==================== move_input_flat
[src/rtl/move_input_if.sv]
// Button-to-move bundle: raw buttons in, one-hot move pulses,
// conflict flag, held level and accepted-move count out.
interface move_input_if #(
  parameter int CNT_W = 8
);
  logic             btn_n;
  logic             btn_s;
  logic             btn_e;
  logic             btn_w;
  logic             n;
  logic             s;
  logic             e;
  logic             w;
  logic             conflict;
  logic             held;
  logic [CNT_W-1:0] move_cnt;

  modport master (
    input  btn_n, btn_s, btn_e, btn_w,
    output n, s, e, w, conflict, held, move_cnt
  );

  modport slave (
    output btn_n, btn_s, btn_e, btn_w,
    input  n, s, e, w, conflict, held, move_cnt
  );
endinterface

[src/rtl/move_input.sv]
// Raw direction buttons -> clean one-hot move pulses for the room FSM.
// Define MOVE_INPUT_DEBOUNCE_EN to build the per-button debouncers.
module move_input #(
  parameter int DEB_CYCLES = 16,
  parameter int CNT_W      = 8
) (
  input logic         clock,
  input logic         R,
  move_input_if.master io
);

  typedef enum logic {IDLE, HELD} state_t;

  logic [3:0] raw;
  logic [3:0] sync1;
  logic [3:0] sync2;
  logic [3:0] deb;

  assign raw = {io.btn_w, io.btn_e, io.btn_s, io.btn_n};

  // Reset loads "pressed" so a button held through reset never moves.
  always_ff @(posedge clock) begin
    if (R) begin
      sync1 <= '1;
      sync2 <= '1;
    end else begin
      sync1 <= raw;
      sync2 <= sync1;
    end
  end

`ifdef MOVE_INPUT_DEBOUNCE_EN
  localparam int CW = (DEB_CYCLES > 1) ? $clog2(DEB_CYCLES) : 1;
  localparam logic [CW-1:0] CMAX = CW'(DEB_CYCLES - 1);

  for (genvar g = 0; g < 4; g++) begin : g_deb
    logic          d_q;
    logic [CW-1:0] c_q;

    always_ff @(posedge clock) begin
      if (R) begin
        d_q <= 1'b1;
        c_q <= '0;
      end else if (sync2[g] == d_q) begin
        c_q <= '0;
      end else if (c_q == CMAX) begin
        d_q <= sync2[g];
        c_q <= '0;
      end else begin
        c_q <= c_q + 1'b1;
      end
    end

    assign deb[g] = d_q;
  end
`else
  logic unused_deb;
  assign unused_deb = ^DEB_CYCLES;
  assign deb = sync2;
`endif

  state_t           state_q;
  state_t           state_d;
  logic [3:0]       pulse_q;
  logic [3:0]       pulse_d;
  logic             conf_q;
  logic             conf_d;
  logic             inc;
  logic [CNT_W-1:0] cnt_q;

  always_comb begin
    state_d = state_q;
    pulse_d = '0;
    conf_d  = 1'b0;
    inc     = 1'b0;
    unique case (state_q)
      IDLE: begin
        unique case (1'b1)
          (deb == 4'b0): state_d = IDLE;
          $onehot(deb): begin
            state_d = HELD;
            pulse_d = deb;
            inc     = 1'b1;
          end
          default: begin
            state_d = HELD;
            conf_d  = 1'b1;
          end
        endcase
      end
      HELD: begin
        if (deb == 4'b0) state_d = IDLE;
      end
    endcase
  end

  always_ff @(posedge clock) begin
    if (R) begin
      state_q <= HELD;
      pulse_q <= '0;
      conf_q  <= 1'b0;
      cnt_q   <= '0;
    end else begin
      state_q <= state_d;
      pulse_q <= pulse_d;
      conf_q  <= conf_d;
      if (inc && (cnt_q != '1)) cnt_q <= cnt_q + 1'b1;
    end
  end

  assign io.n        = pulse_q[0];
  assign io.s        = pulse_q[1];
  assign io.e        = pulse_q[2];
  assign io.w        = pulse_q[3];
  assign io.conflict = conf_q;
  assign io.held     = (state_q == HELD);
  assign io.move_cnt = cnt_q;

endmodule

[src/flat_wrapper.sv]
// flat-port wrapper written by rule: the top's interface ports become plain ports
module move_input_flat 
#(
  parameter int DEB_CYCLES = 16,
  parameter int CNT_W      = 8
)
  (clock, R, io_btn_n, io_btn_s, io_btn_e, io_btn_w, io_n, io_s, io_e, io_w, io_conflict, io_held, io_move_cnt);
  move_input_if #(.CNT_W(CNT_W)) io_i ();
  input logic clock;
  input logic R;
  input wire logic [$bits(io_i.btn_n)-1:0] io_btn_n;
  input wire logic [$bits(io_i.btn_s)-1:0] io_btn_s;
  input wire logic [$bits(io_i.btn_e)-1:0] io_btn_e;
  input wire logic [$bits(io_i.btn_w)-1:0] io_btn_w;
  output wire logic [$bits(io_i.n)-1:0] io_n;
  output wire logic [$bits(io_i.s)-1:0] io_s;
  output wire logic [$bits(io_i.e)-1:0] io_e;
  output wire logic [$bits(io_i.w)-1:0] io_w;
  output wire logic [$bits(io_i.conflict)-1:0] io_conflict;
  output wire logic [$bits(io_i.held)-1:0] io_held;
  output wire logic [$bits(io_i.move_cnt)-1:0] io_move_cnt;
  assign io_i.btn_n = io_btn_n;
  assign io_i.btn_s = io_btn_s;
  assign io_i.btn_e = io_btn_e;
  assign io_i.btn_w = io_btn_w;
  assign io_n = io_i.n;
  assign io_s = io_i.s;
  assign io_e = io_i.e;
  assign io_w = io_i.w;
  assign io_conflict = io_i.conflict;
  assign io_held = io_i.held;
  assign io_move_cnt = io_i.move_cnt;
  move_input #(.DEB_CYCLES(DEB_CYCLES), .CNT_W(CNT_W)) u_core (.clock(clock), .R(R), .io(io_i));
endmodule
[config.mk]
export PLATFORM = sky130hd
export DESIGN_NAME = move_input_flat
export DESIGN_NICKNAME = d
export VERILOG_FILES = /design/src/rtl/move_input_if.sv /design/src/rtl/move_input.sv /design/src/flat_wrapper.sv
export SDC_FILE = /design/constraint.sdc
export NUM_CORES = 1
export LEC_CHECK = 0
export CORE_UTILIZATION = 33
export DETAILED_ROUTE_END_ITERATION = 7
export SETUP_SLACK_MARGIN = 0.05
export SLEW_MARGIN = 30
export SYNTH_ARGS = -nofsm -noshare
export SYNTH_HDL_FRONTEND = slang
export SYNTH_SLANG_ARGS = --single-unit
[constraint.sdc]
create_clock -name clock -period 8.2 [get_ports clock]
set_clock_uncertainty 0.1 [all_clocks]
set_input_delay 1.23 -clock clock [delete_from_list [all_inputs] [get_ports clock]]
set_output_delay 1.23 -clock clock [all_outputs]
set_load 0.05 [all_outputs]
==================== ttl_gate_bist
### src/rtl/ttl_gate_bist.sv
// ttl_gate_bist: exhaustive-stimulus self-test engine for multi-channel 2-input gate packages
module ttl_gate_bist #(
  parameter int CHANNELS      = 4,
  parameter int SETTLE_CYCLES = 3,
  parameter bit STOP_ON_FAIL  = 1'b0
) (
  input  logic                  clk,
  input  logic                  rst,
  input  logic                  start,
  input  logic [2:0]            mode,
  output logic [CHANNELS-1:0]   a,
  output logic [CHANNELS-1:0]   b,
  input  logic [CHANNELS-1:0]   y,
  output logic                  busy,
  output logic                  done,
  output logic                  pass,
  output logic [2*CHANNELS-1:0] fail_vector,
  output logic [CHANNELS-1:0]   fail_mask,
  output logic [15:0]           err_count
);
  localparam int W  = 2 * CHANNELS;
  localparam int CW = $clog2(SETTLE_CYCLES + 1);
  if (SETTLE_CYCLES < 1) begin : g_bad_settle
    $error("SETTLE_CYCLES must be >= 1");
  end
  if (CHANNELS < 1 || CHANNELS > 8) begin : g_bad_channels
    $error("CHANNELS must be in 1..8");
  end
  typedef enum logic [2:0] {IDLE, DRIVE, SETTLE, CHECK, FIN} state_t;
  state_t state, state_n;
  logic [W-1:0] v;
  logic [CW-1:0] cnt;
  logic [2:0] mode_r;
  logic [CHANNELS-1:0] va, vb, e, miss;
  logic [15:0] err_n;
  logic accept, legal, fail, stop;
  // expected outputs come from the registered A/B, which hold V through CHECK
  always_comb begin
    va = '0;
    vb = '0;
    e = '0;
    miss = '0;
    for (int i = 0; i < CHANNELS; i++) begin
      va[i] = v[2*i];
      vb[i] = v[2*i+1];
      e[i] = (mode_r[2] ? a[i] ^ b[i] : mode_r[1] ? a[i] | b[i] : a[i] & b[i]) ^ mode_r[0];
      miss[i] = y[i] !== e[i];
    end
  end
  assign accept = start && (state == IDLE || state == FIN);
  assign legal  = mode_r <= 3'd5;
  assign fail   = |miss;
  assign stop   = (fail && STOP_ON_FAIL) || (&v);
  assign err_n  = err_count + 16'(fail && err_count != 16'hFFFF);
  always_comb begin
    state_n = state;
    case (state)
      IDLE, FIN: state_n = accept ? DRIVE : state;
      DRIVE:     state_n = legal ? SETTLE : FIN;
      SETTLE:    state_n = cnt == CW'(1) ? CHECK : SETTLE;
      CHECK:     state_n = stop ? FIN : DRIVE;
      default:   state_n = IDLE;
    endcase
  end
  always_ff @(posedge clk or posedge rst) begin
    if (rst) begin
      state <= IDLE;
      v <= '0;
      cnt <= '0;
      mode_r <= '0;
      a <= '0;
      b <= '0;
      busy <= 1'b0;
      done <= 1'b0;
      pass <= 1'b0;
      fail_vector <= '0;
      fail_mask <= '0;
      err_count <= '0;
    end else begin
      state <= state_n;
      if (accept) begin
        v <= '0;
        mode_r <= mode;
        busy <= 1'b1;
        done <= 1'b0;
        pass <= 1'b0;
        fail_vector <= '0;
        fail_mask <= '0;
        err_count <= '0;
      end
      if (state == DRIVE && legal) begin
        a <= va;
        b <= vb;
        cnt <= CW'(SETTLE_CYCLES);
      end
      if (state == DRIVE && !legal) begin
        busy <= 1'b0;
        done <= 1'b1;
        fail_mask <= '1;
      end
      if (state == SETTLE) cnt <= cnt - CW'(1);
      if (state == CHECK) begin
        err_count <= err_n;
        if (fail && err_count == 16'd0) begin
          fail_vector <= v;
          fail_mask <= miss;
        end
        if (stop) begin
          busy <= 1'b0;
          done <= 1'b1;
          pass <= err_n == 16'd0;
          a <= '0;
          b <= '0;
        end else v <= v + W'(1);
      end
    end
  end
endmodule

### config.mk
export PLATFORM = sky130hd
export DESIGN_NAME = ttl_gate_bist
export DESIGN_NICKNAME = d
export VERILOG_FILES = /design/src/rtl/ttl_gate_bist.sv
export SDC_FILE = /design/constraint.sdc
export NUM_CORES = 1
export LEC_CHECK = 0
export CORE_MARGIN = 5
export CORE_UTILIZATION = 47
export CTS_CLUSTER_DIAMETER = 120
export DETAILED_ROUTE_END_ITERATION = 12
export GPL_TIMING_DRIVEN = 0
export PLACE_DENSITY = 0.71
export SLEW_MARGIN = 20
export SYNTH_ARGS = -nofsm -noshare
export SYNTH_HDL_FRONTEND = slang
export SYNTH_SLANG_ARGS = --single-unit
### constraint.sdc
create_clock -name clk -period 5.08 [get_ports clk]
set_input_delay 1.524 -clock clk [delete_from_list [all_inputs] [get_ports clk]]
set_output_delay 1.524 -clock clk [all_outputs]
set_load 0.02 [all_outputs]
==================== decode_sequencer
<file path="src/rtl/decode_sequencer.sv">
// Registered IITB-RISC decode stage: turns the accepted IR into the ID/EX control
// bundle and expands LM/SM into one micro-op per set bit of the register list.
module decode_sequencer #(
  parameter int NREG     = 8,
  parameter int RIDX_W   = $clog2(NREG),  // derived from NREG; leave at default
  parameter int OFF_W    = 16,
  parameter bit EN_MULTI = 1'b1
) (
  input  logic              clk,
  input  logic              rst_n,
  input  logic [15:0]       ir_in,
  input  logic              ir_valid,
  output logic              ir_ready,
  input  logic              stall_in,
  input  logic              flush,
  output logic              valid_out,
  output logic              regwrite,
  output logic              memtoreg,
  output logic              memread,
  output logic              memwrite,
  output logic              branch,
  output logic              regdest,
  output logic              lhi_reg,
  output logic [3:0]        aluop,
  output logic [1:0]        alusrc,
  output logic [1:0]        irlast,
  output logic [2:0]        base_reg,
  output logic [RIDX_W-1:0] mop_reg,
  output logic [OFF_W-1:0]  mop_off,
  output logic              mop_first,
  output logic              mop_last
);

  localparam logic [3:0] OP_ADD = 4'b0000;
  localparam logic [3:0] OP_ADI = 4'b0001;
  localparam logic [3:0] OP_NDU = 4'b0010;
  localparam logic [3:0] OP_LHI = 4'b0011;
  localparam logic [3:0] OP_LW  = 4'b0100;
  localparam logic [3:0] OP_SW  = 4'b0101;
  localparam logic [3:0] OP_LM  = 4'b0110;
  localparam logic [3:0] OP_SM  = 4'b0111;
  localparam logic [3:0] OP_JAL = 4'b1000;
  localparam logic [3:0] OP_JLR = 4'b1001;
  localparam logic [3:0] OP_BEQ = 4'b1100;

  typedef enum logic {S_IDLE, S_MULTI} state_t;

  typedef struct packed {
    logic       regwrite;
    logic       memtoreg;
    logic       memread;
    logic       memwrite;
    logic       branch;
    logic       regdest;
    logic       lhi_reg;
    logic [1:0] alusrc;
  } ctl_t;

  state_t              r_state;
  logic [NREG-1:0]     r_pend;
  ctl_t                r_ctl;
  logic                r_valid;
  logic [3:0]          r_aluop;
  logic [1:0]          r_irlast;
  logic [2:0]          r_base;
  logic [RIDX_W-1:0]   r_mop_reg;
  logic [OFF_W-1:0]    r_mop_off;
  logic                r_mop_first;
  logic                r_mop_last;

  logic [3:0]          w_opc;
  logic                w_accept;
  logic                w_is_multi;
  logic [NREG-1:0]     w_list;
  logic [NREG-1:0]     w_rest;
  logic [RIDX_W-1:0]   w_lsb;
  ctl_t                w_ctl;
  logic                w_unused;

  function automatic logic [RIDX_W-1:0] f_lowest(input logic [NREG-1:0] l);
    f_lowest = '0;
    for (int i = NREG - 1; i >= 0; i--) begin
      if (l[i]) f_lowest = RIDX_W'(i);
    end
  endfunction

  // Reset gates ir_ready because the IDLE state alone would otherwise advertise it.
  assign ir_ready = rst_n & (r_state == S_IDLE) & ~stall_in & ~flush;
  assign w_unused = ^ir_in;

  always_comb begin
    w_opc      = ir_in[15:12];
    w_accept   = ir_valid & ir_ready;
    w_is_multi = EN_MULTI && ((w_opc == OP_LM) || (w_opc == OP_SM));
    w_list     = (r_state == S_MULTI) ? r_pend : ir_in[NREG-1:0];
    // Clearing the lowest set bit needs no index: x & (x-1).
    w_rest     = w_list & (w_list - NREG'(1));
    w_lsb      = f_lowest(w_list);
    w_ctl      = '0;
    case (w_opc)
      OP_ADD, OP_NDU: w_ctl.regwrite = 1'b1;
      OP_ADI: begin
        w_ctl.regwrite = 1'b1;
        w_ctl.regdest  = 1'b1;
        w_ctl.alusrc   = 2'b10;
      end
      OP_LHI: begin
        w_ctl.regwrite = 1'b1;
        w_ctl.lhi_reg  = 1'b1;
      end
      OP_LW: begin
        w_ctl.regwrite = 1'b1;
        w_ctl.memread  = 1'b1;
        w_ctl.memtoreg = 1'b1;
        w_ctl.regdest  = 1'b1;
        w_ctl.alusrc   = 2'b10;
      end
      OP_SW: begin
        w_ctl.memwrite = 1'b1;
        w_ctl.alusrc   = 2'b10;
      end
      OP_LM: if (EN_MULTI) begin
        w_ctl.regwrite = 1'b1;
        w_ctl.memread  = 1'b1;
        w_ctl.memtoreg = 1'b1;
        w_ctl.alusrc   = 2'b11;
      end
      OP_SM: if (EN_MULTI) begin
        w_ctl.memwrite = 1'b1;
        w_ctl.alusrc   = 2'b11;
      end
      OP_BEQ: w_ctl.branch = 1'b1;
      OP_JAL, OP_JLR: begin
        w_ctl.regwrite = 1'b1;
        w_ctl.branch   = 1'b1;
      end
      default: w_ctl = '0;
    endcase
  end

  // NOTE: state uses non-blocking assignments so every register samples pre-edge values.
  always_ff @(posedge clk or negedge rst_n) begin
    if (!rst_n) begin
      r_state     <= S_IDLE;
      r_pend      <= '0;
      r_ctl       <= '0;
      r_valid     <= 1'b0;
      r_aluop     <= '0;
      r_irlast    <= '0;
      r_base      <= '0;
      r_mop_reg   <= '0;
      r_mop_off   <= '0;
      r_mop_first <= 1'b0;
      r_mop_last  <= 1'b0;
    end else if (flush) begin
      r_state     <= S_IDLE;
      r_pend      <= '0;
      r_ctl       <= '0;
      r_valid     <= 1'b0;
      r_mop_reg   <= '0;
      r_mop_off   <= '0;
      r_mop_first <= 1'b0;
      r_mop_last  <= 1'b0;
    end else if (!stall_in) begin
      case (r_state)
        S_IDLE: begin
          r_mop_reg   <= '0;
          r_mop_off   <= '0;
          r_mop_first <= 1'b0;
          r_mop_last  <= 1'b0;
          if (w_accept) begin
            r_valid  <= 1'b1;
            r_aluop  <= w_opc;
            r_irlast <= ir_in[1:0];
            r_base   <= ir_in[11:9];
            r_ctl    <= w_ctl;
            if (w_is_multi) begin
              r_mop_first <= 1'b1;
              if (w_list == '0) begin
                r_ctl      <= '0;
                r_mop_last <= 1'b1;
              end else begin
                r_mop_reg  <= w_lsb;
                r_mop_last <= (w_rest == '0);
                r_pend     <= w_rest;
                if (w_rest != '0) r_state <= S_MULTI;
              end
            end
          end else begin
            r_valid <= 1'b0;
            r_ctl   <= '0;
          end
        end
        S_MULTI: begin
          r_mop_reg   <= w_lsb;
          r_mop_off   <= r_mop_off + OFF_W'(1);
          r_mop_first <= 1'b0;
          r_mop_last  <= (w_rest == '0);
          r_pend      <= w_rest;
          if (w_rest == '0) r_state <= S_IDLE;
        end
        default: r_state <= S_IDLE;
      endcase
    end
  end

  assign valid_out = r_valid;
  assign regwrite  = r_ctl.regwrite;
  assign memtoreg  = r_ctl.memtoreg;
  assign memread   = r_ctl.memread;
  assign memwrite  = r_ctl.memwrite;
  assign branch    = r_ctl.branch;
  assign regdest   = r_ctl.regdest;
  assign lhi_reg   = r_ctl.lhi_reg;
  assign alusrc    = r_ctl.alusrc;
  assign aluop     = r_aluop;
  assign irlast    = r_irlast;
  assign base_reg  = r_base;
  assign mop_reg   = r_mop_reg;
  assign mop_off   = r_mop_off;
  assign mop_first = r_mop_first;
  assign mop_last  = r_mop_last;

endmodule

</file>
<file path="config.mk">
export PLATFORM = sky130hd
export DESIGN_NAME = decode_sequencer
export DESIGN_NICKNAME = d
export VERILOG_FILES = /design/src/rtl/decode_sequencer.sv
export SDC_FILE = /design/constraint.sdc
export NUM_CORES = 1
export LEC_CHECK = 0
export CELL_PAD_IN_SITES_DETAIL_PLACEMENT = 1
export CELL_PAD_IN_SITES_GLOBAL_PLACEMENT = 1
export CORE_MARGIN = 1.5
export CORE_UTILIZATION = 37
export CTS_CLUSTER_SIZE = 10
export DETAILED_ROUTE_END_ITERATION = 12
export GPL_ROUTABILITY_DRIVEN = 0
export PLACE_DENSITY = 0.77
export SYNTH_ARGS = -nofsm -noshare
export SYNTH_HDL_FRONTEND = slang
export SYNTH_SLANG_ARGS = --single-unit
export TNS_END_PERCENT = 30
</file>
<file path="constraint.sdc">
create_clock -name clk -period 2.4 [get_ports clk]
set_clock_uncertainty 0.05 [all_clocks]
set_input_delay 0.72 -clock clk [delete_from_list [all_inputs] [get_ports clk]]
set_output_delay 0.72 -clock clk [all_outputs]
set_load 0.05 [all_outputs]
</file>

==> gallery <==
Close-up of the layout.
(a)
Bar = 10 um. Region (32, 32) to (62, 62) um. Cells in gray, sequential cells in the stronger gray; small squares are vias.
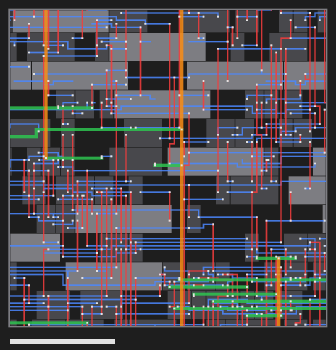
(b)
Bar = 10 um. Region (12, 12) to (42, 42) um. Cells in gray, sequential cells in the stronger gray; small squares are vias.
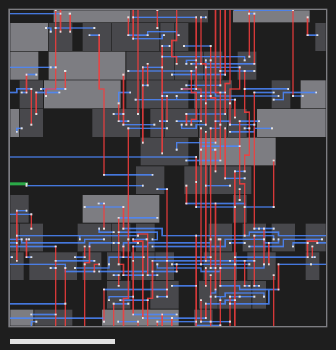
(c)
Bar = 10 um. Region (27, 27) to (57, 57) um. Cells in gray, sequential cells in the stronger gray; small squares are vias.
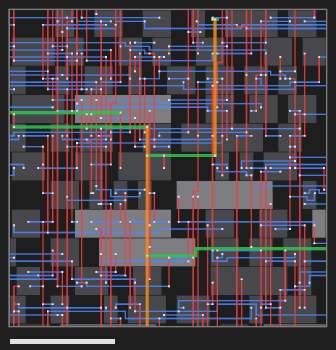
- move_input_flat = (b)
- ttl_gate_bist = (a)
- decode_sequencer = (c)
The one with the smallest die is (b).
The one with the largest die is (a).

Fig. 1: move_input_flat, clock wiring as the flow saved it
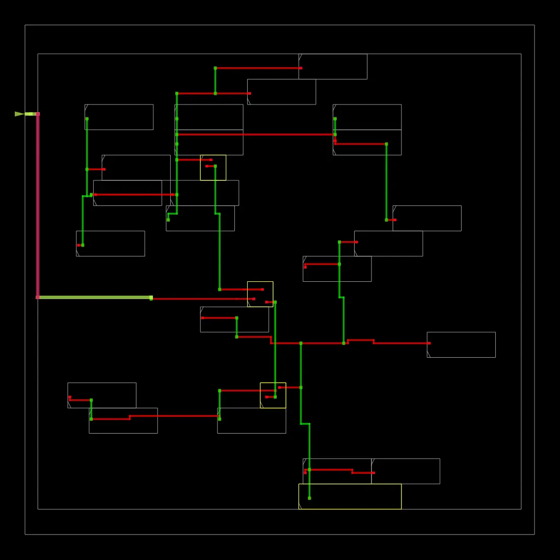
clock network power: 82.9 uW
CTS sink cnt: 22
total of clock buffers placed in the layout: 3
Seq Cell Count: 22

==> summary.txt, move_input_flat <==
The run has ended; figures from its reports follow.

The worst setup path is of the flip-flop to flip-flop kind. The floorplan step set the die width to 54.8 um. The required time at the endpoint of the critical path came out at 8.31 ns. The final clock period utilization by the worst path is 0.366.

The register clock-pin slew on the reported worst setup and hold paths came out at 0.13 ns. The run finished with clean final reports. The area of placed instances came out at 1130 um2.

For this run the top cell type by instance count after synthesis was sky130_fd_sc_hd__dfxtp_1. Per the post-synthesis report, the nets total 104. Measured along the y axis, the die boundary spans roughly 55 um. The share of synthesized area occupied by flip-flops and latches is 0.479.

met3 track demand over resource after global routing is 0.0333. The worst endpoint data arrival time came out at 3.11 ns. In this run the most critical hold path is launched from u_core.sync1[2]$_SDFF_PP1_. The slowest stage of the critical path is the sky130_fd_sc_hd__or4b_1 cell.

The via count of the first global-routing pass was 553. Per the layout area report, the register area comes to 440 um2. The warning count from the yosys run is 0. In this run, the number of DRC markers left after iteration 0 of detailed routing was 8.

For hold timing, the worst endpoint is u_core.deb[2]$_SDFF_PP1_. The final layout contains 124 nets. The total setup violations reported at the end of the flow is 0. STA lists the endpoint of the worst register-to-register path as u_core.io.move_cnt[0]$_SDFFE_PP0P_. The number of buffers inserted to repair setup after CTS is 0. The number of antenna violations at the first check in global routing is 0. The type of destination of the critical path is a flip-flop. The antenna diode count came out at 0.

The number of ordinary inverters in the final layout is 5. Looking at the reg2reg group, the worst path starts from u_core.deb[2]$_SDFF_PP1_.
move_input_flat: cell families (layout without fill, tap and decap cells):
family,Yosys count,in the layout,synth area share
AND-OR/OR-AND,12,12,0.0912
AND/OR/NAND/NOR,37,37,0.241
adder cells (fa/ha/maj),7,7,0.103
buffers and inverters,9,28,0.0381
multiplexers,4,4,0.0476
flip-flops,22,22,0.479
move_input_flat: report_power, final:
part / switching [mW] / internal [mW] / total [mW]
Combinational: 0.00494 / 0.00619 / 0.0111
Clock: 0.0335 / 0.0494 / 0.0829
Sequential: 0.000523 / 0.109 / 0.109
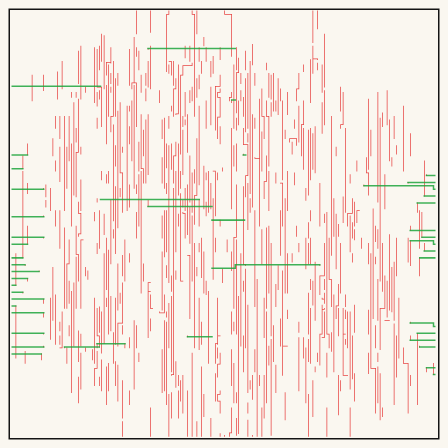
Fig. 2. Metal layers overlaid (decode_sequencer).
Only two layers are drawn.
green -> M3  # wire length 251 um
red -> M2  # wire length 3740 um

Fig. 3: decode_sequencer, I/O nets highlighted
Bar = 20 um.
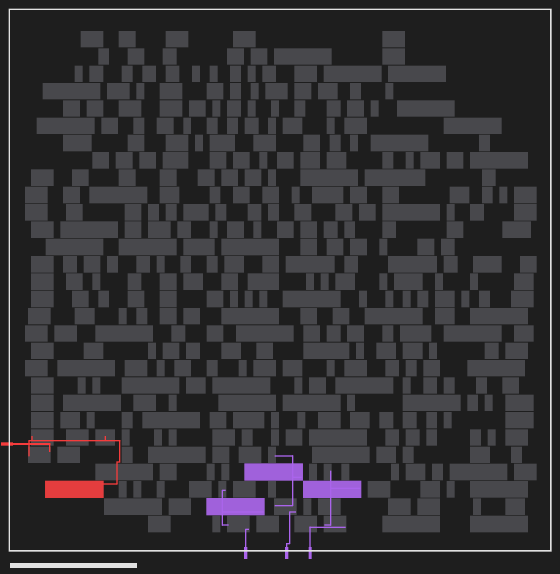
red -> `memtoreg`  # direction output, end cells 1, buffers 1, wire 34.5 um
purple -> `base_reg`  # direction output, end cells 3, buffers 3, wire 61.1 um

==> summary.txt, decode_sequencer <==
The run has ended; figures from its reports follow.

The final reports fail on design-rule violations. The clock sink total is 47. The combinational power share came out at 0.246.

Leaving out fill and tap cells, the most frequent cells in the layout are 53 x sky130_fd_sc_hd__buf_4, 49 x sky130_fd_sc_hd__clkdlybuf4s50_1, 46 x sky130_fd_sc_hd__dfrtp_1. The flow ran to the end, but the final reports show violations. Total global-route track usage over all layers is 0.223. The clock network power reported by the tool is 535 uW. The number of gates given a new drive strength after cts is 4. After detailed routing, the number of remaining DRC violations is 3. The H-tree depth came out at 2.

Listed in order, past its start point the critical path passes clkdlybuf4s50_1. Buffers inserted during clock tree synthesis total 5. For this run, the leading register cell type out of synthesis is sky130_fd_sc_hd__dfrtp_1. The most frequent cell after synthesis is sky130_fd_sc_hd__dfrtp_1.

The number of placement rows came out at 29. The net switching power of the design came out at between 600 and 700 uW. The critical-path cell with the highest stage delay is sky130_fd_sc_hd__clkdlybuf4s50_1. The number of violations of the max-capacitance limit came out at 0.

By instance count after routing, the leading logic cell type is sky130_fd_sc_hd__buf_4. Measured on the final layout, the clock distribution area share stands at 0.0267. The die footprint is 7200 um2. The synthesized flop and latch total is 47.
## decode_sequencer: path summary, 6_finish.rpt
check	slack [ns]	endpoint
worst min-delay path	0.35	r_pend[1]$_DFFE_PN0P_
min in group clk	0.44	aluop[2]$_DFFE_PN0P_
worst max register to register	0.16	memtoreg$_DFFE_PN0P_
worst min register to register	0.44	aluop[2]$_DFFE_PN0P_
max in group asynchronous	1.50	r_state$_DFFE_PN0P_
worst max-delay path	0.06	mop_off[6]
Fig. 4: ttl_gate_bist, metal layers overlaid
Only two layers are drawn.
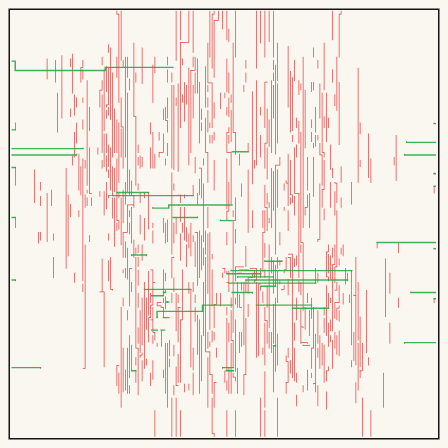
red -> M2  # wire length 3690 um
green -> M3  # wire length 325 um
Tot GR Track Use: 0.193
drt wl/cell: 15.6 um
vias after detailed routing: 2854
Final Routed Wirelength: 7.94 mm

==> summary.txt, ttl_gate_bist <==
The run has ended; figures from its reports follow.

Of the total synthesized cell area, the portion taken by full adders, half adders and majority gates is 0.0463. The flow ran to the end, and the final reports show no timing, DRC or antenna violations. The total clock buffers created by CTS is 5. The synthesized flop and latch total came out at 55. The switching power as a share of total power is 0.417. The worst hold path belongs to the class flip-flop to flip-flop. The warning count from the yosys run came out at 0. The largest voltage drop on the vdd net is 180 uV. Per the timing report, the most critical flop-to-flop path finishes at pass$_DFF_PP0_. The source-to-sink clock delay at the later pin of the worst-skew pair is 0.31 ns. The flop count is ~55. The instance count of the mapped netlist is 372. The multi-input combinational gate total came out at 272.

For reference, the most critical setup path is categorized as primary input to flip-flop. Yosys mapped a number of flops with a built-in enable equal to 0. The H-tree depth is 2. The post-synthesis cell area came out at 3240 um2.

The tightest hold path in the finished design has a slack of ~0.49 ns. The CTS root buffer is sky130_fd_sc_hd__clkbuf_8. The net switching power of the design came out at 674 uW. The starting DRC count in detailed routing is 149. The number of routed nets with antenna violations is 0.
-- ttl_gate_bist: stage by stage --
step           setup slack, ns  instances
6_report                 0.756        508
5_1_grt                  0.443        508
4_1_cts                  0.807        508
3_5_place_dp             0.488        500
3_3_place_gp             0.526        500
2_1_floorplan             1.39        372
-- ttl_gate_bist: power by group through the flow --
stage	registers [mW]	clock network (mW)	logic, mW
after CTS	0.577	0.250	0.796
after global placement	0.583	0	0.773
after detailed placement	0.586	0	0.792
after global routing	0.591	0.267	0.883
final	0.576	0.243	0.796
after floorplan	0.627	0	0.507

==================== psum_drain
Fig. 5: psum_drain, metal layers overlaid
Only two layers are drawn.
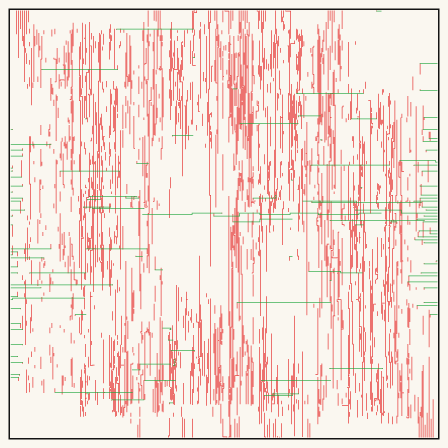

===== src/rtl/psum_drain_pkg.sv =====
// Shared array package: geometry constants of the processing-element array and
// small helpers used by the drain logic.
package psum_drain_pkg;

  // Partial-sum width produced by each PE column.
  localparam int unsigned ArrayDataWidth = 16;
  // Number of PE columns feeding the bottom edge of the array.
  localparam int unsigned ArrayNumCols   = 4;

  // Width of an index register able to hold 0..n-1 (at least one bit).
  function automatic int unsigned idx_width(input int unsigned n);
    return (n > 1) ? $clog2(n) : 1;
  endfunction

endpackage


===== src/rtl/row_fifo.sv =====
// row_fifo: synchronous FIFO holding whole aligned rows.
//   clk_i     - clock, all state on rising edge
//   rst_ni    - synchronous active-low reset (clears pointers, count and storage)
//   wr_en_i   - write request; accepted when not full, or when full with a read
//   wr_data_i - row to write
//   rd_en_i   - read request; honoured only when not empty
//   rd_data_o - row at the head (registered storage, no write bypass)
//   full_o    - Depth rows buffered
//   empty_o   - no rows buffered
//   count_o   - rows currently buffered
module row_fifo #(
  parameter int unsigned Width = 64,
  parameter int unsigned Depth = 4,
  localparam int unsigned PtrW = $clog2(Depth),
  localparam int unsigned CntW = PtrW + 1
) (
  input  logic             clk_i,
  input  logic             rst_ni,
  input  logic             wr_en_i,
  input  logic [Width-1:0] wr_data_i,
  input  logic             rd_en_i,
  output logic [Width-1:0] rd_data_o,
  output logic             full_o,
  output logic             empty_o,
  output logic [CntW-1:0]  count_o
);

  logic [Width-1:0] mem_q [Depth];
  logic [PtrW-1:0]  wr_ptr_q, wr_ptr_d;
  logic [PtrW-1:0]  rd_ptr_q, rd_ptr_d;
  logic [CntW-1:0]  count_q, count_d;
  logic             do_wr, do_rd;

  assign empty_o = (count_q == '0);
  assign full_o  = (count_q == CntW'(Depth));
  assign count_o = count_q;

  assign do_rd = rd_en_i && !empty_o;
  // A full FIFO still takes a write when the head leaves in the same cycle;
  // the write slot then coincides with the slot being freed.
  assign do_wr = wr_en_i && (!full_o || do_rd);

  always_comb begin
    wr_ptr_d = wr_ptr_q;
    rd_ptr_d = rd_ptr_q;
    count_d  = count_q;
    // Depth is a power of two, so pointers wrap naturally.
    if (do_wr) wr_ptr_d = wr_ptr_q + PtrW'(1);
    if (do_rd) rd_ptr_d = rd_ptr_q + PtrW'(1);
    case ({do_wr, do_rd})
      2'b10:   count_d = count_q + CntW'(1);
      2'b01:   count_d = count_q - CntW'(1);
      default: count_d = count_q;
    endcase
  end

  always_ff @(posedge clk_i) begin
    if (!rst_ni) begin
      wr_ptr_q <= '0;
      rd_ptr_q <= '0;
      count_q  <= '0;
    end else begin
      wr_ptr_q <= wr_ptr_d;
      rd_ptr_q <= rd_ptr_d;
      count_q  <= count_d;
    end
  end

  // Storage is cleared on reset so the head reads as zero afterwards.
  always_ff @(posedge clk_i) begin
    if (!rst_ni) begin
      for (int i = 0; i < int'(Depth); i++) mem_q[i] <= '0;
    end else if (do_wr) begin
      mem_q[wr_ptr_q] <= wr_data_i;
    end
  end

  assign rd_data_o = mem_q[rd_ptr_q];

endmodule


===== src/rtl/psum_drain.sv =====
// psum_drain: deskews the bottom-row outputs of the PE array into whole rows,
// buffers them in a row FIFO and presents them on a valid/ready interface,
// flagging the last row of each result tile.
//   clk        - clock, all state on rising edge
//   reset      - synchronous active-low reset
//   in_psum    - skewed column data; column c at [c*DATA_WIDTH +: DATA_WIDTH]
//   in_valid   - column 0 of a row is present this cycle
//   out_data   - deskewed row, same packing
//   out_valid  - out_data holds a row
//   out_ready  - consumer takes the row
//   out_last   - presented row is the last of its tile
//   overflow   - sticky, a row was dropped because the FIFO was full
//   fifo_count - rows currently buffered
module psum_drain
  import psum_drain_pkg::*;
#(
  parameter int unsigned DATA_WIDTH = ArrayDataWidth,
  parameter int unsigned NUM_COLS   = ArrayNumCols,
  parameter int unsigned FIFO_DEPTH = 4,
  parameter int unsigned NUM_ROWS   = 4,
  localparam int unsigned RowW      = NUM_COLS * DATA_WIDTH,
  localparam int unsigned CntW      = $clog2(FIFO_DEPTH) + 1
) (
  input  logic            clk,
  input  logic            reset,
  input  logic [RowW-1:0] in_psum,
  input  logic            in_valid,
  output logic [RowW-1:0] out_data,
  output logic            out_valid,
  input  logic            out_ready,
  output logic            out_last,
  output logic            overflow,
  output logic [CntW-1:0] fifo_count
);

  localparam int unsigned RowIdxW = idx_width(NUM_ROWS);
  localparam logic [RowIdxW-1:0] LastIdx = RowIdxW'(NUM_ROWS - 1);

  logic [RowW-1:0] aligned_row;
  logic            aligned_valid;
  logic            fifo_full, fifo_empty;
  logic            pop;
  logic            ovf_q, ovf_d;
  logic [RowIdxW-1:0] row_idx_q, row_idx_d;

  // Column c arrives c cycles after column 0, so it is delayed by the
  // remaining NUM_COLS-1-c cycles; the last column needs no delay at all.
  for (genvar c = 0; c < NUM_COLS; c++) begin : g_col
    localparam int unsigned Delay = NUM_COLS - 1 - c;
    if (Delay == 0) begin : g_direct
      assign aligned_row[c*DATA_WIDTH +: DATA_WIDTH] = in_psum[c*DATA_WIDTH +: DATA_WIDTH];
    end else begin : g_delay
      logic [DATA_WIDTH-1:0] pipe_q [Delay];
      always_ff @(posedge clk) begin
        if (!reset) begin
          for (int k = 0; k < int'(Delay); k++) pipe_q[k] <= '0;
        end else begin
          pipe_q[0] <= in_psum[c*DATA_WIDTH +: DATA_WIDTH];
          for (int k = 1; k < int'(Delay); k++) pipe_q[k] <= pipe_q[k-1];
        end
      end
      assign aligned_row[c*DATA_WIDTH +: DATA_WIDTH] = pipe_q[Delay-1];
    end
  end

  // Row strobe follows column 0 through the same NUM_COLS-1 stages.
  if (NUM_COLS == 1) begin : g_vld_direct
    assign aligned_valid = in_valid;
  end else begin : g_vld_delay
    logic vld_q [NUM_COLS-1];
    always_ff @(posedge clk) begin
      if (!reset) begin
        for (int k = 0; k < int'(NUM_COLS) - 1; k++) vld_q[k] <= 1'b0;
      end else begin
        vld_q[0] <= in_valid;
        for (int k = 1; k < int'(NUM_COLS) - 1; k++) vld_q[k] <= vld_q[k-1];
      end
    end
    assign aligned_valid = vld_q[NUM_COLS-2];
  end

  row_fifo #(
    .Width (RowW),
    .Depth (FIFO_DEPTH)
  ) u_row_fifo (
    .clk_i     (clk),
    .rst_ni    (reset),
    .wr_en_i   (aligned_valid),
    .wr_data_i (aligned_row),
    .rd_en_i   (pop),
    .rd_data_o (out_data),
    .full_o    (fifo_full),
    .empty_o   (fifo_empty),
    .count_o   (fifo_count)
  );

  assign out_valid = !fifo_empty;
  assign pop       = out_valid && out_ready;

  always_comb begin
    ovf_d     = ovf_q;
    row_idx_d = row_idx_q;
    // Drop happens only when full and the head is not leaving this cycle.
    if (aligned_valid && fifo_full && !pop) ovf_d = 1'b1;
    if (pop) row_idx_d = (row_idx_q == LastIdx) ? '0 : row_idx_q + RowIdxW'(1);
  end

  always_ff @(posedge clk) begin
    if (!reset) begin
      ovf_q     <= 1'b0;
      row_idx_q <= '0;
    end else begin
      ovf_q     <= ovf_d;
      row_idx_q <= row_idx_d;
    end
  end

  assign overflow = ovf_q;
  assign out_last = out_valid && (row_idx_q == LastIdx);

endmodule

===== config.mk =====
export PLATFORM = sky130hd
export DESIGN_NAME = psum_drain
export DESIGN_NICKNAME = d
export VERILOG_FILES = /design/src/rtl/psum_drain_pkg.sv /design/src/rtl/row_fifo.sv /design/src/rtl/psum_drain.sv
export SDC_FILE = /design/constraint.sdc
export NUM_CORES = 1
export LEC_CHECK = 0
export CAP_MARGIN = 30
export CORE_MARGIN = 3
export CORE_UTILIZATION = 40
export CTS_BUF_LIST = sky130_fd_sc_hd__clkbuf_16
export DETAILED_ROUTE_END_ITERATION = 12
export SLEW_MARGIN = 20
export SYNTH_ARGS = -nofsm -noshare
export SYNTH_HDL_FRONTEND = slang
export SYNTH_SLANG_ARGS = --single-unit

===== constraint.sdc =====
create_clock -name clk -period 9.14 [get_ports clk]
set_clock_uncertainty 0.1 [all_clocks]
set_input_delay 1.828 -clock clk [delete_from_list [all_inputs] [get_ports clk]]
set_output_delay 1.828 -clock clk [all_outputs]
set_load 0.1 [all_outputs]

==================== bcd_counter_4dig_flat
## src/rtl/bcd_counter_4dig_pkg.sv

```systemverilog
// rtl/bcd_counter_4dig_pkg.sv - shared state encoding and BCD constants for the 4-digit counter
package bcd_counter_4dig_pkg;

    typedef enum logic [1:0] {
        ST_STOPPED = 2'd0,
        ST_RUNNING = 2'd1,
        ST_PAUSED  = 2'd2
    } state_t;

    localparam logic [3:0] BCD_MAX = 4'd9;

endpackage

```

## src/rtl/bcd_counter_4dig_if.sv

```systemverilog
// rtl/bcd_counter_4dig_if.sv - control and display-digit bundle of the 4-digit BCD counter
interface bcd_counter_4dig_if;

    logic        i_start;
    logic        i_clear;
    logic        i_up;
    logic [15:0] o_digits;
    logic        o_running;
    logic        o_step;
    logic        o_wrap;

    modport master (
        output i_start,
        output i_clear,
        output i_up,
        input  o_digits,
        input  o_running,
        input  o_step,
        input  o_wrap
    );

    modport slave (
        input  i_start,
        input  i_clear,
        input  i_up,
        output o_digits,
        output o_running,
        output o_step,
        output o_wrap
    );

endinterface

```

## src/rtl/bcd_counter_4dig_bcd_digit.sv

```systemverilog
// rtl/bcd_counter_4dig_bcd_digit.sv - one BCD digit stage with carry/borrow, chained units to thousands
module bcd_digit
    import bcd_counter_4dig_pkg::*;
(
    input  logic       step_in,
    input  logic       up,
    input  logic [3:0] digit,
    output logic [3:0] digit_nxt,
    output logic       carry_out
);

    // Advance this digit only when the lower stage rolls over; wrap 9<->0 and ripple onward
    always_comb begin
        digit_nxt = digit;
        carry_out = 1'b0;
        if (step_in) begin
            if (up) begin
                if (digit >= BCD_MAX) begin
                    digit_nxt = 4'd0;
                    carry_out = 1'b1;
                end else begin
                    digit_nxt = digit + 4'd1;
                end
            end else begin
                if (digit == 4'd0) begin
                    digit_nxt = BCD_MAX;
                    carry_out = 1'b1;
                end else begin
                    digit_nxt = digit - 4'd1;
                end
            end
        end
    end

endmodule

```

## src/rtl/bcd_counter_4dig.sv

```systemverilog
// rtl/bcd_counter_4dig.sv - four-digit BCD up/down counter with prescaler and run/pause/clear FSM
module bcd_counter_4dig
    import bcd_counter_4dig_pkg::*;
#(
    parameter int TICK_DIV = 500000,
    parameter int PRE_W    = 24
) (
    input  logic                clk,
    input  logic                rst,
    bcd_counter_4dig_if.slave   bus
);

    localparam logic [PRE_W-1:0] PRE_LAST = PRE_W'(TICK_DIV - 1);

    state_t           state_q;
    state_t           state_d;
    logic [PRE_W-1:0] pre_q;
    logic [PRE_W-1:0] pre_d;
    logic [15:0]      digits_q;
    logic [15:0]      digits_nxt;
    logic             step_q;
    logic             wrap_q;
    logic             tc;
    logic             step_go;
    logic [4:0]       carry;

    // A step is due at prescaler terminal count; clear or a pausing start pulse cancels it
    assign tc      = (state_q == ST_RUNNING) && (pre_q == PRE_LAST);
    assign step_go = tc && !bus.i_clear && !bus.i_start;
    assign carry[0] = step_go;

    for (genvar g = 0; g < 4; g++) begin : g_digit
        bcd_digit u_digit (
            .step_in   (carry[g]),
            .up        (bus.i_up),
            .digit     (digits_q[4*g +: 4]),
            .digit_nxt (digits_nxt[4*g +: 4]),
            .carry_out (carry[g+1])
        );
    end

    // Next state: clear dominates, start toggles run/pause; prescaler only advances while running undisturbed
    always_comb begin
        state_d = state_q;
        pre_d   = pre_q;
        if (bus.i_clear) begin
            state_d = ST_STOPPED;
            pre_d   = '0;
        end else begin
            if (bus.i_start) begin
                case (state_q)
                    ST_STOPPED: state_d = ST_RUNNING;
                    ST_RUNNING: state_d = ST_PAUSED;
                    ST_PAUSED:  state_d = ST_RUNNING;
                    default:    state_d = ST_STOPPED;
                endcase
            end
            if (state_q == ST_STOPPED) begin
                pre_d = '0;
            end else if ((state_q == ST_RUNNING) && !bus.i_start) begin
                pre_d = tc ? '0 : pre_q + 1'b1;
            end
        end
    end

    // State, prescaler and registered display outputs
    always_ff @(posedge clk) begin
        if (rst) begin
            state_q  <= ST_STOPPED;
            pre_q    <= '0;
            digits_q <= 16'h0000;
            step_q   <= 1'b0;
            wrap_q   <= 1'b0;
        end else begin
            state_q <= state_d;
            pre_q   <= pre_d;
            step_q  <= step_go;
            wrap_q  <= step_go && carry[4];
            if (bus.i_clear) begin
                digits_q <= 16'h0000;
            end else if (step_go) begin
                digits_q <= digits_nxt;
            end
        end
    end

    assign bus.o_digits  = digits_q;
    assign bus.o_running = (state_q == ST_RUNNING);
    assign bus.o_step    = step_q;
    assign bus.o_wrap    = wrap_q;

endmodule
```

## src/flat_wrapper.sv

```systemverilog
// flat-port wrapper written by rule: the top's interface ports become plain ports
module bcd_counter_4dig_flat import bcd_counter_4dig_pkg::*;
#(
    parameter int TICK_DIV = 500000,
    parameter int PRE_W    = 24
)
  (clk, rst, bus_i_start, bus_i_clear, bus_i_up, bus_o_digits, bus_o_running, bus_o_step, bus_o_wrap);
  bcd_counter_4dig_if bus_i ();
  input  logic clk;
  input  logic rst;
  input wire logic [$bits(bus_i.i_start)-1:0] bus_i_start;
  input wire logic [$bits(bus_i.i_clear)-1:0] bus_i_clear;
  input wire logic [$bits(bus_i.i_up)-1:0] bus_i_up;
  output wire logic [$bits(bus_i.o_digits)-1:0] bus_o_digits;
  output wire logic [$bits(bus_i.o_running)-1:0] bus_o_running;
  output wire logic [$bits(bus_i.o_step)-1:0] bus_o_step;
  output wire logic [$bits(bus_i.o_wrap)-1:0] bus_o_wrap;
  assign bus_i.i_start = bus_i_start;
  assign bus_i.i_clear = bus_i_clear;
  assign bus_i.i_up = bus_i_up;
  assign bus_o_digits = bus_i.o_digits;
  assign bus_o_running = bus_i.o_running;
  assign bus_o_step = bus_i.o_step;
  assign bus_o_wrap = bus_i.o_wrap;
  bcd_counter_4dig #(.TICK_DIV(TICK_DIV), .PRE_W(PRE_W)) u_core (.clk(clk), .rst(rst), .bus(bus_i));
endmodule
```

## config.mk

```make
export PLATFORM = sky130hd
export DESIGN_NAME = bcd_counter_4dig_flat
export DESIGN_NICKNAME = d
export VERILOG_FILES = /design/src/rtl/bcd_counter_4dig_pkg.sv /design/src/rtl/bcd_counter_4dig_if.sv /design/src/rtl/bcd_counter_4dig_bcd_digit.sv /design/src/rtl/bcd_counter_4dig.sv /design/src/flat_wrapper.sv
export SDC_FILE = /design/constraint.sdc
export NUM_CORES = 1
export LEC_CHECK = 0
export CORE_AREA = 2 2 92 94
export CTS_CLUSTER_DIAMETER = 30
export DETAILED_ROUTE_END_ITERATION = 10
export DIE_AREA = 0 0 94 96
export REMOVE_ABC_BUFFERS = 1
export SLEW_MARGIN = 20
export SYNTH_ARGS = -nofsm -noshare
export SYNTH_HDL_FRONTEND = slang
export SYNTH_SLANG_ARGS = --single-unit
```

## constraint.sdc

```tcl
create_clock -name clk -period 2 [get_ports clk]
set_input_delay 0.4 -clock clk [delete_from_list [all_inputs] [get_ports clk]]
set_output_delay 0.4 -clock clk [all_outputs]
set_load 0.005 [all_outputs]
```

==================== rf8088_bus_arb
File: config.mk
export PLATFORM = sky130hd
export DESIGN_NAME = rf8088_bus_arb
export DESIGN_NICKNAME = d
export VERILOG_FILES = /design/src/rtl/rf8088_bus_arb.sv
export SDC_FILE = /design/constraint.sdc
export NUM_CORES = 2
export LEC_CHECK = 0
export ABC_AREA = 1
export CORE_AREA = 2 2 437 439
export CTS_BUF_LIST = sky130_fd_sc_hd__clkbuf_8
export CTS_CLUSTER_SIZE = 40
export DETAILED_ROUTE_END_ITERATION = 8
export DIE_AREA = 0 0 439 441
export GPL_TIMING_DRIVEN = 0
export PLACE_DENSITY = 0.47
export SLEW_MARGIN = 30
export SYNTH_ARGS = -nofsm -noshare
export SYNTH_HDL_FRONTEND = slang
export SYNTH_SLANG_ARGS = --single-unit
File: constraint.sdc
create_clock -name clk_i -period 2.2 [get_ports clk_i]
set_input_delay 0.44 -clock clk_i [delete_from_list [all_inputs] [get_ports clk_i]]
set_output_delay 0.44 -clock clk_i [all_outputs]
set_load 0.01 [all_outputs]
File: src/rtl/rf8088_bus_arb.sv
// rf8088_bus_arb -- two-master arbiter/sequencer for the shared 128-bit fta bus.
//
// Master 0 is the instruction-bundle fill path, master 1 the core data master.
// Each master owns a one-entry pending slot loaded by a one-cycle request pulse.
// Slots are granted round-robin and exactly one transaction at a time is issued
// to the slave. Retries back off and are reissued; a silent slave times out.
//
// Ports:
//   clk_i, rst_i        clock, synchronous active-high reset
//   m0_req / m0_resp    fill-path request pulse / registered response
//   m1_req / m1_resp    core data request pulse / registered response
//   s_req / s_resp      system bus request (registered) / response
//   busy_o              arbiter not idle
//   ovf_o               one-cycle pulse: a request was dropped (slot full)
//   tmo_o               one-cycle pulse: a transaction timed out

package fta_bus_pkg;

  typedef struct packed {
    logic [3:0] core;
    logic [2:0] channel;
    logic [7:0] tranid;
  } fta_tranid_t;

  typedef struct packed {
    logic          cyc;
    logic          stb;
    logic          we;
    logic [15:0]   sel;
    logic [31:0]   padr;
    logic [127:0]  dat;
    fta_tranid_t   tid;
  } fta_cmd_request128_t;

  typedef struct packed {
    logic          ack;
    logic          rty;
    logic          err;
    fta_tranid_t   tid;
    logic [31:0]   adr;
    logic [127:0]  dat;
  } fta_cmd_response128_t;

endpackage

module rf8088_bus_arb
  import fta_bus_pkg::*;
#(
  parameter int TIMEOUT   = 1024,
  parameter int RETRY_DLY = 4,
  parameter int MAX_RETRY = 7
) (
  input  logic                 clk_i,
  input  logic                 rst_i,
  input  fta_cmd_request128_t  m0_req,
  output fta_cmd_response128_t m0_resp,
  input  fta_cmd_request128_t  m1_req,
  output fta_cmd_response128_t m1_resp,
  output fta_cmd_request128_t  s_req,
  input  fta_cmd_response128_t s_resp,
  output logic                 busy_o,
  output logic                 ovf_o,
  output logic                 tmo_o
);

  localparam int TW = (TIMEOUT > 1) ? $clog2(TIMEOUT) : 1;
  localparam int BW = (RETRY_DLY > 1) ? $clog2(RETRY_DLY) : 1;

  typedef enum logic [1:0] {
    ST_IDLE    = 2'd0,
    ST_WAIT    = 2'd1,
    ST_BACKOFF = 2'd2
  } state_e;

  state_e               state_q, state_d;
  logic                 owner_q, owner_d;
  logic                 last_grant_q, last_grant_d;
  logic [TW-1:0]        tmo_cnt_q, tmo_cnt_d;
  logic [2:0]           rty_cnt_q, rty_cnt_d;
  logic [BW-1:0]        bo_cnt_q, bo_cnt_d;
  logic [1:0]           slot_v_q, slot_v_d;
  fta_cmd_request128_t  slot0_q, slot0_d, slot1_q, slot1_d;
  fta_cmd_request128_t  s_req_q, s_req_d;
  fta_cmd_response128_t m0_resp_q, m0_resp_d, m1_resp_q, m1_resp_d;
  logic                 ovf_q, ovf_d, tmo_q, tmo_d;

  logic                 grant_s;
  logic [1:0]           free_s;
  logic                 resp_v_s;
  fta_cmd_response128_t resp_s;
  fta_cmd_request128_t  own_slot_s;

  assign own_slot_s = owner_q ? slot1_q : slot0_q;

  // Arbitration / transaction FSM: next state and next registered outputs.
  always_comb begin
    state_d      = state_q;
    owner_d      = owner_q;
    last_grant_d = last_grant_q;
    tmo_cnt_d    = tmo_cnt_q;
    rty_cnt_d    = rty_cnt_q;
    bo_cnt_d     = bo_cnt_q;
    s_req_d      = '0;
    m0_resp_d    = '0;
    m1_resp_d    = '0;
    tmo_d        = 1'b0;
    grant_s      = 1'b0;
    resp_v_s     = 1'b0;
    resp_s       = '0;
    free_s       = 2'b00;

    case (state_q)
      ST_IDLE: begin
        if (slot_v_q != 2'b00) begin
          // A tie goes to whichever master was not granted last.
          grant_s      = (slot_v_q == 2'b11) ? ~last_grant_q : slot_v_q[1];
          owner_d      = grant_s;
          last_grant_d = grant_s;
          s_req_d      = grant_s ? slot1_q : slot0_q;
          s_req_d.cyc  = 1'b1;
          s_req_d.stb  = 1'b1;
          tmo_cnt_d    = '0;
          rty_cnt_d    = 3'd0;
          state_d      = ST_WAIT;
        end else begin
          state_d = ST_IDLE;
        end
      end
      ST_WAIT: begin
        if (s_resp.ack) begin
          resp_v_s = 1'b1;
          resp_s   = s_resp;
          state_d  = ST_IDLE;
        end else if (s_resp.rty) begin
          if (rty_cnt_q < 3'(MAX_RETRY)) begin
            rty_cnt_d = rty_cnt_q + 3'd1;
            bo_cnt_d  = '0;
            state_d   = ST_BACKOFF;
          end else begin
            // Retries exhausted: hand the rty to the master.
            resp_v_s = 1'b1;
            resp_s   = s_resp;
            state_d  = ST_IDLE;
          end
        end else if (tmo_cnt_q == TW'(TIMEOUT - 1)) begin
          resp_v_s   = 1'b1;
          resp_s.ack = 1'b1;
          resp_s.err = 1'b1;
          resp_s.tid = own_slot_s.tid;
          tmo_d      = 1'b1;
          state_d    = ST_IDLE;
        end else begin
          tmo_cnt_d = tmo_cnt_q + TW'(1);
        end
      end
      ST_BACKOFF: begin
        if (bo_cnt_q == BW'(RETRY_DLY - 1)) begin
          s_req_d     = own_slot_s;
          s_req_d.cyc = 1'b1;
          s_req_d.stb = 1'b1;
          tmo_cnt_d   = '0;
          state_d     = ST_WAIT;
        end else begin
          bo_cnt_d = bo_cnt_q + BW'(1);
        end
      end
      default: begin
        state_d = ST_IDLE;
      end
    endcase

    // Route a completed response to the owner only and release its slot.
    if (resp_v_s) begin
      free_s[owner_q] = 1'b1;
      if (owner_q) begin
        m1_resp_d = resp_s;
      end else begin
        m0_resp_d = resp_s;
      end
    end else begin
      free_s = 2'b00;
    end
  end

  // Pending-slot capture; a slot being freed this cycle may accept a new pulse.
  always_comb begin
    slot_v_d = slot_v_q & ~free_s;
    slot0_d  = slot0_q;
    slot1_d  = slot1_q;
    ovf_d    = 1'b0;
    if (m0_req.cyc && m0_req.stb) begin
      if (!slot_v_q[0] || free_s[0]) begin
        slot_v_d[0] = 1'b1;
        slot0_d     = m0_req;
      end else begin
        ovf_d = 1'b1;
      end
    end else begin
      slot0_d = slot0_q;
    end
    if (m1_req.cyc && m1_req.stb) begin
      if (!slot_v_q[1] || free_s[1]) begin
        slot_v_d[1] = 1'b1;
        slot1_d     = m1_req;
      end else begin
        ovf_d = 1'b1;
      end
    end else begin
      slot1_d = slot1_q;
    end
  end

  // State, counters, slots and all registered outputs.
  always_ff @(posedge clk_i) begin
    if (rst_i) begin
      state_q      <= ST_IDLE;
      owner_q      <= 1'b0;
      last_grant_q <= 1'b1;
      tmo_cnt_q    <= '0;
      rty_cnt_q    <= 3'd0;
      bo_cnt_q     <= '0;
      slot_v_q     <= 2'b00;
      slot0_q      <= '0;
      slot1_q      <= '0;
      s_req_q      <= '0;
      m0_resp_q    <= '0;
      m1_resp_q    <= '0;
      ovf_q        <= 1'b0;
      tmo_q        <= 1'b0;
    end else begin
      state_q      <= state_d;
      owner_q      <= owner_d;
      last_grant_q <= last_grant_d;
      tmo_cnt_q    <= tmo_cnt_d;
      rty_cnt_q    <= rty_cnt_d;
      bo_cnt_q     <= bo_cnt_d;
      slot_v_q     <= slot_v_d;
      slot0_q      <= slot0_d;
      slot1_q      <= slot1_d;
      s_req_q      <= s_req_d;
      m0_resp_q    <= m0_resp_d;
      m1_resp_q    <= m1_resp_d;
      ovf_q        <= ovf_d;
      tmo_q        <= tmo_d;
    end
  end

  assign s_req   = s_req_q;
  assign m0_resp = m0_resp_q;
  assign m1_resp = m1_resp_q;
  assign busy_o  = (state_q != ST_IDLE);
  assign ovf_o   = ovf_q;
  assign tmo_o   = tmo_q;

endmodule

==================== sram_arbiter_flat
===== src/rtl/sram_arbiter_if.sv =====
// Bus bundle for the video/host SRAM arbiter: requester handshakes plus the
// single-ported asynchronous SRAM pins.
interface sram_arbiter_if #(
  parameter int ADDR_W = 18,
  parameter int DATA_W = 16
);
  logic              vid_req;
  logic [ADDR_W-1:0] vid_addr;
  logic              vid_gnt;
  logic              vid_rvalid;

  logic              host_req;
  logic              host_we;
  logic [ADDR_W-1:0] host_addr;
  logic [DATA_W-1:0] host_wdata;
  logic [1:0]        host_be;
  logic              host_gnt;
  logic              host_rvalid;

  logic [DATA_W-1:0] rd_data;

  logic [ADDR_W-1:0] ram_addr;
  logic [DATA_W-1:0] ram_din;
  logic [DATA_W-1:0] ram_dout;
  logic              ram_ce;
  logic              ram_oe;
  logic              ram_we;
  logic              ram_lb;
  logic              ram_hb;

  modport slave (
    input  vid_req, vid_addr, host_req, host_we, host_addr, host_wdata, host_be, ram_din,
    output vid_gnt, vid_rvalid, host_gnt, host_rvalid, rd_data,
           ram_addr, ram_dout, ram_ce, ram_oe, ram_we, ram_lb, ram_hb
  );

  modport master (
    output vid_req, vid_addr, host_req, host_we, host_addr, host_wdata, host_be,
    input  vid_gnt, vid_rvalid, host_gnt, host_rvalid, rd_data
  );
endinterface


===== src/rtl/sram_arbiter.sv =====
// Two-port arbiter in front of an asynchronous SRAM: a read-only video port with
// priority and a read/write host port protected against starvation.
module sram_arbiter #(
  parameter int ADDR_W        = 18,
  parameter int DATA_W        = 16,
  parameter int HOST_MAX_WAIT = 16
) (
  input logic          clk,
  input logic          reset,
  sram_arbiter_if.slave bus
);
  localparam int CNT_W = $clog2(HOST_MAX_WAIT + 1);

  typedef enum logic [1:0] {IDLE, RD, WR, WR_HOLD} state_t;

  state_t           state;
  state_t           state_next;
  logic [CNT_W-1:0] wait_cnt;
  logic             grantable;
  logic             force_host;
  logic             host_blocked;
  logic             vid_gnt;
  logic             host_gnt;
  logic             pend_vid;
  logic             pend_host;

  // State register
  always_ff @(posedge clk) begin
    if (reset) begin
      state <= IDLE;
    end else begin
      state <= state_next;
    end
  end

  // Arbitration and next-state; WR is the only state that cannot accept a transfer
  always_comb begin
    grantable    = 1'b0;
    force_host   = 1'b0;
    vid_gnt      = 1'b0;
    host_gnt     = 1'b0;
    host_blocked = 1'b0;
    state_next   = IDLE;
    grantable    = !reset && (state != WR);
    force_host   = (wait_cnt == CNT_W'(HOST_MAX_WAIT));
    if (grantable) begin
      if (bus.host_req && (force_host || !bus.vid_req)) begin
        host_gnt = 1'b1;
      end else if (bus.vid_req) begin
        vid_gnt = 1'b1;
      end else begin
        vid_gnt = 1'b0;
      end
    end else begin
      host_gnt = 1'b0;
    end
    host_blocked = grantable && bus.host_req && !host_gnt;
    if (host_gnt && bus.host_we) begin
      state_next = WR;
    end else if (host_gnt || vid_gnt) begin
      state_next = RD;
    end else if (state == WR) begin
      state_next = WR_HOLD;
    end else begin
      state_next = IDLE;
    end
  end

  assign bus.vid_gnt  = vid_gnt;
  assign bus.host_gnt = host_gnt;

  // Host starvation counter, saturating at the forcing threshold
  always_ff @(posedge clk) begin
    if (reset) begin
      wait_cnt <= '0;
    end else if (host_gnt) begin
      wait_cnt <= '0;
    end else if (host_blocked && !force_host) begin
      wait_cnt <= wait_cnt + CNT_W'(1);
    end else begin
      wait_cnt <= wait_cnt;
    end
  end

  // Registered SRAM strobes, read pipeline and read-data capture
  always_ff @(posedge clk) begin
    if (reset) begin
      bus.ram_addr    <= '0;
      bus.ram_dout    <= '0;
      bus.ram_ce      <= 1'b0;
      bus.ram_oe      <= 1'b0;
      bus.ram_we      <= 1'b0;
      bus.ram_lb      <= 1'b0;
      bus.ram_hb      <= 1'b0;
      bus.rd_data     <= '0;
      bus.vid_rvalid  <= 1'b0;
      bus.host_rvalid <= 1'b0;
      pend_vid        <= 1'b0;
      pend_host       <= 1'b0;
    end else begin
      pend_vid        <= vid_gnt;
      pend_host       <= host_gnt && !bus.host_we;
      bus.vid_rvalid  <= pend_vid;
      bus.host_rvalid <= pend_host;
      if (pend_vid || pend_host) begin
        bus.rd_data <= bus.ram_din;
      end else begin
        bus.rd_data <= bus.rd_data;
      end
      if (vid_gnt) begin
        bus.ram_addr <= bus.vid_addr;
        bus.ram_ce   <= 1'b1;
        bus.ram_oe   <= 1'b1;
        bus.ram_we   <= 1'b0;
        bus.ram_lb   <= 1'b1;
        bus.ram_hb   <= 1'b1;
      end else if (host_gnt) begin
        bus.ram_addr <= bus.host_addr;
        bus.ram_ce   <= 1'b1;
        bus.ram_oe   <= !bus.host_we;
        bus.ram_we   <= bus.host_we;
        if (bus.host_we) begin
          bus.ram_dout <= bus.host_wdata;
          bus.ram_lb   <= bus.host_be[0];
          bus.ram_hb   <= bus.host_be[1];
        end else begin
          bus.ram_lb   <= 1'b1;
          bus.ram_hb   <= 1'b1;
        end
      end else if (state == WR) begin
        // Hold address, data and lanes one cycle past the write strobe
        bus.ram_ce <= 1'b1;
        bus.ram_oe <= 1'b0;
        bus.ram_we <= 1'b0;
      end else begin
        bus.ram_ce <= 1'b0;
        bus.ram_oe <= 1'b0;
        bus.ram_we <= 1'b0;
        bus.ram_lb <= 1'b0;
        bus.ram_hb <= 1'b0;
      end
    end
  end
endmodule


===== src/flat_wrapper.sv =====
// flat-port wrapper written by rule: the top's interface ports become plain ports
module sram_arbiter_flat 
#(
  parameter int ADDR_W        = 18,
  parameter int DATA_W        = 16,
  parameter int HOST_MAX_WAIT = 16
)
  (clk, reset, bus_vid_req, bus_vid_addr, bus_host_req, bus_host_we, bus_host_addr, bus_host_wdata, bus_host_be, bus_ram_din, bus_vid_gnt, bus_vid_rvalid, bus_host_gnt, bus_host_rvalid, bus_rd_data, bus_ram_addr, bus_ram_dout, bus_ram_ce, bus_ram_oe, bus_ram_we, bus_ram_lb, bus_ram_hb);
  sram_arbiter_if #(.ADDR_W(ADDR_W), .DATA_W(DATA_W)) bus_i ();
  input logic clk;
  input logic reset;
  input wire logic [$bits(bus_i.vid_req)-1:0] bus_vid_req;
  input wire logic [$bits(bus_i.vid_addr)-1:0] bus_vid_addr;
  input wire logic [$bits(bus_i.host_req)-1:0] bus_host_req;
  input wire logic [$bits(bus_i.host_we)-1:0] bus_host_we;
  input wire logic [$bits(bus_i.host_addr)-1:0] bus_host_addr;
  input wire logic [$bits(bus_i.host_wdata)-1:0] bus_host_wdata;
  input wire logic [$bits(bus_i.host_be)-1:0] bus_host_be;
  input wire logic [$bits(bus_i.ram_din)-1:0] bus_ram_din;
  output wire logic [$bits(bus_i.vid_gnt)-1:0] bus_vid_gnt;
  output wire logic [$bits(bus_i.vid_rvalid)-1:0] bus_vid_rvalid;
  output wire logic [$bits(bus_i.host_gnt)-1:0] bus_host_gnt;
  output wire logic [$bits(bus_i.host_rvalid)-1:0] bus_host_rvalid;
  output wire logic [$bits(bus_i.rd_data)-1:0] bus_rd_data;
  output wire logic [$bits(bus_i.ram_addr)-1:0] bus_ram_addr;
  output wire logic [$bits(bus_i.ram_dout)-1:0] bus_ram_dout;
  output wire logic [$bits(bus_i.ram_ce)-1:0] bus_ram_ce;
  output wire logic [$bits(bus_i.ram_oe)-1:0] bus_ram_oe;
  output wire logic [$bits(bus_i.ram_we)-1:0] bus_ram_we;
  output wire logic [$bits(bus_i.ram_lb)-1:0] bus_ram_lb;
  output wire logic [$bits(bus_i.ram_hb)-1:0] bus_ram_hb;
  assign bus_i.vid_req = bus_vid_req;
  assign bus_i.vid_addr = bus_vid_addr;
  assign bus_i.host_req = bus_host_req;
  assign bus_i.host_we = bus_host_we;
  assign bus_i.host_addr = bus_host_addr;
  assign bus_i.host_wdata = bus_host_wdata;
  assign bus_i.host_be = bus_host_be;
  assign bus_i.ram_din = bus_ram_din;
  assign bus_vid_gnt = bus_i.vid_gnt;
  assign bus_vid_rvalid = bus_i.vid_rvalid;
  assign bus_host_gnt = bus_i.host_gnt;
  assign bus_host_rvalid = bus_i.host_rvalid;
  assign bus_rd_data = bus_i.rd_data;
  assign bus_ram_addr = bus_i.ram_addr;
  assign bus_ram_dout = bus_i.ram_dout;
  assign bus_ram_ce = bus_i.ram_ce;
  assign bus_ram_oe = bus_i.ram_oe;
  assign bus_ram_we = bus_i.ram_we;
  assign bus_ram_lb = bus_i.ram_lb;
  assign bus_ram_hb = bus_i.ram_hb;
  sram_arbiter #(.ADDR_W(ADDR_W), .DATA_W(DATA_W), .HOST_MAX_WAIT(HOST_MAX_WAIT)) u_core (.clk(clk), .reset(reset), .bus(bus_i));
endmodule

===== config.mk =====
export PLATFORM = sky130hd
export DESIGN_NAME = sram_arbiter_flat
export DESIGN_NICKNAME = d
export VERILOG_FILES = /design/src/rtl/sram_arbiter_if.sv /design/src/rtl/sram_arbiter.sv /design/src/flat_wrapper.sv
export SDC_FILE = /design/constraint.sdc
export NUM_CORES = 1
export LEC_CHECK = 0
export CAP_MARGIN = 20
export CELL_PAD_IN_SITES_DETAIL_PLACEMENT = 2
export CELL_PAD_IN_SITES_GLOBAL_PLACEMENT = 2
export CORE_MARGIN = 1
export CORE_UTILIZATION = 22
export DETAILED_ROUTE_END_ITERATION = 8
export PLACE_DENSITY = 0.95
export RECOVER_POWER = 25
export SYNTH_ARGS = -nofsm -noshare
export SYNTH_HDL_FRONTEND = slang
export SYNTH_SLANG_ARGS = --single-unit

===== constraint.sdc =====
create_clock -name clk -period 2.7 [get_ports clk]
set_input_delay 0.54 -clock clk [delete_from_list [all_inputs] [get_ports clk]]
set_output_delay 0.54 -clock clk [all_outputs]
set_load 0.01 [all_outputs]


==> notes/layouts.md <==
Pictures saved along the way, in no particular order.

M1 wires.
Supply wires on this layer in gray.
Plate I
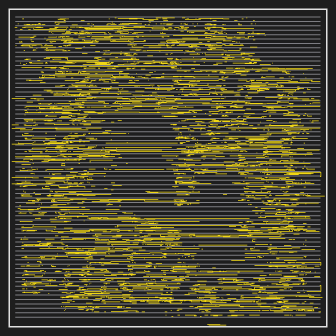
Plate II
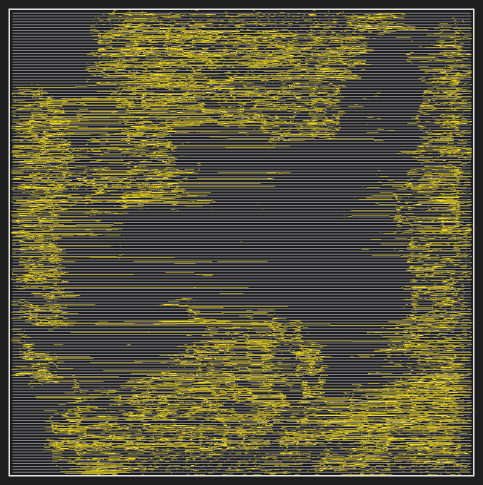
Plate III
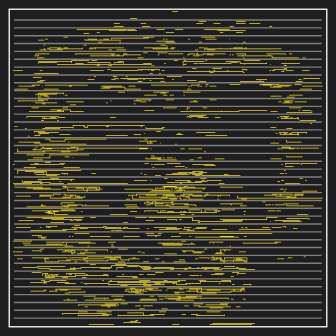
Plate IV
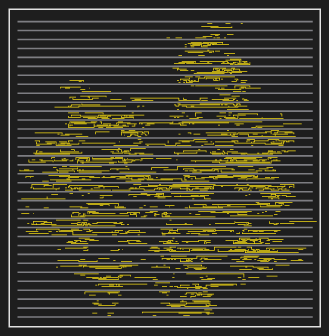
- rf8088_bus_arb = Plate II
- bcd_counter_4dig_flat = Plate IV
- psum_drain = Plate I
- sram_arbiter_flat = Plate III

Key to Plate III:
main direction = horizontal
nets with wire on the layer = 459

Fig. 6: psum_drain, clock wiring as the flow saved it
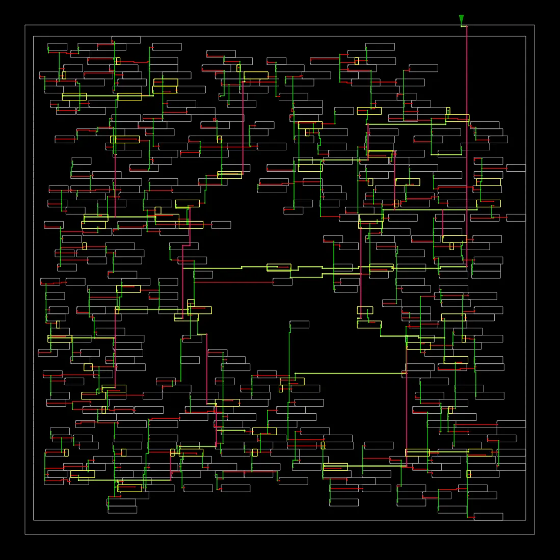
Seq Cell Count: 367
number of clock buffers inserted by TritonCTS: 40
clock network power: 1.48 mW

Fig. 7: psum_drain, close-up of the layout
Bar = 10 um. Region (82, 82) to (112, 112) um. Cells in gray, sequential cells in the stronger gray; small squares are vias.
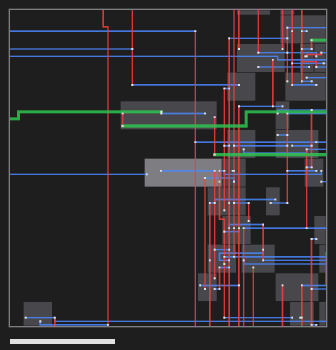
green -> M3
red -> M2
blue -> M1
netlist names of flops here include = `u_row_fifo.wr_ptr_q` (1)
sequential cells in the window = 1
cells with their middle in the window = 20
most frequent = buf_4 (3), inv_1 (2), nand2b_1 (2)

Notes on Fig. 5 above:
red -> M2  # wire length 14200 um
green -> M3  # wire length 1420 um

==> summary.txt, psum_drain <==
The run has ended; figures from its reports follow.

The first global-routing pass estimated 45.3 mm of wire. Sorting the Yosys area breakdown by cell type puts at the top sky130_fd_sc_hd__edfxtp_1. The instance count on the critical path came out at 3.

STA classifies the critical path startpoint as a flip-flop. The report lists the power per cell area as ~220 nW/um2. The warning tally printed by Yosys for this design is 0. The first TritonRoute pass finished after 4 iterations. The critical path ends at out_data[8]. The flow ran to the end, and the final reports show no timing, DRC or antenna violations. The global routing report lists met1 layer usage as 0.208. The clock share of power is 0.387. The total routing usage reported by global routing is 0.154. The actual slew at the worst max-slew pin came out at 1.01 ns. The area of the synthesized netlist per yosys stat came out at ~14000 um2. The standard cell core area came out at 34800 um2. For the worst reg-to-reg path, the startpoint reported by OpenROAD is u_row_fifo.count_o[0]$_SDFFE_PN0P_. The detailed router reports a met2 wire length of between 10 and 15 mm. The report shows a maximum critical-path fanout of 36.

During I/O placement, the number of pins put on the boundary was 138. The number of buffers inserted to repair setup after CTS came out at 0. Among logic cells in the layout, the one with the most instances is sky130_fd_sc_hd__and2_1.

Together, buffers and inverters on the worst path number 2. The OpenROAD warning count is 26. The largest registers in the layout are u_row_fifo.mem_q: 256 flops, g_col.g_delay.pipe_q: 96 flops.

For reference, the mux area share after synthesis is 0.101. Looking at the cell usage after synthesis, the top flip-flop cell is sky130_fd_sc_hd__edfxtp_1. STA lists the endpoint of the worst register-to-register path as u_row_fifo.mem_q[0][46]$_SDFFCE_PN0P_. The post-synthesis share of cell area spent on xor and xnor gates is 0.00246. The vertical extent of the die came out at 195 um.
psum_drain: metrics by stage:
stage,setup slack [ns],power [mW],utilization
after detailed placement,4.01,2.38,0.463
final,3.62,3.81,0.500
after global routing,3.34,3.96,0.500
after CTS,3.45,3.87,0.498
after floorplan,1.63,2.25,-
after global placement,4.05,2.38,0.462
psum_drain: layout make-up:
type | count | area (um2)
Fill cell | 2905 | 17400
Sequential cell | 367 | 9920
Multi-Input combinational cell | 469 | 4100
Timing Repair Buffer | 154 | 1550
Clock buffer | 44 | 1100
Tap cell | 455 | 569
Clock inverter | 28 | 134
Inverter | 6 | 22.5
Antenna cell | 1 | 2.50
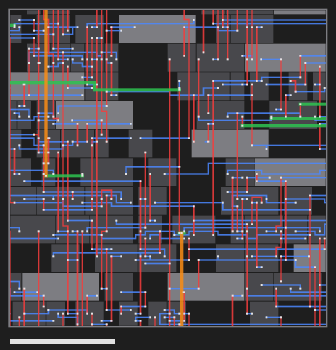
Fig. 8. Close-up of the layout (bcd_counter_4dig_flat).
Bar = 10 um. Region (32, 33) to (62, 63) um. Cells in gray, sequential cells in the stronger gray; small squares are vias.
orange -> M4
red -> M2
green -> M3
blue -> M1
cells with their middle in the window = 68
netlist names of flops here include = `u_core.bus.o_digits` (4), `u_core.pre_q` (4)
sequential cells in the window = 8
most frequent = buf_4 (10), nor2_1 (8), dfxtp_1 (7)

==> summary.txt, bcd_counter_4dig_flat <==
The run has ended; figures from its reports follow.

OpenROAD emitted warnings numbering 36. The share of synthesized registers carrying an async set or reset is 0. The post-synthesis cell area is about 2800 um2. The number of flip-flops under the largest register name is 24. The clock-cell share of area came out at 0.0251. For this run, the leading register cell type out of synthesis is sky130_fd_sc_hd__dfxtp_1. The final non-filler cell total is 517.

The fraction of cell area in sequential cells is reported as 0.238. The number of instances in the placed design is ~510. The tree is rooted in a sky130_fd_sc_hd__clkbuf_8.

The maximum number of pins on one net before global-route repair came out at 19. The final RePlAce weighted congestion is 0.855. The final worst setup slack is 0.0428 ns. In the detailed route, the total length drawn on met3 is just under 200 um. The largest register by flop count is u_core.pre_q. The area of placed instances came out at 3530 um2. The number of violations of the max-capacitance limit came out at 0. The detailed router placed 2648 vias in this run. Sequential cells consume a total of 876 uW. The adder and majority cell fraction of the synthesized area came out at 0.0665. The worst setup path is captured at a flip-flop. The wire length of the first global-routing pass came out at 11.4 mm. The flow ran to the end, and the final reports show no timing, DRC or antenna violations. The power report attributes to the clock group a share of 0.375. STA classifies the critical path startpoint as a primary input.
-- bcd_counter_4dig_flat: layout by cell type (no fill, tap or decap), drive strengths merged, types with 3 or more instances in the layout --
master and n:
xnor2 5, and2 4, nand2 20, nand3 16, nand4 9, nor3 7, or2 3, clkdlybuf4s50 22
or3 3, inv 12, buf 60, and4 4, a21oi 12, or4 3, or3b 6, nor4 6
nor2b 6, ha 15, and3 8, o21ai 11, clkbuf 7, a31o 3, a211oi 12, mux2i 4
nor2 58, a31oi 5, xor2 19, dfxtp 44
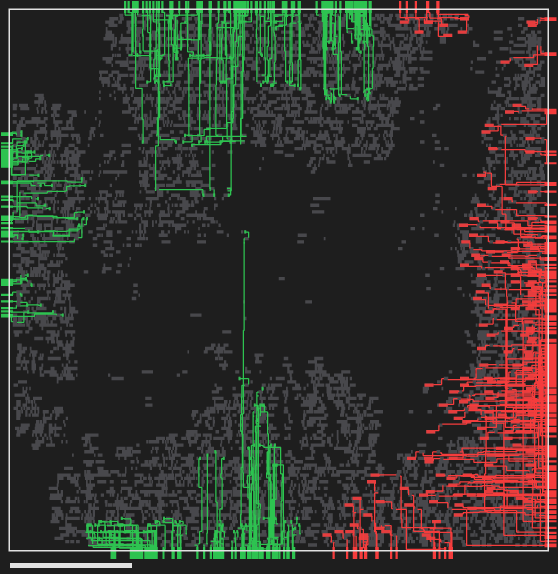
Fig. 9. I/O nets highlighted (rf8088_bus_arb).
Bar = 100 um.
red -> `m0_resp`  # direction output, end cells 178, buffers 178, wire 8800 um
green -> `m1_req`  # direction input, end cells 193, buffers 195, wire 10500 um
count of boundary I/O pins: 1121
number of port buffers: 1119

==> summary.txt, rf8088_bus_arb <==
The run has ended; figures from its reports follow.

The overall power consumption came out at about 41 mW. The die footprint came out at 194000 um2. The final number of max-transition violations is 0. The layout cell share with drive strength beyond 1 came out at 0.0976. For this design, the CTS-stage hold fixing added 89 buffers. The number of non-clock buffers came out at 1593. Looking at the post-CTS report, the setup buffer insertion count equals 12.

The buffering overhead came out at 0.255. The share of synthesized registers carrying an async set or reset is 0. The number of fillers in the final layout came out at 20955. Among all cell types in the netlist, the one instantiated most often is sky130_fd_sc_hd__dfxtp_1.

The clock-cell share of area is 0.0669. The CTS root buffer is sky130_fd_sc_hd__clkbuf_8. The number of tap cells added at floorplan is 2511. The smallest hold slack came out at roughly 0.13 ns. Per the GRT congestion report, total overflow comes to 0. The simple-gate portion of the synthesized area came out at 0.245.

The sink of the worst hold path is m1_resp[131]$_SDFF_PP0_. The clock buffer count in the final layout is between 200 and 250. The share of the core filled with cells is 0.289. Setup repair after global routing could not meet its margin everywhere. The main area contributors are sky130_fd_sc_hd__dfxtp_1 55%, sky130_fd_sc_hd__nand2_1 8.5%, sky130_fd_sc_hd__a21oi_1 8.5%, sky130_fd_sc_hd__inv_1 6.3%, sky130_fd_sc_hd__nand3_1 5.7%.

Ranking logic cells in the layout by count gives the top entries 950 x sky130_fd_sc_hd__dfxtp_1, 792 x sky130_fd_sc_hd__nand2_1, 642 x sky130_fd_sc_hd__inv_1. The worst setup path is launched from a primary input. The final non-filler cell total is a little under 9000. The run finished with clean final reports. The net switching power of the design came out at 11.5 mW. The detailed-route wire length per cell is 21.5 um.
rf8088_bus_arb: flip-flops by register name, indices dropped and copies added, names as in the netlist, 2 cells and up:
signal / flops
m0_resp: 178
m1_resp: 178
slot1_q: 192
bo_cnt_q: 2
slot_v_q: 2
tmo_cnt_q: 10
rty_cnt_q: 3
s_req: 193
slot0_q: 192
state_q: 2
rf8088_bus_arb: routing by layer:
layer / wire length (um) / track usage / share of wire
met1: 67000 / 0.185 / 0.36
met2: 98900 / 0.347 / 0.53
met3: 10800 / 0.0446 / 0.058
met4: 9910 / 0.0983 / 0.053
met5: 93 / 0 / 0.00050
Fig. 10: sram_arbiter_flat, metal layers overlaid
Only two layers are drawn.
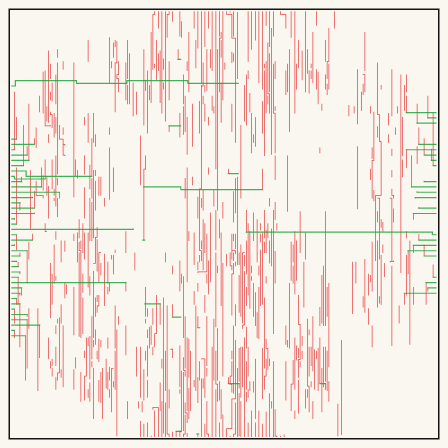
green -> M3  # wire length 454 um
red -> M2  # wire length 4930 um

Fig. 11: sram_arbiter_flat, close-up of the layout
Bar = 10 um. Region (40, 40) to (70, 70) um. Cells in gray, sequential cells in the stronger gray; small squares are vias.
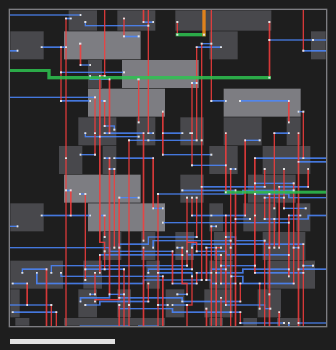
orange -> M4
red -> M2
green -> M3
blue -> M1
cells with their middle in the window = 41
sequential cells in the window = 6
netlist names of flops here include = `u_core.wait_cnt` (3), `u_core.state` (2)
most frequent = dfxtp_1 (6), nor2_1 (4), a21oi_1 (3)

==> summary.txt, sram_arbiter_flat <==
The run has ended; figures from its reports follow.

The run finished with clean final reports. The share of Yosys cell area claimed by the top area cell type is 0.519. The detailed router used layers up to and including met4. The final clock period utilization by the worst path came out at 0.933. The register with the most flip-flops in the layout has 18 of them. The critical-path cell with the highest stage delay is sky130_fd_sc_hd__clkdlybuf4s50_1.

The share of cell area taken by multi-input logic gates came out at 0.250. After technology mapping, the gate count stands at 312. Per the layout report, the design carries 145 non-clock buffers. The synthesized design contains 0 enable-type register cells.

After synthesis, the most frequently instantiated cells are 102 x sky130_fd_sc_hd__nand2_1, 66 x sky130_fd_sc_hd__dfxtp_1, 35 x sky130_fd_sc_hd__a21oi_1, 20 x sky130_fd_sc_hd__a31oi_1, 13 x sky130_fd_sc_hd__o21ai_0. The share of synthesized area occupied by flip-flops and latches came out at 0.519. The detailed-route wire length per cell came out at around 16 um.

The type recorded for the worst min-delay path is flip-flop to flip-flop. In this run the tools logged warnings totalling 27. Per the layout area report, the combinational gate area comes to 1080 um2.
## sram_arbiter_flat: logic make-up (layout without fill, tap and decap cells)
kind of cell               after synthesis  in the layout  share of synthesized area
xor gates and xnor gates                 3              3                     0.0103
adders and majority gates                2              2                    0.00983
DFF                                     66             66                      0.519
and+or+nand+nor                        129            129                      0.214
buffers and inverters                   29            171                     0.0556
AOI/OAI and AO/OA                       83             83                      0.191
## sram_arbiter_flat: power breakdown
part | switching (mW) | internal [mW]
clock | 0.429 | 0.712
sequential | 0.0283 | 1.03
combinational | 0.172 | 0.224

==================== req_rr_arbiter
Fig. 12: req_rr_arbiter, close-up of the layout
Bar = 10 um. Region (24, 43) to (54, 73) um. Cells in gray, sequential cells in the stronger gray; small squares are vias.
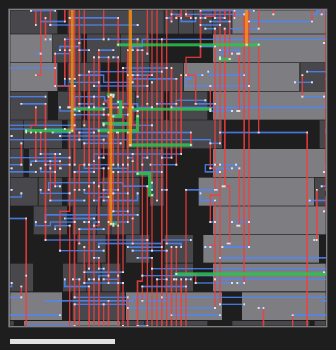

[config.mk]
export PLATFORM = sky130hd
export DESIGN_NAME = req_rr_arbiter
export DESIGN_NICKNAME = d
export VERILOG_FILES = /design/src/rtl/req_rr_arbiter.sv
export SDC_FILE = /design/constraint.sdc
export NUM_CORES = 1
export LEC_CHECK = 0
export CORE_ASPECT_RATIO = 1.5
export CORE_UTILIZATION = 52
export DETAILED_ROUTE_END_ITERATION = 8
export MAX_ROUTING_LAYER = met4
export PLACE_DENSITY = 0.86
export SETUP_SLACK_MARGIN = 0.05
export SLEW_MARGIN = 5
export SYNTH_ARGS = -nofsm -noshare
export SYNTH_HDL_FRONTEND = slang
export SYNTH_SLANG_ARGS = --single-unit
export TNS_END_PERCENT = 30
[constraint.sdc]
create_clock -name clk_i -period 9.4 [get_ports clk_i]
set_input_delay 2.35 -clock clk_i [delete_from_list [all_inputs] [get_ports clk_i]]
set_output_delay 2.35 -clock clk_i [all_outputs]
set_load 0.02 [all_outputs]
[src/rtl/req_rr_arbiter.sv]
// Round-robin arbiter sharing one valid/ready request channel, with credit limits and in-order
// response steering via a tag FIFO. Define ARB_ERR_STATUS_EN to build the sticky err_o logic.
module req_rr_arbiter #(
   parameter int unsigned NUM_REQ         = 4,
   parameter int unsigned DATA_SIZE       = 16,
   parameter int unsigned MAX_OUTSTANDING = 4,
   parameter int unsigned ID_DEPTH        = 8
) (
   input  logic                           clk_i,
   input  logic                           rstn_i,
   input  logic [NUM_REQ-1:0]             req_valid_i,
   input  logic [NUM_REQ*DATA_SIZE-1:0]   req_data_i,
   output logic [NUM_REQ-1:0]             req_ready_o,
   output logic                           dn_req_valid_o,
   output logic [DATA_SIZE-1:0]           dn_req_data_o,
   input  logic                           dn_req_ready_i,
   input  logic                           dn_resp_valid_i,
   input  logic [DATA_SIZE-1:0]           dn_resp_data_i,
   output logic [NUM_REQ-1:0]             resp_valid_o,
   output logic [DATA_SIZE-1:0]           resp_data_o,
   output logic                           err_o
);

   localparam int unsigned TW = (NUM_REQ > 1) ? $clog2(NUM_REQ) : 1;
   localparam int unsigned CW = $clog2(MAX_OUTSTANDING + 1);
   localparam int unsigned NW = $clog2(ID_DEPTH + 1);
   localparam int unsigned PW = (ID_DEPTH > 1) ? $clog2(ID_DEPTH) : 1;

   typedef enum logic [0:0] {StEmpty, StFull} state_e;

   state_e                 state_q;
   logic [DATA_SIZE-1:0]   data_q;
   logic [TW-1:0]          tag_q;
   logic [TW-1:0]          rr_ptr_q;
   logic [CW-1:0]          credit_q [NUM_REQ];
   logic [CW-1:0]          credit_d [NUM_REQ];
   logic [NW-1:0]          total_q, total_d;
   logic [TW-1:0]          fifo_mem [ID_DEPTH];
   logic [PW-1:0]          wr_ptr_q, rd_ptr_q;
   logic [NW-1:0]          fifo_cnt_q, fifo_cnt_d;
   logic [NUM_REQ-1:0]     resp_valid_q;
   logic [DATA_SIZE-1:0]   resp_data_q;

   logic                   load_en;
   logic [NUM_REQ-1:0]     eligible;
   logic                   grant_valid;
   logic [TW-1:0]          grant_idx;
   logic [TW-1:0]          rr_ptr_next;
   logic [NUM_REQ-1:0]     grant_oh;
   logic [DATA_SIZE-1:0]   grant_data;
   logic                   push, pop;
   logic [TW-1:0]          head_tag;
   logic [NUM_REQ-1:0]     pop_oh;
   logic [TW:0]            sum;

   function automatic logic [PW-1:0] ptr_inc(input logic [PW-1:0] p);
      return (p == PW'(ID_DEPTH - 1)) ? '0 : p + PW'(1);
   endfunction

   assign load_en  = (state_q == StEmpty) || dn_req_ready_i;
   assign push     = (state_q == StFull) && dn_req_ready_i;
   assign pop      = dn_resp_valid_i && (fifo_cnt_q != '0);
   assign head_tag = fifo_mem[rd_ptr_q];
   assign pop_oh   = pop ? (NUM_REQ'(1) << head_tag) : '0;

   // Gated by rstn_i so req_ready_o stays low while reset is held.
   always_comb begin
      for (int i = 0; i < NUM_REQ; i++) begin
         eligible[i] = rstn_i && req_valid_i[i] && (credit_q[i] < CW'(MAX_OUTSTANDING)) &&
                       (total_q < NW'(ID_DEPTH)) && load_en;
      end
   end

   always_comb begin
      grant_valid = 1'b0;
      grant_idx   = '0;
      sum         = '0;
      for (int off = 0; off < NUM_REQ; off++) begin
         sum = {1'b0, rr_ptr_q} + (TW+1)'(off);
         if (sum >= (TW+1)'(NUM_REQ)) sum = sum - (TW+1)'(NUM_REQ);
         if (!grant_valid && eligible[sum[TW-1:0]]) begin
            grant_valid = 1'b1;
            grant_idx   = sum[TW-1:0];
         end
      end
   end

   assign grant_oh    = grant_valid ? (NUM_REQ'(1) << grant_idx) : '0;
   assign req_ready_o = grant_oh;
   assign rr_ptr_next = (grant_idx == TW'(NUM_REQ - 1)) ? '0 : grant_idx + TW'(1);

   always_comb begin
      grant_data = '0;
      for (int i = 0; i < NUM_REQ; i++) begin
         if (grant_oh[i]) grant_data = req_data_i[i*DATA_SIZE +: DATA_SIZE];
      end
   end

   // A grant and a pop for the same requester cancel out.
   always_comb begin
      for (int i = 0; i < NUM_REQ; i++) begin
         credit_d[i] = credit_q[i];
         if (grant_oh[i] && !pop_oh[i])      credit_d[i] = credit_q[i] + CW'(1);
         else if (pop_oh[i] && !grant_oh[i]) credit_d[i] = credit_q[i] - CW'(1);
      end
      total_d = total_q;
      if (grant_valid && !pop)      total_d = total_q + NW'(1);
      else if (pop && !grant_valid) total_d = total_q - NW'(1);
      fifo_cnt_d = fifo_cnt_q;
      if (push && !pop)      fifo_cnt_d = fifo_cnt_q + NW'(1);
      else if (pop && !push) fifo_cnt_d = fifo_cnt_q - NW'(1);
   end

   always_ff @(posedge clk_i or negedge rstn_i) begin
      if (!rstn_i) begin
         state_q  <= StEmpty;
         data_q   <= '0;
         tag_q    <= '0;
         rr_ptr_q <= '0;
      end else begin
         if (grant_valid) begin
            data_q   <= grant_data;
            tag_q    <= grant_idx;
            rr_ptr_q <= rr_ptr_next;
         end
         unique case (state_q)
            StEmpty: if (grant_valid) state_q <= StFull;
            StFull:  if (dn_req_ready_i && !grant_valid) state_q <= StEmpty;
            default: state_q <= StEmpty;
         endcase
      end
   end

   always_ff @(posedge clk_i or negedge rstn_i) begin
      if (!rstn_i) begin
         for (int i = 0; i < NUM_REQ; i++) credit_q[i] <= '0;
         total_q      <= '0;
         wr_ptr_q     <= '0;
         rd_ptr_q     <= '0;
         fifo_cnt_q   <= '0;
         resp_valid_q <= '0;
         resp_data_q  <= '0;
      end else begin
         for (int i = 0; i < NUM_REQ; i++) credit_q[i] <= credit_d[i];
         total_q      <= total_d;
         fifo_cnt_q   <= fifo_cnt_d;
         resp_valid_q <= pop_oh;
         if (push) wr_ptr_q <= ptr_inc(wr_ptr_q);
         if (pop) begin
            rd_ptr_q    <= ptr_inc(rd_ptr_q);
            resp_data_q <= dn_resp_data_i;
         end
      end
   end

   always_ff @(posedge clk_i) begin
      if (push) fifo_mem[wr_ptr_q] <= tag_q;
   end

   assign dn_req_valid_o = (state_q == StFull);
   assign dn_req_data_o  = data_q;
   assign resp_valid_o   = resp_valid_q;
   assign resp_data_o    = resp_data_q;

`ifdef ARB_ERR_STATUS_EN
   logic err_q;

   always_ff @(posedge clk_i or negedge rstn_i) begin
      if (!rstn_i)                                   err_q <= 1'b0;
      else if (dn_resp_valid_i && fifo_cnt_q == '0) err_q <= 1'b1;
   end

   assign err_o = err_q;

   grant_within_credit: assert property (@(posedge clk_i) disable iff (!rstn_i)
      !(grant_valid && credit_q[grant_idx] >= CW'(MAX_OUTSTANDING)));
`else
   assign err_o = 1'b0;
`endif

endmodule
==================== stepper_bank_flat
File: src/rtl/stepper_bank_if.sv
// Command port for stepper_bank: absolute position commands on valid/ready.
// Ports: cmd_valid/cmd_ready handshake, cmd_ch channel index, cmd_target signed target.
interface stepper_bank_if #(
    parameter int CHANNELS  = 2,
    parameter int POS_WIDTH = 16
);
    localparam int CH_W = (CHANNELS > 1) ? $clog2(CHANNELS) : 1;

    logic                        cmd_valid;
    logic                        cmd_ready;
    logic [CH_W-1:0]             cmd_ch;
    logic signed [POS_WIDTH-1:0] cmd_target;

    modport master (
        output cmd_valid, cmd_ch, cmd_target,
        input  cmd_ready
    );

    modport slave (
        input  cmd_valid, cmd_ch, cmd_target,
        output cmd_ready
    );
endinterface

File: src/rtl/stepper_bank.sv
// Multi-channel stepper controller: steps each channel toward an absolute target.
// Ports: clock, reset (async active-low), cmd (slave command port), stop, hold_en,
// coil {A,B,A',B'} per channel, position, busy, done.
// Build option STEPPER_HALFSTEP_EN selects the 8-entry half-step table.
module stepper_bank #(
    parameter int CHANNELS  = 2,
    parameter int POS_WIDTH = 16,
    parameter int DIV_WIDTH = 20,
    parameter int STEP_DIV  = 250000
) (
    input  logic                          clock,
    input  logic                          reset,
    stepper_bank_if.slave                 cmd,
    input  logic [CHANNELS-1:0]           stop,
    input  logic [CHANNELS-1:0]           hold_en,
    output logic [4*CHANNELS-1:0]         coil,
    output logic [POS_WIDTH*CHANNELS-1:0] position,
    output logic [CHANNELS-1:0]           busy,
    output logic [CHANNELS-1:0]           done
);
    localparam logic [1:0] IDLE   = 2'd0;
    localparam logic [1:0] RUN    = 2'd1;
    localparam logic [1:0] SETTLE = 2'd2;

    localparam logic [DIV_WIDTH-1:0] DIV_LAST = DIV_WIDTH'(STEP_DIV - 1);
    localparam logic [DIV_WIDTH-1:0] DIV_ONE  = DIV_WIDTH'(1);
    localparam logic [POS_WIDTH-1:0] POS_ONE  = POS_WIDTH'(1);

`ifdef STEPPER_HALFSTEP_EN
    localparam int PH_W = 3;

    function automatic logic [3:0] pattern(input logic [PH_W-1:0] idx);
        case (idx)
            3'd0:    pattern = 4'b1000;
            3'd1:    pattern = 4'b1100;
            3'd2:    pattern = 4'b0100;
            3'd3:    pattern = 4'b0110;
            3'd4:    pattern = 4'b0010;
            3'd5:    pattern = 4'b0011;
            3'd6:    pattern = 4'b0001;
            default: pattern = 4'b1001;
        endcase
    endfunction
`else
    localparam int PH_W = 2;

    function automatic logic [3:0] pattern(input logic [PH_W-1:0] idx);
        case (idx)
            2'd0:    pattern = 4'b1100;
            2'd1:    pattern = 4'b0110;
            2'd2:    pattern = 4'b0011;
            default: pattern = 4'b1001;
        endcase
    endfunction
`endif

    localparam logic [PH_W-1:0] PH_ONE = PH_W'(1);

    assign cmd.cmd_ready = 1'b1;

    for (genvar c = 0; c < CHANNELS; c++) begin : g_ch
        logic [1:0]                  state, state_n;
        logic [DIV_WIDTH-1:0]        div, div_n;
        logic signed [POS_WIDTH-1:0] pos, pos_n, tgt, tgt_n;
        logic [PH_W-1:0]             ph, ph_n;
        logic                        done_n;
        logic                        hit, tick;
        logic [3:0]                  coil_q;
        logic                        busy_q, done_q;

        assign hit  = cmd.cmd_valid && (int'(cmd.cmd_ch) == c);
        assign tick = (div == DIV_LAST);

        always_comb begin
            state_n = state;
            div_n   = div;
            pos_n   = pos;
            tgt_n   = tgt;
            ph_n    = ph;
            done_n  = 1'b0;
            if (stop[c]) begin
                // stop beats a same-cycle command and freezes the target
                state_n = IDLE;
                div_n   = '0;
                tgt_n   = pos;
            end else if (state == IDLE) begin
                div_n = '0;
                if (hit && cmd.cmd_target != pos) begin
                    tgt_n   = cmd.cmd_target;
                    state_n = RUN;
                end
            end else begin
                // re-targeting a moving channel keeps the divider phase
                div_n = tick ? '0 : div + DIV_ONE;
                if (hit) tgt_n = cmd.cmd_target;
                if (state == RUN) begin
                    if (tick) begin
                        if (tgt_n > pos) begin
                            pos_n = pos + POS_ONE;
                            ph_n  = ph + PH_ONE;
                        end else if (tgt_n < pos) begin
                            pos_n = pos - POS_ONE;
                            ph_n  = ph - PH_ONE;
                        end
                        if (pos_n == tgt_n) state_n = SETTLE;
                    end
                end else begin
                    if (tgt_n != pos) begin
                        state_n = RUN;
                    end else if (tick) begin
                        state_n = IDLE;
                        done_n  = 1'b1;
                    end
                end
            end
        end

        always_ff @(posedge clock or negedge reset) begin
            if (!reset) begin
                state  <= IDLE;
                div    <= '0;
                pos    <= '0;
                tgt    <= '0;
                ph     <= '0;
                coil_q <= 4'b0000;
                busy_q <= 1'b0;
                done_q <= 1'b0;
            end else begin
                state  <= state_n;
                div    <= div_n;
                pos    <= pos_n;
                tgt    <= tgt_n;
                ph     <= ph_n;
                // coils follow next-state so they change once per tick
                coil_q <= (state_n != IDLE || hold_en[c]) ? pattern(ph_n) : 4'b0000;
                busy_q <= (state_n != IDLE);
                done_q <= done_n;
            end
        end

        assign coil[4*c +: 4]                 = coil_q;
        assign position[POS_WIDTH*c +: POS_WIDTH] = pos;
        assign busy[c]                        = busy_q;
        assign done[c]                        = done_q;
    end
endmodule

File: src/flat_wrapper.sv
// flat-port wrapper written by rule: the top's interface ports become plain ports
module stepper_bank_flat 
#(
    parameter int CHANNELS  = 2,
    parameter int POS_WIDTH = 16,
    parameter int DIV_WIDTH = 20,
    parameter int STEP_DIV  = 250000
)
  (clock, reset, stop, hold_en, coil, position, busy, done, cmd_cmd_valid, cmd_cmd_ch, cmd_cmd_target, cmd_cmd_ready);
  stepper_bank_if #(.CHANNELS(CHANNELS), .POS_WIDTH(POS_WIDTH)) cmd_i ();
  input  logic clock;
  input  logic reset;
  input  logic [CHANNELS-1:0] stop;
  input  logic [CHANNELS-1:0] hold_en;
  output logic [4*CHANNELS-1:0] coil;
  output logic [POS_WIDTH*CHANNELS-1:0] position;
  output logic [CHANNELS-1:0] busy;
  output logic [CHANNELS-1:0] done;
  input wire logic [$bits(cmd_i.cmd_valid)-1:0] cmd_cmd_valid;
  input wire logic [$bits(cmd_i.cmd_ch)-1:0] cmd_cmd_ch;
  input wire logic [$bits(cmd_i.cmd_target)-1:0] cmd_cmd_target;
  output wire logic [$bits(cmd_i.cmd_ready)-1:0] cmd_cmd_ready;
  assign cmd_i.cmd_valid = cmd_cmd_valid;
  assign cmd_i.cmd_ch = cmd_cmd_ch;
  assign cmd_i.cmd_target = cmd_cmd_target;
  assign cmd_cmd_ready = cmd_i.cmd_ready;
  stepper_bank #(.CHANNELS(CHANNELS), .POS_WIDTH(POS_WIDTH), .DIV_WIDTH(DIV_WIDTH), .STEP_DIV(STEP_DIV)) u_core (.clock(clock), .reset(reset), .cmd(cmd_i), .stop(stop), .hold_en(hold_en), .coil(coil), .position(position), .busy(busy), .done(done));
endmodule
File: config.mk
export PLATFORM = sky130hd
export DESIGN_NAME = stepper_bank_flat
export DESIGN_NICKNAME = d
export VERILOG_FILES = /design/src/rtl/stepper_bank_if.sv /design/src/rtl/stepper_bank.sv /design/src/flat_wrapper.sv
export SDC_FILE = /design/constraint.sdc
export NUM_CORES = 1
export LEC_CHECK = 0
export ABC_AREA = 1
export CAP_MARGIN = 20
export CORE_UTILIZATION = 50
export DETAILED_ROUTE_END_ITERATION = 12
export GPL_ROUTABILITY_DRIVEN = 1
export PLACE_DENSITY = 0.69
export SLEW_MARGIN = 30
export SYNTH_ARGS = -nofsm -noshare
export SYNTH_HDL_FRONTEND = slang
export SYNTH_SLANG_ARGS = --single-unit
File: constraint.sdc
create_clock -name clock -period 4.5 [get_ports clock]
set_input_delay 1.125 -clock clock [delete_from_list [all_inputs] [get_ports clock]]
set_output_delay 1.125 -clock clock [all_outputs]
set_load 0.01 [all_outputs]
==================== trigger_event_logger
==> config.mk <==
export PLATFORM = sky130hd
export DESIGN_NAME = trigger_event_logger
export DESIGN_NICKNAME = d
export VERILOG_FILES = /design/src/rtl/trigger_event_logger.sv
export SDC_FILE = /design/constraint.sdc
export NUM_CORES = 1
export LEC_CHECK = 0
export CAP_MARGIN = 10
export CORE_AREA = 4 4 224 226
export DETAILED_ROUTE_END_ITERATION = 16
export DIE_AREA = 0 0 228 230
export PLACE_DENSITY = 0.71
export SYNTH_ARGS = -nofsm -noshare
export SYNTH_HDL_FRONTEND = slang
export SYNTH_SLANG_ARGS = --single-unit
==> constraint.sdc <==
create_clock -name clk -period 8.3 [get_ports clk]
set_clock_uncertainty 0.15 [all_clocks]
set_input_delay 1.66 -clock clk [delete_from_list [all_inputs] [get_ports clk]]
set_output_delay 1.66 -clock clk [all_outputs]
set_load 0.05 [all_outputs]
==> src/rtl/trigger_event_logger.sv <==
// Timestamps rising edges of the trigger pulse with a prescaled counter and queues them
// in a small FIFO for the register map, with an event count and sticky overflow/wrap flags.
module trigger_event_logger #(
    parameter int unsigned DEPTH     = 16,
    parameter int unsigned TS_WIDTH  = 32,
    parameter int unsigned CNT_WIDTH = 16
) (
    input  logic                    clk,
    input  logic                    rst_sync,
    input  logic                    trig_in,
    input  logic                    cfg_enable,
    input  logic [4:0]              cfg_prescale,
    input  logic                    clear,
    input  logic                    rd_req,
    output logic [TS_WIDTH-1:0]     rd_data,
    output logic                    rd_valid,
    output logic [$clog2(DEPTH):0]  fifo_count,
    output logic                    fifo_empty,
    output logic                    fifo_full,
    output logic                    overflow,
    output logic                    ts_wrapped,
    output logic [CNT_WIDTH-1:0]    event_count
);

    localparam int unsigned PTR_W = $clog2(DEPTH);
    localparam int unsigned FCW   = PTR_W + 1;

    logic [4:0]          pre_cnt;
    logic [TS_WIDTH-1:0] ts;
    logic                trig_d;
    logic [PTR_W-1:0]    wr_ptr;
    logic [PTR_W-1:0]    rd_ptr;
    logic [TS_WIDTH-1:0] mem [DEPTH];

    logic [4:0]          pre_end;
    logic                tick;
    logic                trig_edge;
    logic                rd_ok;
    logic                wr_ok;
    logic                drop;
    logic                mem_we;
    logic [FCW-1:0]      count_nxt;

    // Tick, edge and FIFO handshake decode; a read on a full FIFO frees the slot for a same-cycle write.
    always_comb begin
        pre_end   = 5'd0;
        tick      = 1'b0;
        trig_edge = 1'b0;
        rd_ok     = 1'b0;
        wr_ok     = 1'b0;
        drop      = 1'b0;
        mem_we    = 1'b0;
        count_nxt = fifo_count;
        if (cfg_prescale > 5'd1)
            pre_end = cfg_prescale - 5'd1;
        // >= also recovers if the prescale is lowered mid-count
        tick      = cfg_enable && (pre_cnt >= pre_end);
        trig_edge = trig_in && !trig_d && cfg_enable;
        rd_ok     = rd_req && !fifo_empty;
        wr_ok     = trig_edge && (!fifo_full || rd_ok);
        drop      = trig_edge && fifo_full && !rd_ok;
        mem_we    = wr_ok && !clear && !rst_sync;
        count_nxt = FCW'(fifo_count + FCW'(wr_ok) - FCW'(rd_ok));
    end

    always_ff @(posedge clk) begin
        if (mem_we)
            mem[wr_ptr] <= ts;
    end

    always_ff @(posedge clk) begin
        if (rst_sync) begin
            pre_cnt     <= '0;
            ts          <= '0;
            trig_d      <= 1'b0;
            wr_ptr      <= '0;
            rd_ptr      <= '0;
            fifo_count  <= '0;
            fifo_empty  <= 1'b1;
            fifo_full   <= 1'b0;
            rd_data     <= '0;
            rd_valid    <= 1'b0;
            overflow    <= 1'b0;
            ts_wrapped  <= 1'b0;
            event_count <= '0;
        end else begin
            trig_d <= trig_in;
            if (clear) begin
                pre_cnt     <= '0;
                ts          <= '0;
                wr_ptr      <= '0;
                rd_ptr      <= '0;
                fifo_count  <= '0;
                fifo_empty  <= 1'b1;
                fifo_full   <= 1'b0;
                rd_valid    <= 1'b0;
                overflow    <= 1'b0;
                ts_wrapped  <= 1'b0;
                event_count <= '0;
            end else begin
                if (!cfg_enable) begin
                    pre_cnt <= '0;
                    ts      <= '0;
                end else if (tick) begin
                    pre_cnt <= '0;
                    ts      <= ts + TS_WIDTH'(1);
                    if (ts == '1)
                        ts_wrapped <= 1'b1;
                end else begin
                    pre_cnt <= pre_cnt + 5'd1;
                end

                rd_valid <= rd_ok;
                if (rd_ok) begin
                    rd_data <= mem[rd_ptr];
                    rd_ptr  <= rd_ptr + PTR_W'(1);
                end
                if (wr_ok)
                    wr_ptr <= wr_ptr + PTR_W'(1);
                fifo_count <= count_nxt;
                fifo_empty <= (count_nxt == '0);
                fifo_full  <= (count_nxt == FCW'(DEPTH));

                if (drop)
                    overflow <= 1'b1;
                if (trig_edge && (event_count != '1))
                    event_count <= event_count + CNT_WIDTH'(1);
            end
        end
    end

endmodule

==================== hash_nearest
[config.mk]
export PLATFORM = sky130hd
export DESIGN_NAME = hash_nearest
export DESIGN_NICKNAME = d
export VERILOG_FILES = /design/src/rtl/hash_nearest.sv
export SDC_FILE = /design/constraint.sdc
export NUM_CORES = 1
export LEC_CHECK = 0
export CAP_MARGIN = 20
export CORE_AREA = 3 3 202 204
export CTS_BUF_LIST = sky130_fd_sc_hd__clkbuf_4
export CTS_CLUSTER_DIAMETER = 150
export DETAILED_ROUTE_END_ITERATION = 12
export DIE_AREA = 0 0 205 207
export PLACE_DENSITY = 0.7
export SLEW_MARGIN = 20
export SYNTH_ARGS = -nofsm -noshare
export SYNTH_HDL_FRONTEND = slang
export SYNTH_SLANG_ARGS = --single-unit
[constraint.sdc]
create_clock -name clk -period 7.8 [get_ports clk]
set_input_delay 1.56 -clock clk [delete_from_list [all_inputs] [get_ports clk]]
set_output_delay 1.56 -clock clk [all_outputs]
set_load 0.01 [all_outputs]
[src/rtl/hash_nearest.sv]
// Greedy nearest-neighbour search: reads a reference 256-bit hash, then every unvisited candidate, returns the min Hamming distance.
// Latency 10 + 10*evaluated + skipped cycles from start to done; start/init_visited are ignored while busy.
module hash_nearest #(
    parameter int MAX_IMAGES = 32,
    parameter int HASH_BASE  = 256
) (
    input  logic        clk,
    input  logic        reset,
    input  logic        init_visited,
    input  logic        start,
    input  logic [8:0]  ref_index,
    input  logic [8:0]  num_images,
    output logic        busy,
    output logic        done,
    output logic [8:0]  best_index,
    output logic [8:0]  best_dist,
    output logic        none_left,
    output logic [11:0] dist_A,
    input  logic [31:0] dist_O,
    output logic        dist_WEB
);

    localparam logic [8:0] NO_DIST = 9'd511;

    typedef enum logic [2:0] {IDLE, LOAD_REF, SCAN, CMP, DONE} state_t;

    state_t                  state, state_nxt;
    logic [8:0]              ref_q, num_q, cand, run_dist, run_idx, acc;
    logic [3:0]              word_cnt;
    logic [255:0]            ref_hash;
    logic [MAX_IMAGES-1:0]   visited;
    logic                    rd_vld, rd_ref, searched;
    logic [2:0]              rd_word;

    logic [8:0]              num_clamped, issue_idx, fin_dist, fin_idx;
    logic [2:0]              issue_word;
    logic                    reject, issue, cand_visited, cand_skip, cand_last;
    logic [31:0]             ref_word;

    function automatic logic [5:0] popcount32(input logic [31:0] v);
        logic [5:0] c;
        c = '0;
        for (int b = 0; b < 32; b++) c = c + {5'd0, v[b]};
        return c;
    endfunction

    assign num_clamped = (num_images > 9'(MAX_IMAGES)) ? 9'(MAX_IMAGES) : num_images;
    assign reject      = (ref_index >= num_clamped);
    assign cand_last   = ((cand + 9'd1) == num_q);
    assign cand_skip   = (cand == ref_q) || cand_visited;
    assign ref_word    = ref_hash[{rd_word, 5'b0} +: 32];

    always_comb begin
        cand_visited = 1'b0;
        for (int i = 0; i < MAX_IMAGES; i++) begin
            if (cand == 9'(i)) cand_visited = visited[i];
        end
    end

    // Best result as it will stand once the current cycle retires.
    always_comb begin
        fin_dist = run_dist;
        fin_idx  = run_idx;
        if (state == IDLE) begin
            fin_dist = NO_DIST;
            fin_idx  = ref_index;
        end else if (state == CMP && acc < run_dist) begin
            fin_dist = acc;
            fin_idx  = cand;
        end
    end

    always_comb begin
        state_nxt  = state;
        issue      = 1'b0;
        issue_idx  = ref_q;
        issue_word = word_cnt[2:0];
        case (state)
            IDLE: begin
                if (start) state_nxt = reject ? DONE : LOAD_REF;
            end
            LOAD_REF: begin
                if (!word_cnt[3]) issue = 1'b1;
                else              state_nxt = SCAN;
            end
            SCAN: begin
                if (word_cnt == 4'd0 && cand_skip) begin
                    state_nxt = cand_last ? DONE : SCAN;
                end else if (!word_cnt[3]) begin
                    issue     = 1'b1;
                    issue_idx = cand;
                end else begin
                    state_nxt = CMP;
                end
            end
            CMP:     state_nxt = cand_last ? DONE : SCAN;
            DONE:    state_nxt = IDLE;
            default: state_nxt = IDLE;
        endcase
    end

    assign dist_A   = issue ? (12'(HASH_BASE) + {issue_idx, issue_word}) : 12'd0;
    assign dist_WEB = 1'b1;
    assign busy     = (state != IDLE);
    assign done     = (state == DONE);

    always_ff @(posedge clk) begin
        if (reset) begin
            state      <= IDLE;
            ref_q      <= '0;
            num_q      <= '0;
            cand       <= '0;
            run_dist   <= '0;
            run_idx    <= '0;
            acc        <= '0;
            word_cnt   <= '0;
            ref_hash   <= '0;
            visited    <= '0;
            rd_vld     <= 1'b0;
            rd_ref     <= 1'b0;
            rd_word    <= '0;
            searched   <= 1'b0;
            best_index <= '0;
            best_dist  <= '0;
            none_left  <= 1'b0;
        end else begin
            state   <= state_nxt;
            rd_vld  <= issue;
            rd_ref  <= (state == LOAD_REF);
            rd_word <= issue_word;

            // Read data lags its address by one cycle.
            if (rd_vld) begin
                if (rd_ref) ref_hash[{rd_word, 5'b0} +: 32] <= dist_O;
                else        acc <= acc + {3'd0, popcount32(dist_O ^ ref_word)};
            end

            case (state)
                IDLE: begin
                    if (init_visited) visited <= '0;
                    if (start) begin
                        num_q    <= num_clamped;
                        searched <= !reject;
                        if (!reject) begin
                            ref_q    <= ref_index;
                            cand     <= '0;
                            run_dist <= NO_DIST;
                            run_idx  <= ref_index;
                            word_cnt <= '0;
                            acc      <= '0;
                        end
                    end
                end
                LOAD_REF: begin
                    word_cnt <= word_cnt[3] ? 4'd0 : word_cnt + 4'd1;
                end
                SCAN: begin
                    if (word_cnt == 4'd0 && cand_skip) cand <= cand + 9'd1;
                    else word_cnt <= word_cnt[3] ? 4'd0 : word_cnt + 4'd1;
                end
                CMP: begin
                    run_dist <= fin_dist;
                    run_idx  <= fin_idx;
                    acc      <= '0;
                    cand     <= cand + 9'd1;
                end
                DONE: begin
                    // Rejected starts never touch the chain.
                    for (int i = 0; i < MAX_IMAGES; i++) begin
                        if (searched && ref_q == 9'(i)) visited[i] <= 1'b1;
                        if (searched && !none_left && best_index == 9'(i)) visited[i] <= 1'b1;
                    end
                end
                default: ;
            endcase

            if (state_nxt == DONE && state != DONE) begin
                best_index <= fin_idx;
                best_dist  <= fin_dist;
                none_left  <= (fin_dist == NO_DIST);
            end
        end
    end

endmodule

Fig. 13: req_rr_arbiter, signal wires on met4
Supply wires on this layer in gray.
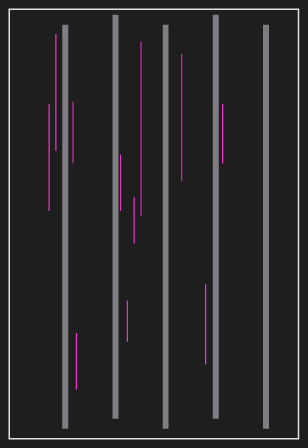
longest straight run = 46.9 um
wire length on this layer = 247 um
share of all routed wire = 2.5%
main direction = vertical
vias after detailed routing: 3537
Final Routed Wirelength: 9.91 mm

About Fig. 12:
orange -> M4
green -> M3
blue -> M1
red -> M2
sequential cells in the window = 12
cells with their middle in the window = 59
netlist names of flops here include = `fifo_mem` (8), `total_q` (2)
most frequent = edfxtp_1 (8), nand2b_1 (4), dfrtp_1 (4)

==> summary.txt, req_rr_arbiter <==
The run has ended; figures from its reports follow.

The net switching power of the design came out at 681 uW. The flow ran to the end, and the final reports show no timing, DRC or antenna violations. The detailed-route wire length per cell is 15.6 um. The final RePlAce weighted congestion came out at 0.888.

The warning count from the yosys run came out at 0. The detailed router used layers up to and including met4. The final worst setup slack came out at around 1.4 ns. The die footprint is 9010 um2. The number of placement rows is roughly 41. The detailed-routing iteration count for the pre-antenna-repair pass came out at 4. The instance count of the mapped netlist is about 400. The timing report gives the worst reg2reg path a setup slack of approximately 5.6 ns. The via count of the first global-routing pass came out at roughly 3600. The startpoint of the tightest hold check path is credit_q[2]$_DFFE_PN0P_.

The analysis attributes to cell leakage a power of 2.57 nW. In the final layout, the fill cell count is 577. The later pin in the worst-skew pair is clocked with a latency of 0.33 ns.

The layout-stage area growth over the synthesis result came out at 36.0%. The required time at the endpoint of the critical path is 7.05 ns. The final non-filler cell total came out at 634.
## req_rr_arbiter: power groups by stage
stage,clock (mW),combinational [mW],sequential (mW)
finish,0.328,0.883,0.648
detailed placement,0,0.885,0.651
global route,0.350,0.965,0.669
global placement,0,0.845,0.641
floorplan,0,0.537,0.687
CTS,0.336,0.889,0.647
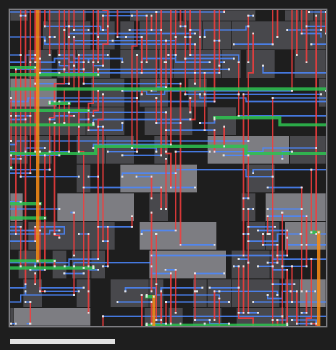
Fig. 14. Close-up of the layout (hash_nearest).
Bar = 10 um. Region (88, 88) to (118, 118) um. Cells in gray, sequential cells in the stronger gray; small squares are vias.
green -> M3
orange -> M4
red -> M2
blue -> M1
cells with their middle in the window = 66
netlist names of flops here include = `ref_hash` (4), `rd_word` (2), `word_cnt` (2)
most frequent = nand2_1 (11), dfxtp_1 (8), a21oi_1 (6)
sequential cells in the window = 9

==> summary.txt, hash_nearest <==
The run has ended; figures from its reports follow.

The final RePlAce weighted congestion came out at 0.895. The count of flip-flops with a built-in enable after synthesis is 0. Per the slew report, the remaining headroom to the max-slew limit stands at 0.261. The number of routed nets with antenna violations is 0. The wire length on met1 is ~24 mm.

The run finished with clean final reports. The pre-placement core utilization is 0.492. The highest-count logic cell in the final layout is sky130_fd_sc_hd__nand2_1. The post-synthesis share of cell area spent on xor and xnor gates came out at 0.0262.

The cell sitting at the root of the clock tree is a sky130_fd_sc_hd__clkbuf_4. The maximum fanout along the worst path came out at 21. Per the cell usage report, the commonest logic cells after layout are 405 x sky130_fd_sc_hd__nand2_1, 372 x sky130_fd_sc_hd__dfxtp_1, 339 x sky130_fd_sc_hd__a21oi_1. Per the detail_route report, DRC violations left total 0. The largest voltage drop on the vdd net is around 150 uV. The post-synthesis cell count from yosys is between 2000 and 2500. The total number of vias came out at 17816. The count of buffer and inverter cells on the critical path came out at 2. The largest total area in the synthesized netlist belongs to sky130_fd_sc_hd__dfxtp_1.
-- hash_nearest: where the power goes --
part	switching (mW)	internal, mW	leakage [nW]
Clock	0.826	0.808	0.695
Combinational	0.528	0.391	3.72
Sequential	0.0470	1.95	3.02
Total	1.40	3.14	7.44
-- hash_nearest: cell type report --
cell class              instances  area (um2)
fillers                      3690       17800
multi-input cells            1662       10800
flip-flops and latches        374        7490
repair buffers                134        1260
clock buffers                 137        1030
well taps                     525         657
inverters                      60         225
clock inverters                28         130
diodes                          2        5.00
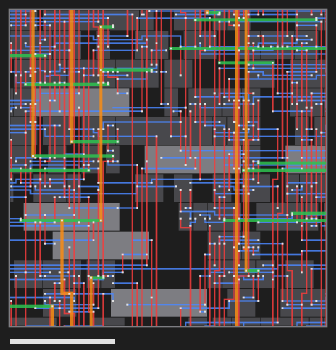
Fig. 15. Close-up of the layout (stepper_bank_flat).
Bar = 10 um. Region (59, 59) to (89, 89) um. Cells in gray, sequential cells in the stronger gray; small squares are vias.
green -> M3
orange -> M4
blue -> M1
red -> M2
sequential cells in the window = 5
cells with their middle in the window = 77
most frequent = nand2_1 (14), buf_4 (11), o21ai_0 (8)
netlist names of flops here include = `u_core.g_ch.tgt` (5)

Fig. 16: stepper_bank_flat, clock wiring as the flow saved it
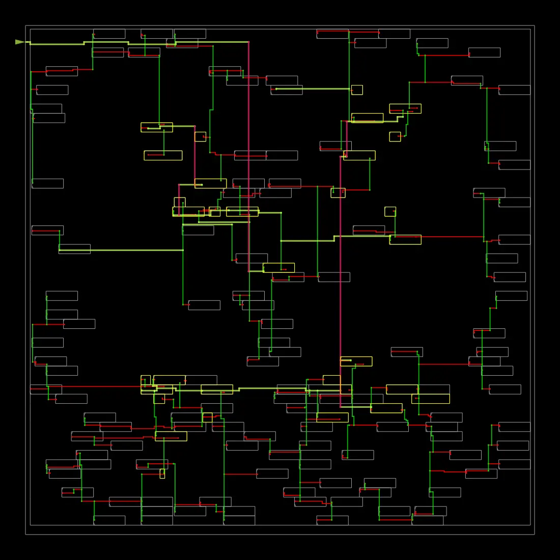
clock latency reported for the late side of the worst-skew pair: 0.43 ns
clock network power: 1.45 mW
Post-Route Skew: 0.00935 ns

==> summary.txt, stepper_bank_flat <==
The run has ended; figures from its reports follow.

The detailed-route wire length is 34.6 mm. The critical path starts at cmd_cmd_valid. In the layout the commonest cells are 369 x sky130_fd_sc_hd__nand2_1, 188 x sky130_fd_sc_hd__inv_1, 178 x sky130_fd_sc_hd__buf_4. The routed length on met3 is 2.18 mm. The endpoint of the worst-slack reg-to-reg timing path is u_core.g_ch[1].coil_q[0]$_DFF_PN0_. The area of the synthesized netlist per yosys stat is 10600 um2. The residual overflow from global routing is 0. The wire length on met1 came out at between 10 and 15 mm. Of all the cell area in the finished design, the clock network holds 0.0443. The quantity of hold-fixing buffers added after cts came out at 0. The flow ran to the end, and the final reports show no timing, DRC or antenna violations. The switching power as a share of total power came out at 0.355. The share of Yosys cell area claimed by the top area cell type came out at 0.291. Per the layout report, the design carries 1958 filler cells. The share of synthesized area occupied by flip-flops and latches came out at 0.291.

The share of synthesized registers carrying an async set or reset came out at 1.00. The largest voltage drop on the vdd net came out at around 270 uV.
==> stepper_bank_flat: per-stage QoR <==
step           std cells   util  hold slack [ns]  setup slack [ns]
2_1_floorplan       1605      -            0.433             0.231
3_3_place_gp        2045  0.605            0.452            -0.395
3_5_place_dp        2045  0.605            0.462            -0.430
4_1_cts             2077  0.634            0.470           0.00458
5_1_grt             2084  0.646            0.489            0.0810
6_report            2084  0.646            0.475             0.356
Fig. 17: trigger_event_logger, clock wiring as the flow saved it
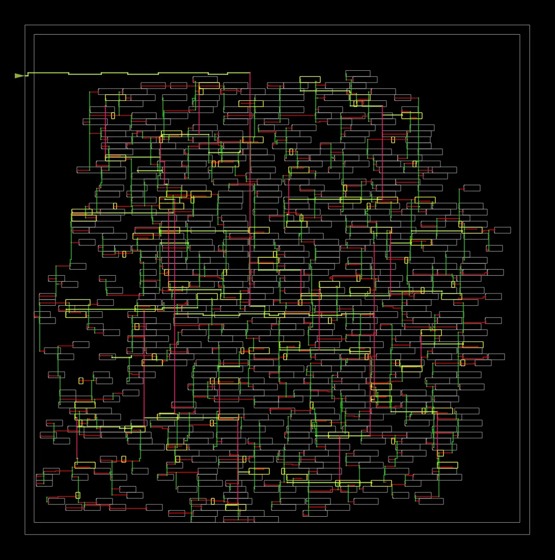
number of clock buffers inserted by TritonCTS: 59
clock latency reported for the late side of the worst-skew pair: 0.60 ns
clock network power: 2.56 mW

Fig. 18: trigger_event_logger, signal wires on met4
Supply wires on this layer in gray.
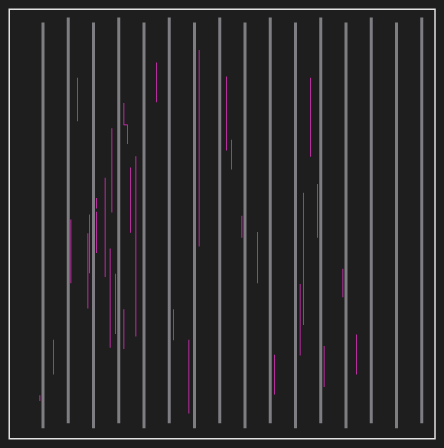
share of all routed wire = 2.2%
main direction = vertical

==> summary.txt, trigger_event_logger <==
The run has ended; figures from its reports follow.

The initial utilization of the core area, before any placement, comes to 0.495. In this run the maximum-capacitance check reported violations numbering 0. At the end of the flow the core is filled with cells to 0.564. The most common logic cell in the final layout is sky130_fd_sc_hd__edfxtp_1. The post-synthesis share of cell area spent on xor and xnor gates came out at 0.00878.

The run finished with clean final reports. The endpoint of the worst-slack reg-to-reg timing path is ts[25]$_SDFFE_PP0P_. The detailed-route wire length came out at about 49 mm. Counting every net in the synthesized netlist gives roughly 1400.

In this run, post-CTS repair resized a total of 0 instances. The critical path starts at cfg_prescale[1]. Entering global routing, the biggest net connects 119 pins.

The quantity of hold-fixing buffers added after cts came out at 0. TritonCTS built the clock tree. The power report attributes to the clock group a share of 0.409. The wire length on met1 came out at 20.8 mm. The required time at the endpoint of the critical path is 8.65 ns. The HPWL after detailed placement is 27.8 mm. The clock sink total came out at ~600.
trigger_event_logger: worst max-delay path: cells and delay by family:
kind,cells,cell delay (ns)
buffers and inverters,3,0.90
and+or+nand+nor,3,0.80
adders and majority gates,2,0.48
AOI/OAI and AO/OA,4,1.06
trigger_event_logger: cell type report:
class | count | share of cell area
clock buffer | 82 | 0.0589
tap | 622 | 0.0286
inverter | 20 | 0.00275
sequential | 616 | 0.641
timing repair buffer | 84 | 0.0306
clock inverter | 29 | 0.00854
multi-input combinational | 645 | 0.230

==================== destruct_stream
==> config.mk <==
export PLATFORM = sky130hd
export DESIGN_NAME = destruct_stream
export DESIGN_NICKNAME = d
export VERILOG_FILES = /design/src/rtl/destruct_stream.sv
export SDC_FILE = /design/constraint.sdc
export NUM_CORES = 2
export LEC_CHECK = 0
export ABC_AREA = 1
export ABC_CLOCK_PERIOD_IN_PS = 4900
export CAP_MARGIN = 25
export CORE_MARGIN = 10
export CORE_UTILIZATION = 45
export DETAILED_ROUTE_END_ITERATION = 8
export HOLD_SLACK_MARGIN = 0.08
export PLACE_DENSITY = 0.75
export SKIP_CTS_REPAIR_TIMING = 1
export SLEW_MARGIN = 15
export SYNTH_ARGS = -nofsm -noshare
export SYNTH_HDL_FRONTEND = slang
export SYNTH_SLANG_ARGS = --single-unit
==> constraint.sdc <==
create_clock -name clock -period 4.9 [get_ports clock]
set_input_delay 0.735 -clock clock [delete_from_list [all_inputs] [get_ports clock]]
set_output_delay 0.735 -clock clock [all_outputs]
set_load 0.02 [all_outputs]
==> src/rtl/destruct_stream.sv <==
// Wide-to-narrow gearbox: splits ISIZE-bit beats into OSIZE-bit words, MSB-first,
// with end-of-line flush (byte-masked partial word) and a synchronous re-align.
module destruct_stream #(
    parameter int unsigned ISIZE = 256,
    parameter int unsigned OSIZE = 24
) (
    input  logic               clock,
    input  logic               rst_n,
    input  logic               ialign,
    input  logic               ivalid,
    output logic               iready,
    input  logic [ISIZE-1:0]   idata,
    input  logic               ilast,
    output logic               ovalid,
    input  logic               oready,
    output logic [OSIZE-1:0]   odata,
    output logic [OSIZE/8-1:0] omask,
    output logic               olast
);

    localparam int unsigned BW = ISIZE + OSIZE;
    localparam int unsigned CW = $clog2(ISIZE + OSIZE) + 1;
    localparam int unsigned MW = OSIZE / 8;

    localparam logic [CW-1:0] OSZ  = CW'(OSIZE);
    localparam logic [CW-1:0] OSZ2 = CW'(2 * OSIZE);
    localparam logic [CW-1:0] ISZ  = CW'(ISIZE);

    // Left-aligned bit buffer; bits below cnt are always kept zero.
    logic [BW-1:0] sbuf_q, sbuf_d;
    logic [CW-1:0] cnt_q, cnt_d;
    logic          last_pend_q, last_pend_d;

    logic          full;
    logic          pop;
    logic          push;
    logic [BW-1:0] buf_pop;
    logic [CW-1:0] cnt_pop;

    // Handshake and output decode from registered state (iready also looks at oready).
    always_comb begin
        full   = (cnt_q >= OSZ);
        ovalid = !ialign && (full || (last_pend_q && (cnt_q != '0)));
        olast  = ovalid && last_pend_q && (cnt_q <= OSZ);
        pop    = ovalid && oready;
        // A pop this cycle frees room, so a beat can land without a bubble.
        iready = !ialign && !last_pend_q && (!full || ((cnt_q < OSZ2) && pop));
        push   = ivalid && iready;

        odata = sbuf_q[BW-1 -: OSIZE];
        omask = '0;
        for (int i = 0; i < OSIZE; i++) begin
            if (!full && (CW'(i) >= cnt_q)) begin
                odata[OSIZE-1-i] = 1'b0;
            end
        end
        if (ovalid) begin
            for (int i = 0; i < MW; i++) begin
                omask[MW-1-i] = full || (CW'(8 * i + 8) <= cnt_q);
            end
        end
    end

    // Next state: pop shift first, then the new beat goes directly below the survivors.
    always_comb begin
        buf_pop     = pop ? (sbuf_q << OSIZE) : sbuf_q;
        cnt_pop     = cnt_q;
        if (pop) begin
            cnt_pop = full ? (cnt_q - OSZ) : '0;
        end
        sbuf_d      = buf_pop;
        cnt_d       = cnt_pop;
        last_pend_d = last_pend_q;
        if (pop && olast) begin
            last_pend_d = 1'b0;
        end
        if (push) begin
            sbuf_d = buf_pop | ({idata, {OSIZE{1'b0}}} >> cnt_pop);
            cnt_d  = cnt_pop + ISZ;
            if (ilast) begin
                last_pend_d = 1'b1;
            end
        end
        // Clearing the buffer keeps the zero-below-cnt invariant after a re-align.
        if (ialign) begin
            sbuf_d      = '0;
            cnt_d       = '0;
            last_pend_d = 1'b0;
        end
    end

    // State registers with asynchronous active-low reset.
    always_ff @(posedge clock or negedge rst_n) begin
        if (!rst_n) begin
            sbuf_q      <= '0;
            cnt_q       <= '0;
            last_pend_q <= 1'b0;
        end else begin
            sbuf_q      <= sbuf_d;
            cnt_q       <= cnt_d;
            last_pend_q <= last_pend_d;
        end
    end

endmodule
Fig. 19: destruct_stream, metal layers overlaid
Only two layers are drawn.
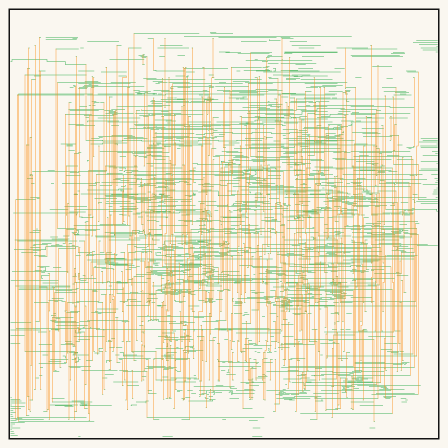
green -> M3  # wire length 21.2 mm
orange -> M4  # wire length 29.2 mm
Tot GR Track Use: 0.460
vias after detailed routing: 50321
drt wl/cell: 28.6 um
Final Routed Wirelength: 218 mm

==> summary.txt <==
The run has ended; figures from its reports follow.

The vertical extent of the die came out at around 300 um. The synthesized flop and latch total is 291. The number of different library cells in the post-synthesis netlist is ~45. Sorting the synthesized cells by area gives the leading types as sky130_fd_sc_hd__nand3_1 35%, sky130_fd_sc_hd__dfrtp_1 20%, sky130_fd_sc_hd__nand2_1 20%, sky130_fd_sc_hd__a21oi_1 5.1%, sky130_fd_sc_hd__o21ai_0 3.8%. Per the synthesis report, the XOR/XNOR share of the synthesized area is 0.000242. Per the detailed placement report, the placed cell area equals 39900 um2. Per the area breakdown, the dominant cell category is multi-input combinational cells. The run finished, with violations left. Counting tap cells, the placed design contains a total of 7558 instances. The cell-mix breakdown from Yosys lists the adder-cell area share as 0.00138. Setup repair after global routing left no endpoint under its margin. The flop share of the area came out at 0.178. The residual overflow from global routing came out at 0. During I/O placement, the number of pins put on the boundary was roughly 290.

The combinational power share is 0.776. The checks that failed: design-rule violations. The worst clock skew is roughly 0.047 ns. The number of fillers in the final layout came out at 8515.

The mean instance size in the synthesized netlist is about 5.5 um2. The source-to-sink clock delay at the later pin of the worst-skew pair is 0.62 ns. The number of antenna violations at the first check in global routing came to 8. The detailed-route DRC error count is 1.
Fig. 20: destruct_stream, M1 wires
Supply wires on this layer in gray.
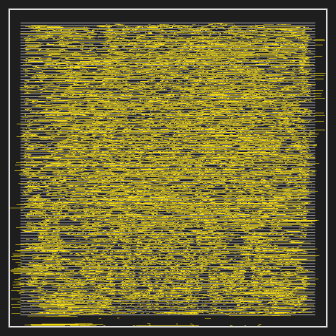
main direction = horizontal
nets with wire on the layer = 6435
longest straight run = 67.2 um
met1 track demand over resource in global routing: 0.488

-- Yosys cell counts (all sizes together) --
cell	n
nor4	2
mux2i	9
o211ai	49
nand4	41
o21ai	296
nand3b	8
clkinv	3
or2	3
and2	6
inv	328
a211oi	4
a21boi	2
nand3	2546
a21oi	367
a31oi	10
a21o	4
ha	4
nor2	82
nand2	1935
a31o	1
o21a	1
nor3	10
clkbuf	236
dfrtp	291
xor2	1
a311oi	7
o2111ai	1
buf	333
o31ai	35
-- sequential cells by signal, summed over array words and instances (netlist names) --
signal and count:
cnt_q 10, last_pend_q 1, sbuf_q 280


==> notes/layouts.md <==
Pictures saved along the way, in no particular order.

M1 wires.
Supply wires on this layer in gray.
panel A
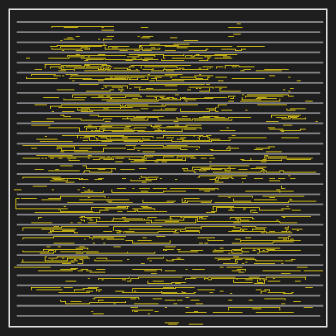
panel B
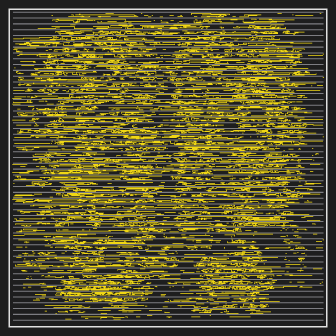
panel C
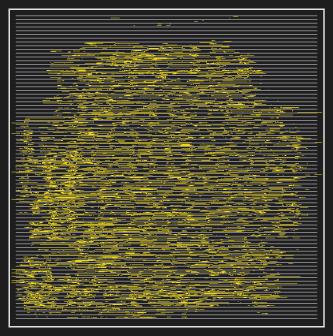
panel D
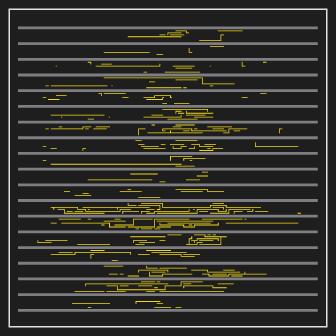
panel E
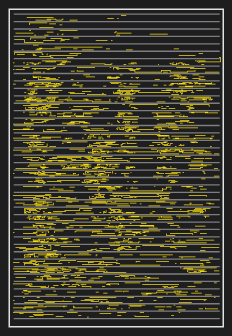
panel F
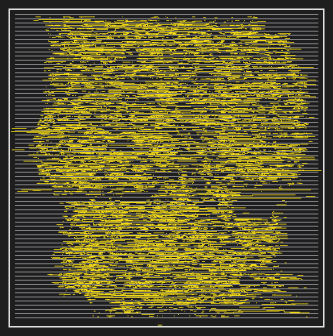
req_rr_arbiter: panel E
move_input_flat: panel D
stepper_bank_flat: panel B
decode_sequencer: panel A
trigger_event_logger: panel C
hash_nearest: panel F

Key to panel E:
nets with wire on the layer = 532
main direction = horizontal


==> screenshots <==
Signal wires on met4.
Supply wires on this layer in gray.
image #1
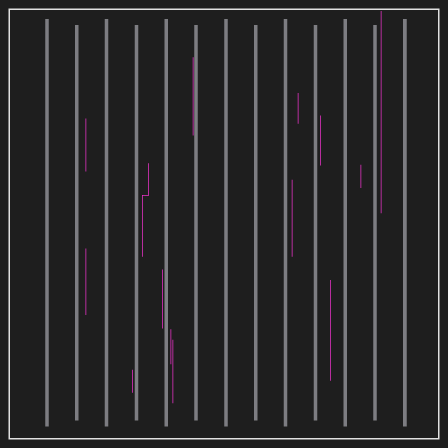
image #2
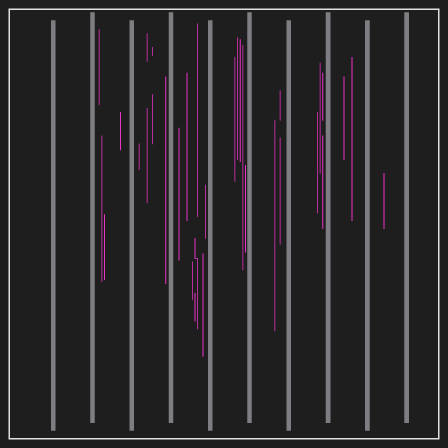
image #3
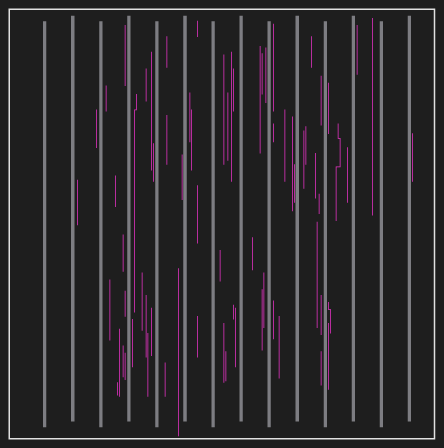
image #4
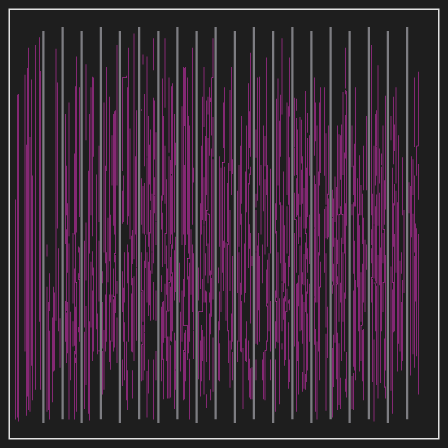
image #5
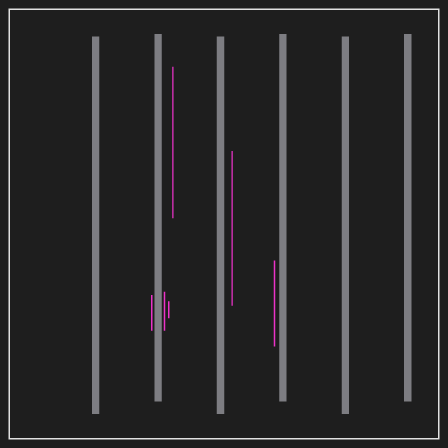
image #6
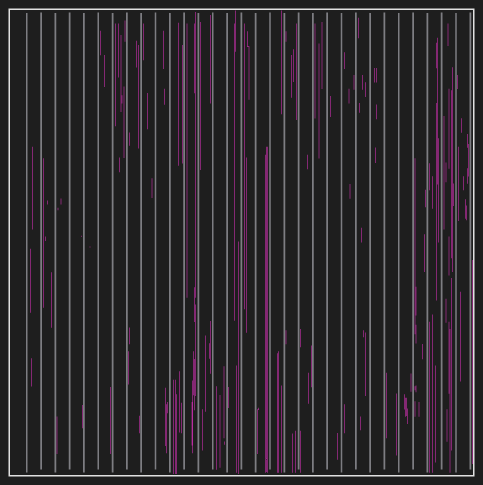
| picture | from |
|---|---|
| image #2 | stepper_bank_flat |
| image #4 | destruct_stream |
| image #6 | rf8088_bus_arb |
| image #1 | psum_drain |
| image #5 | ttl_gate_bist |
| image #3 | hash_nearest |

Key to image #5:
share of all routed wire = 1.3%
nets with wire on the layer = 6
longest straight run = 33.3 um

Power is estimated from default activity; no workload was simulated.
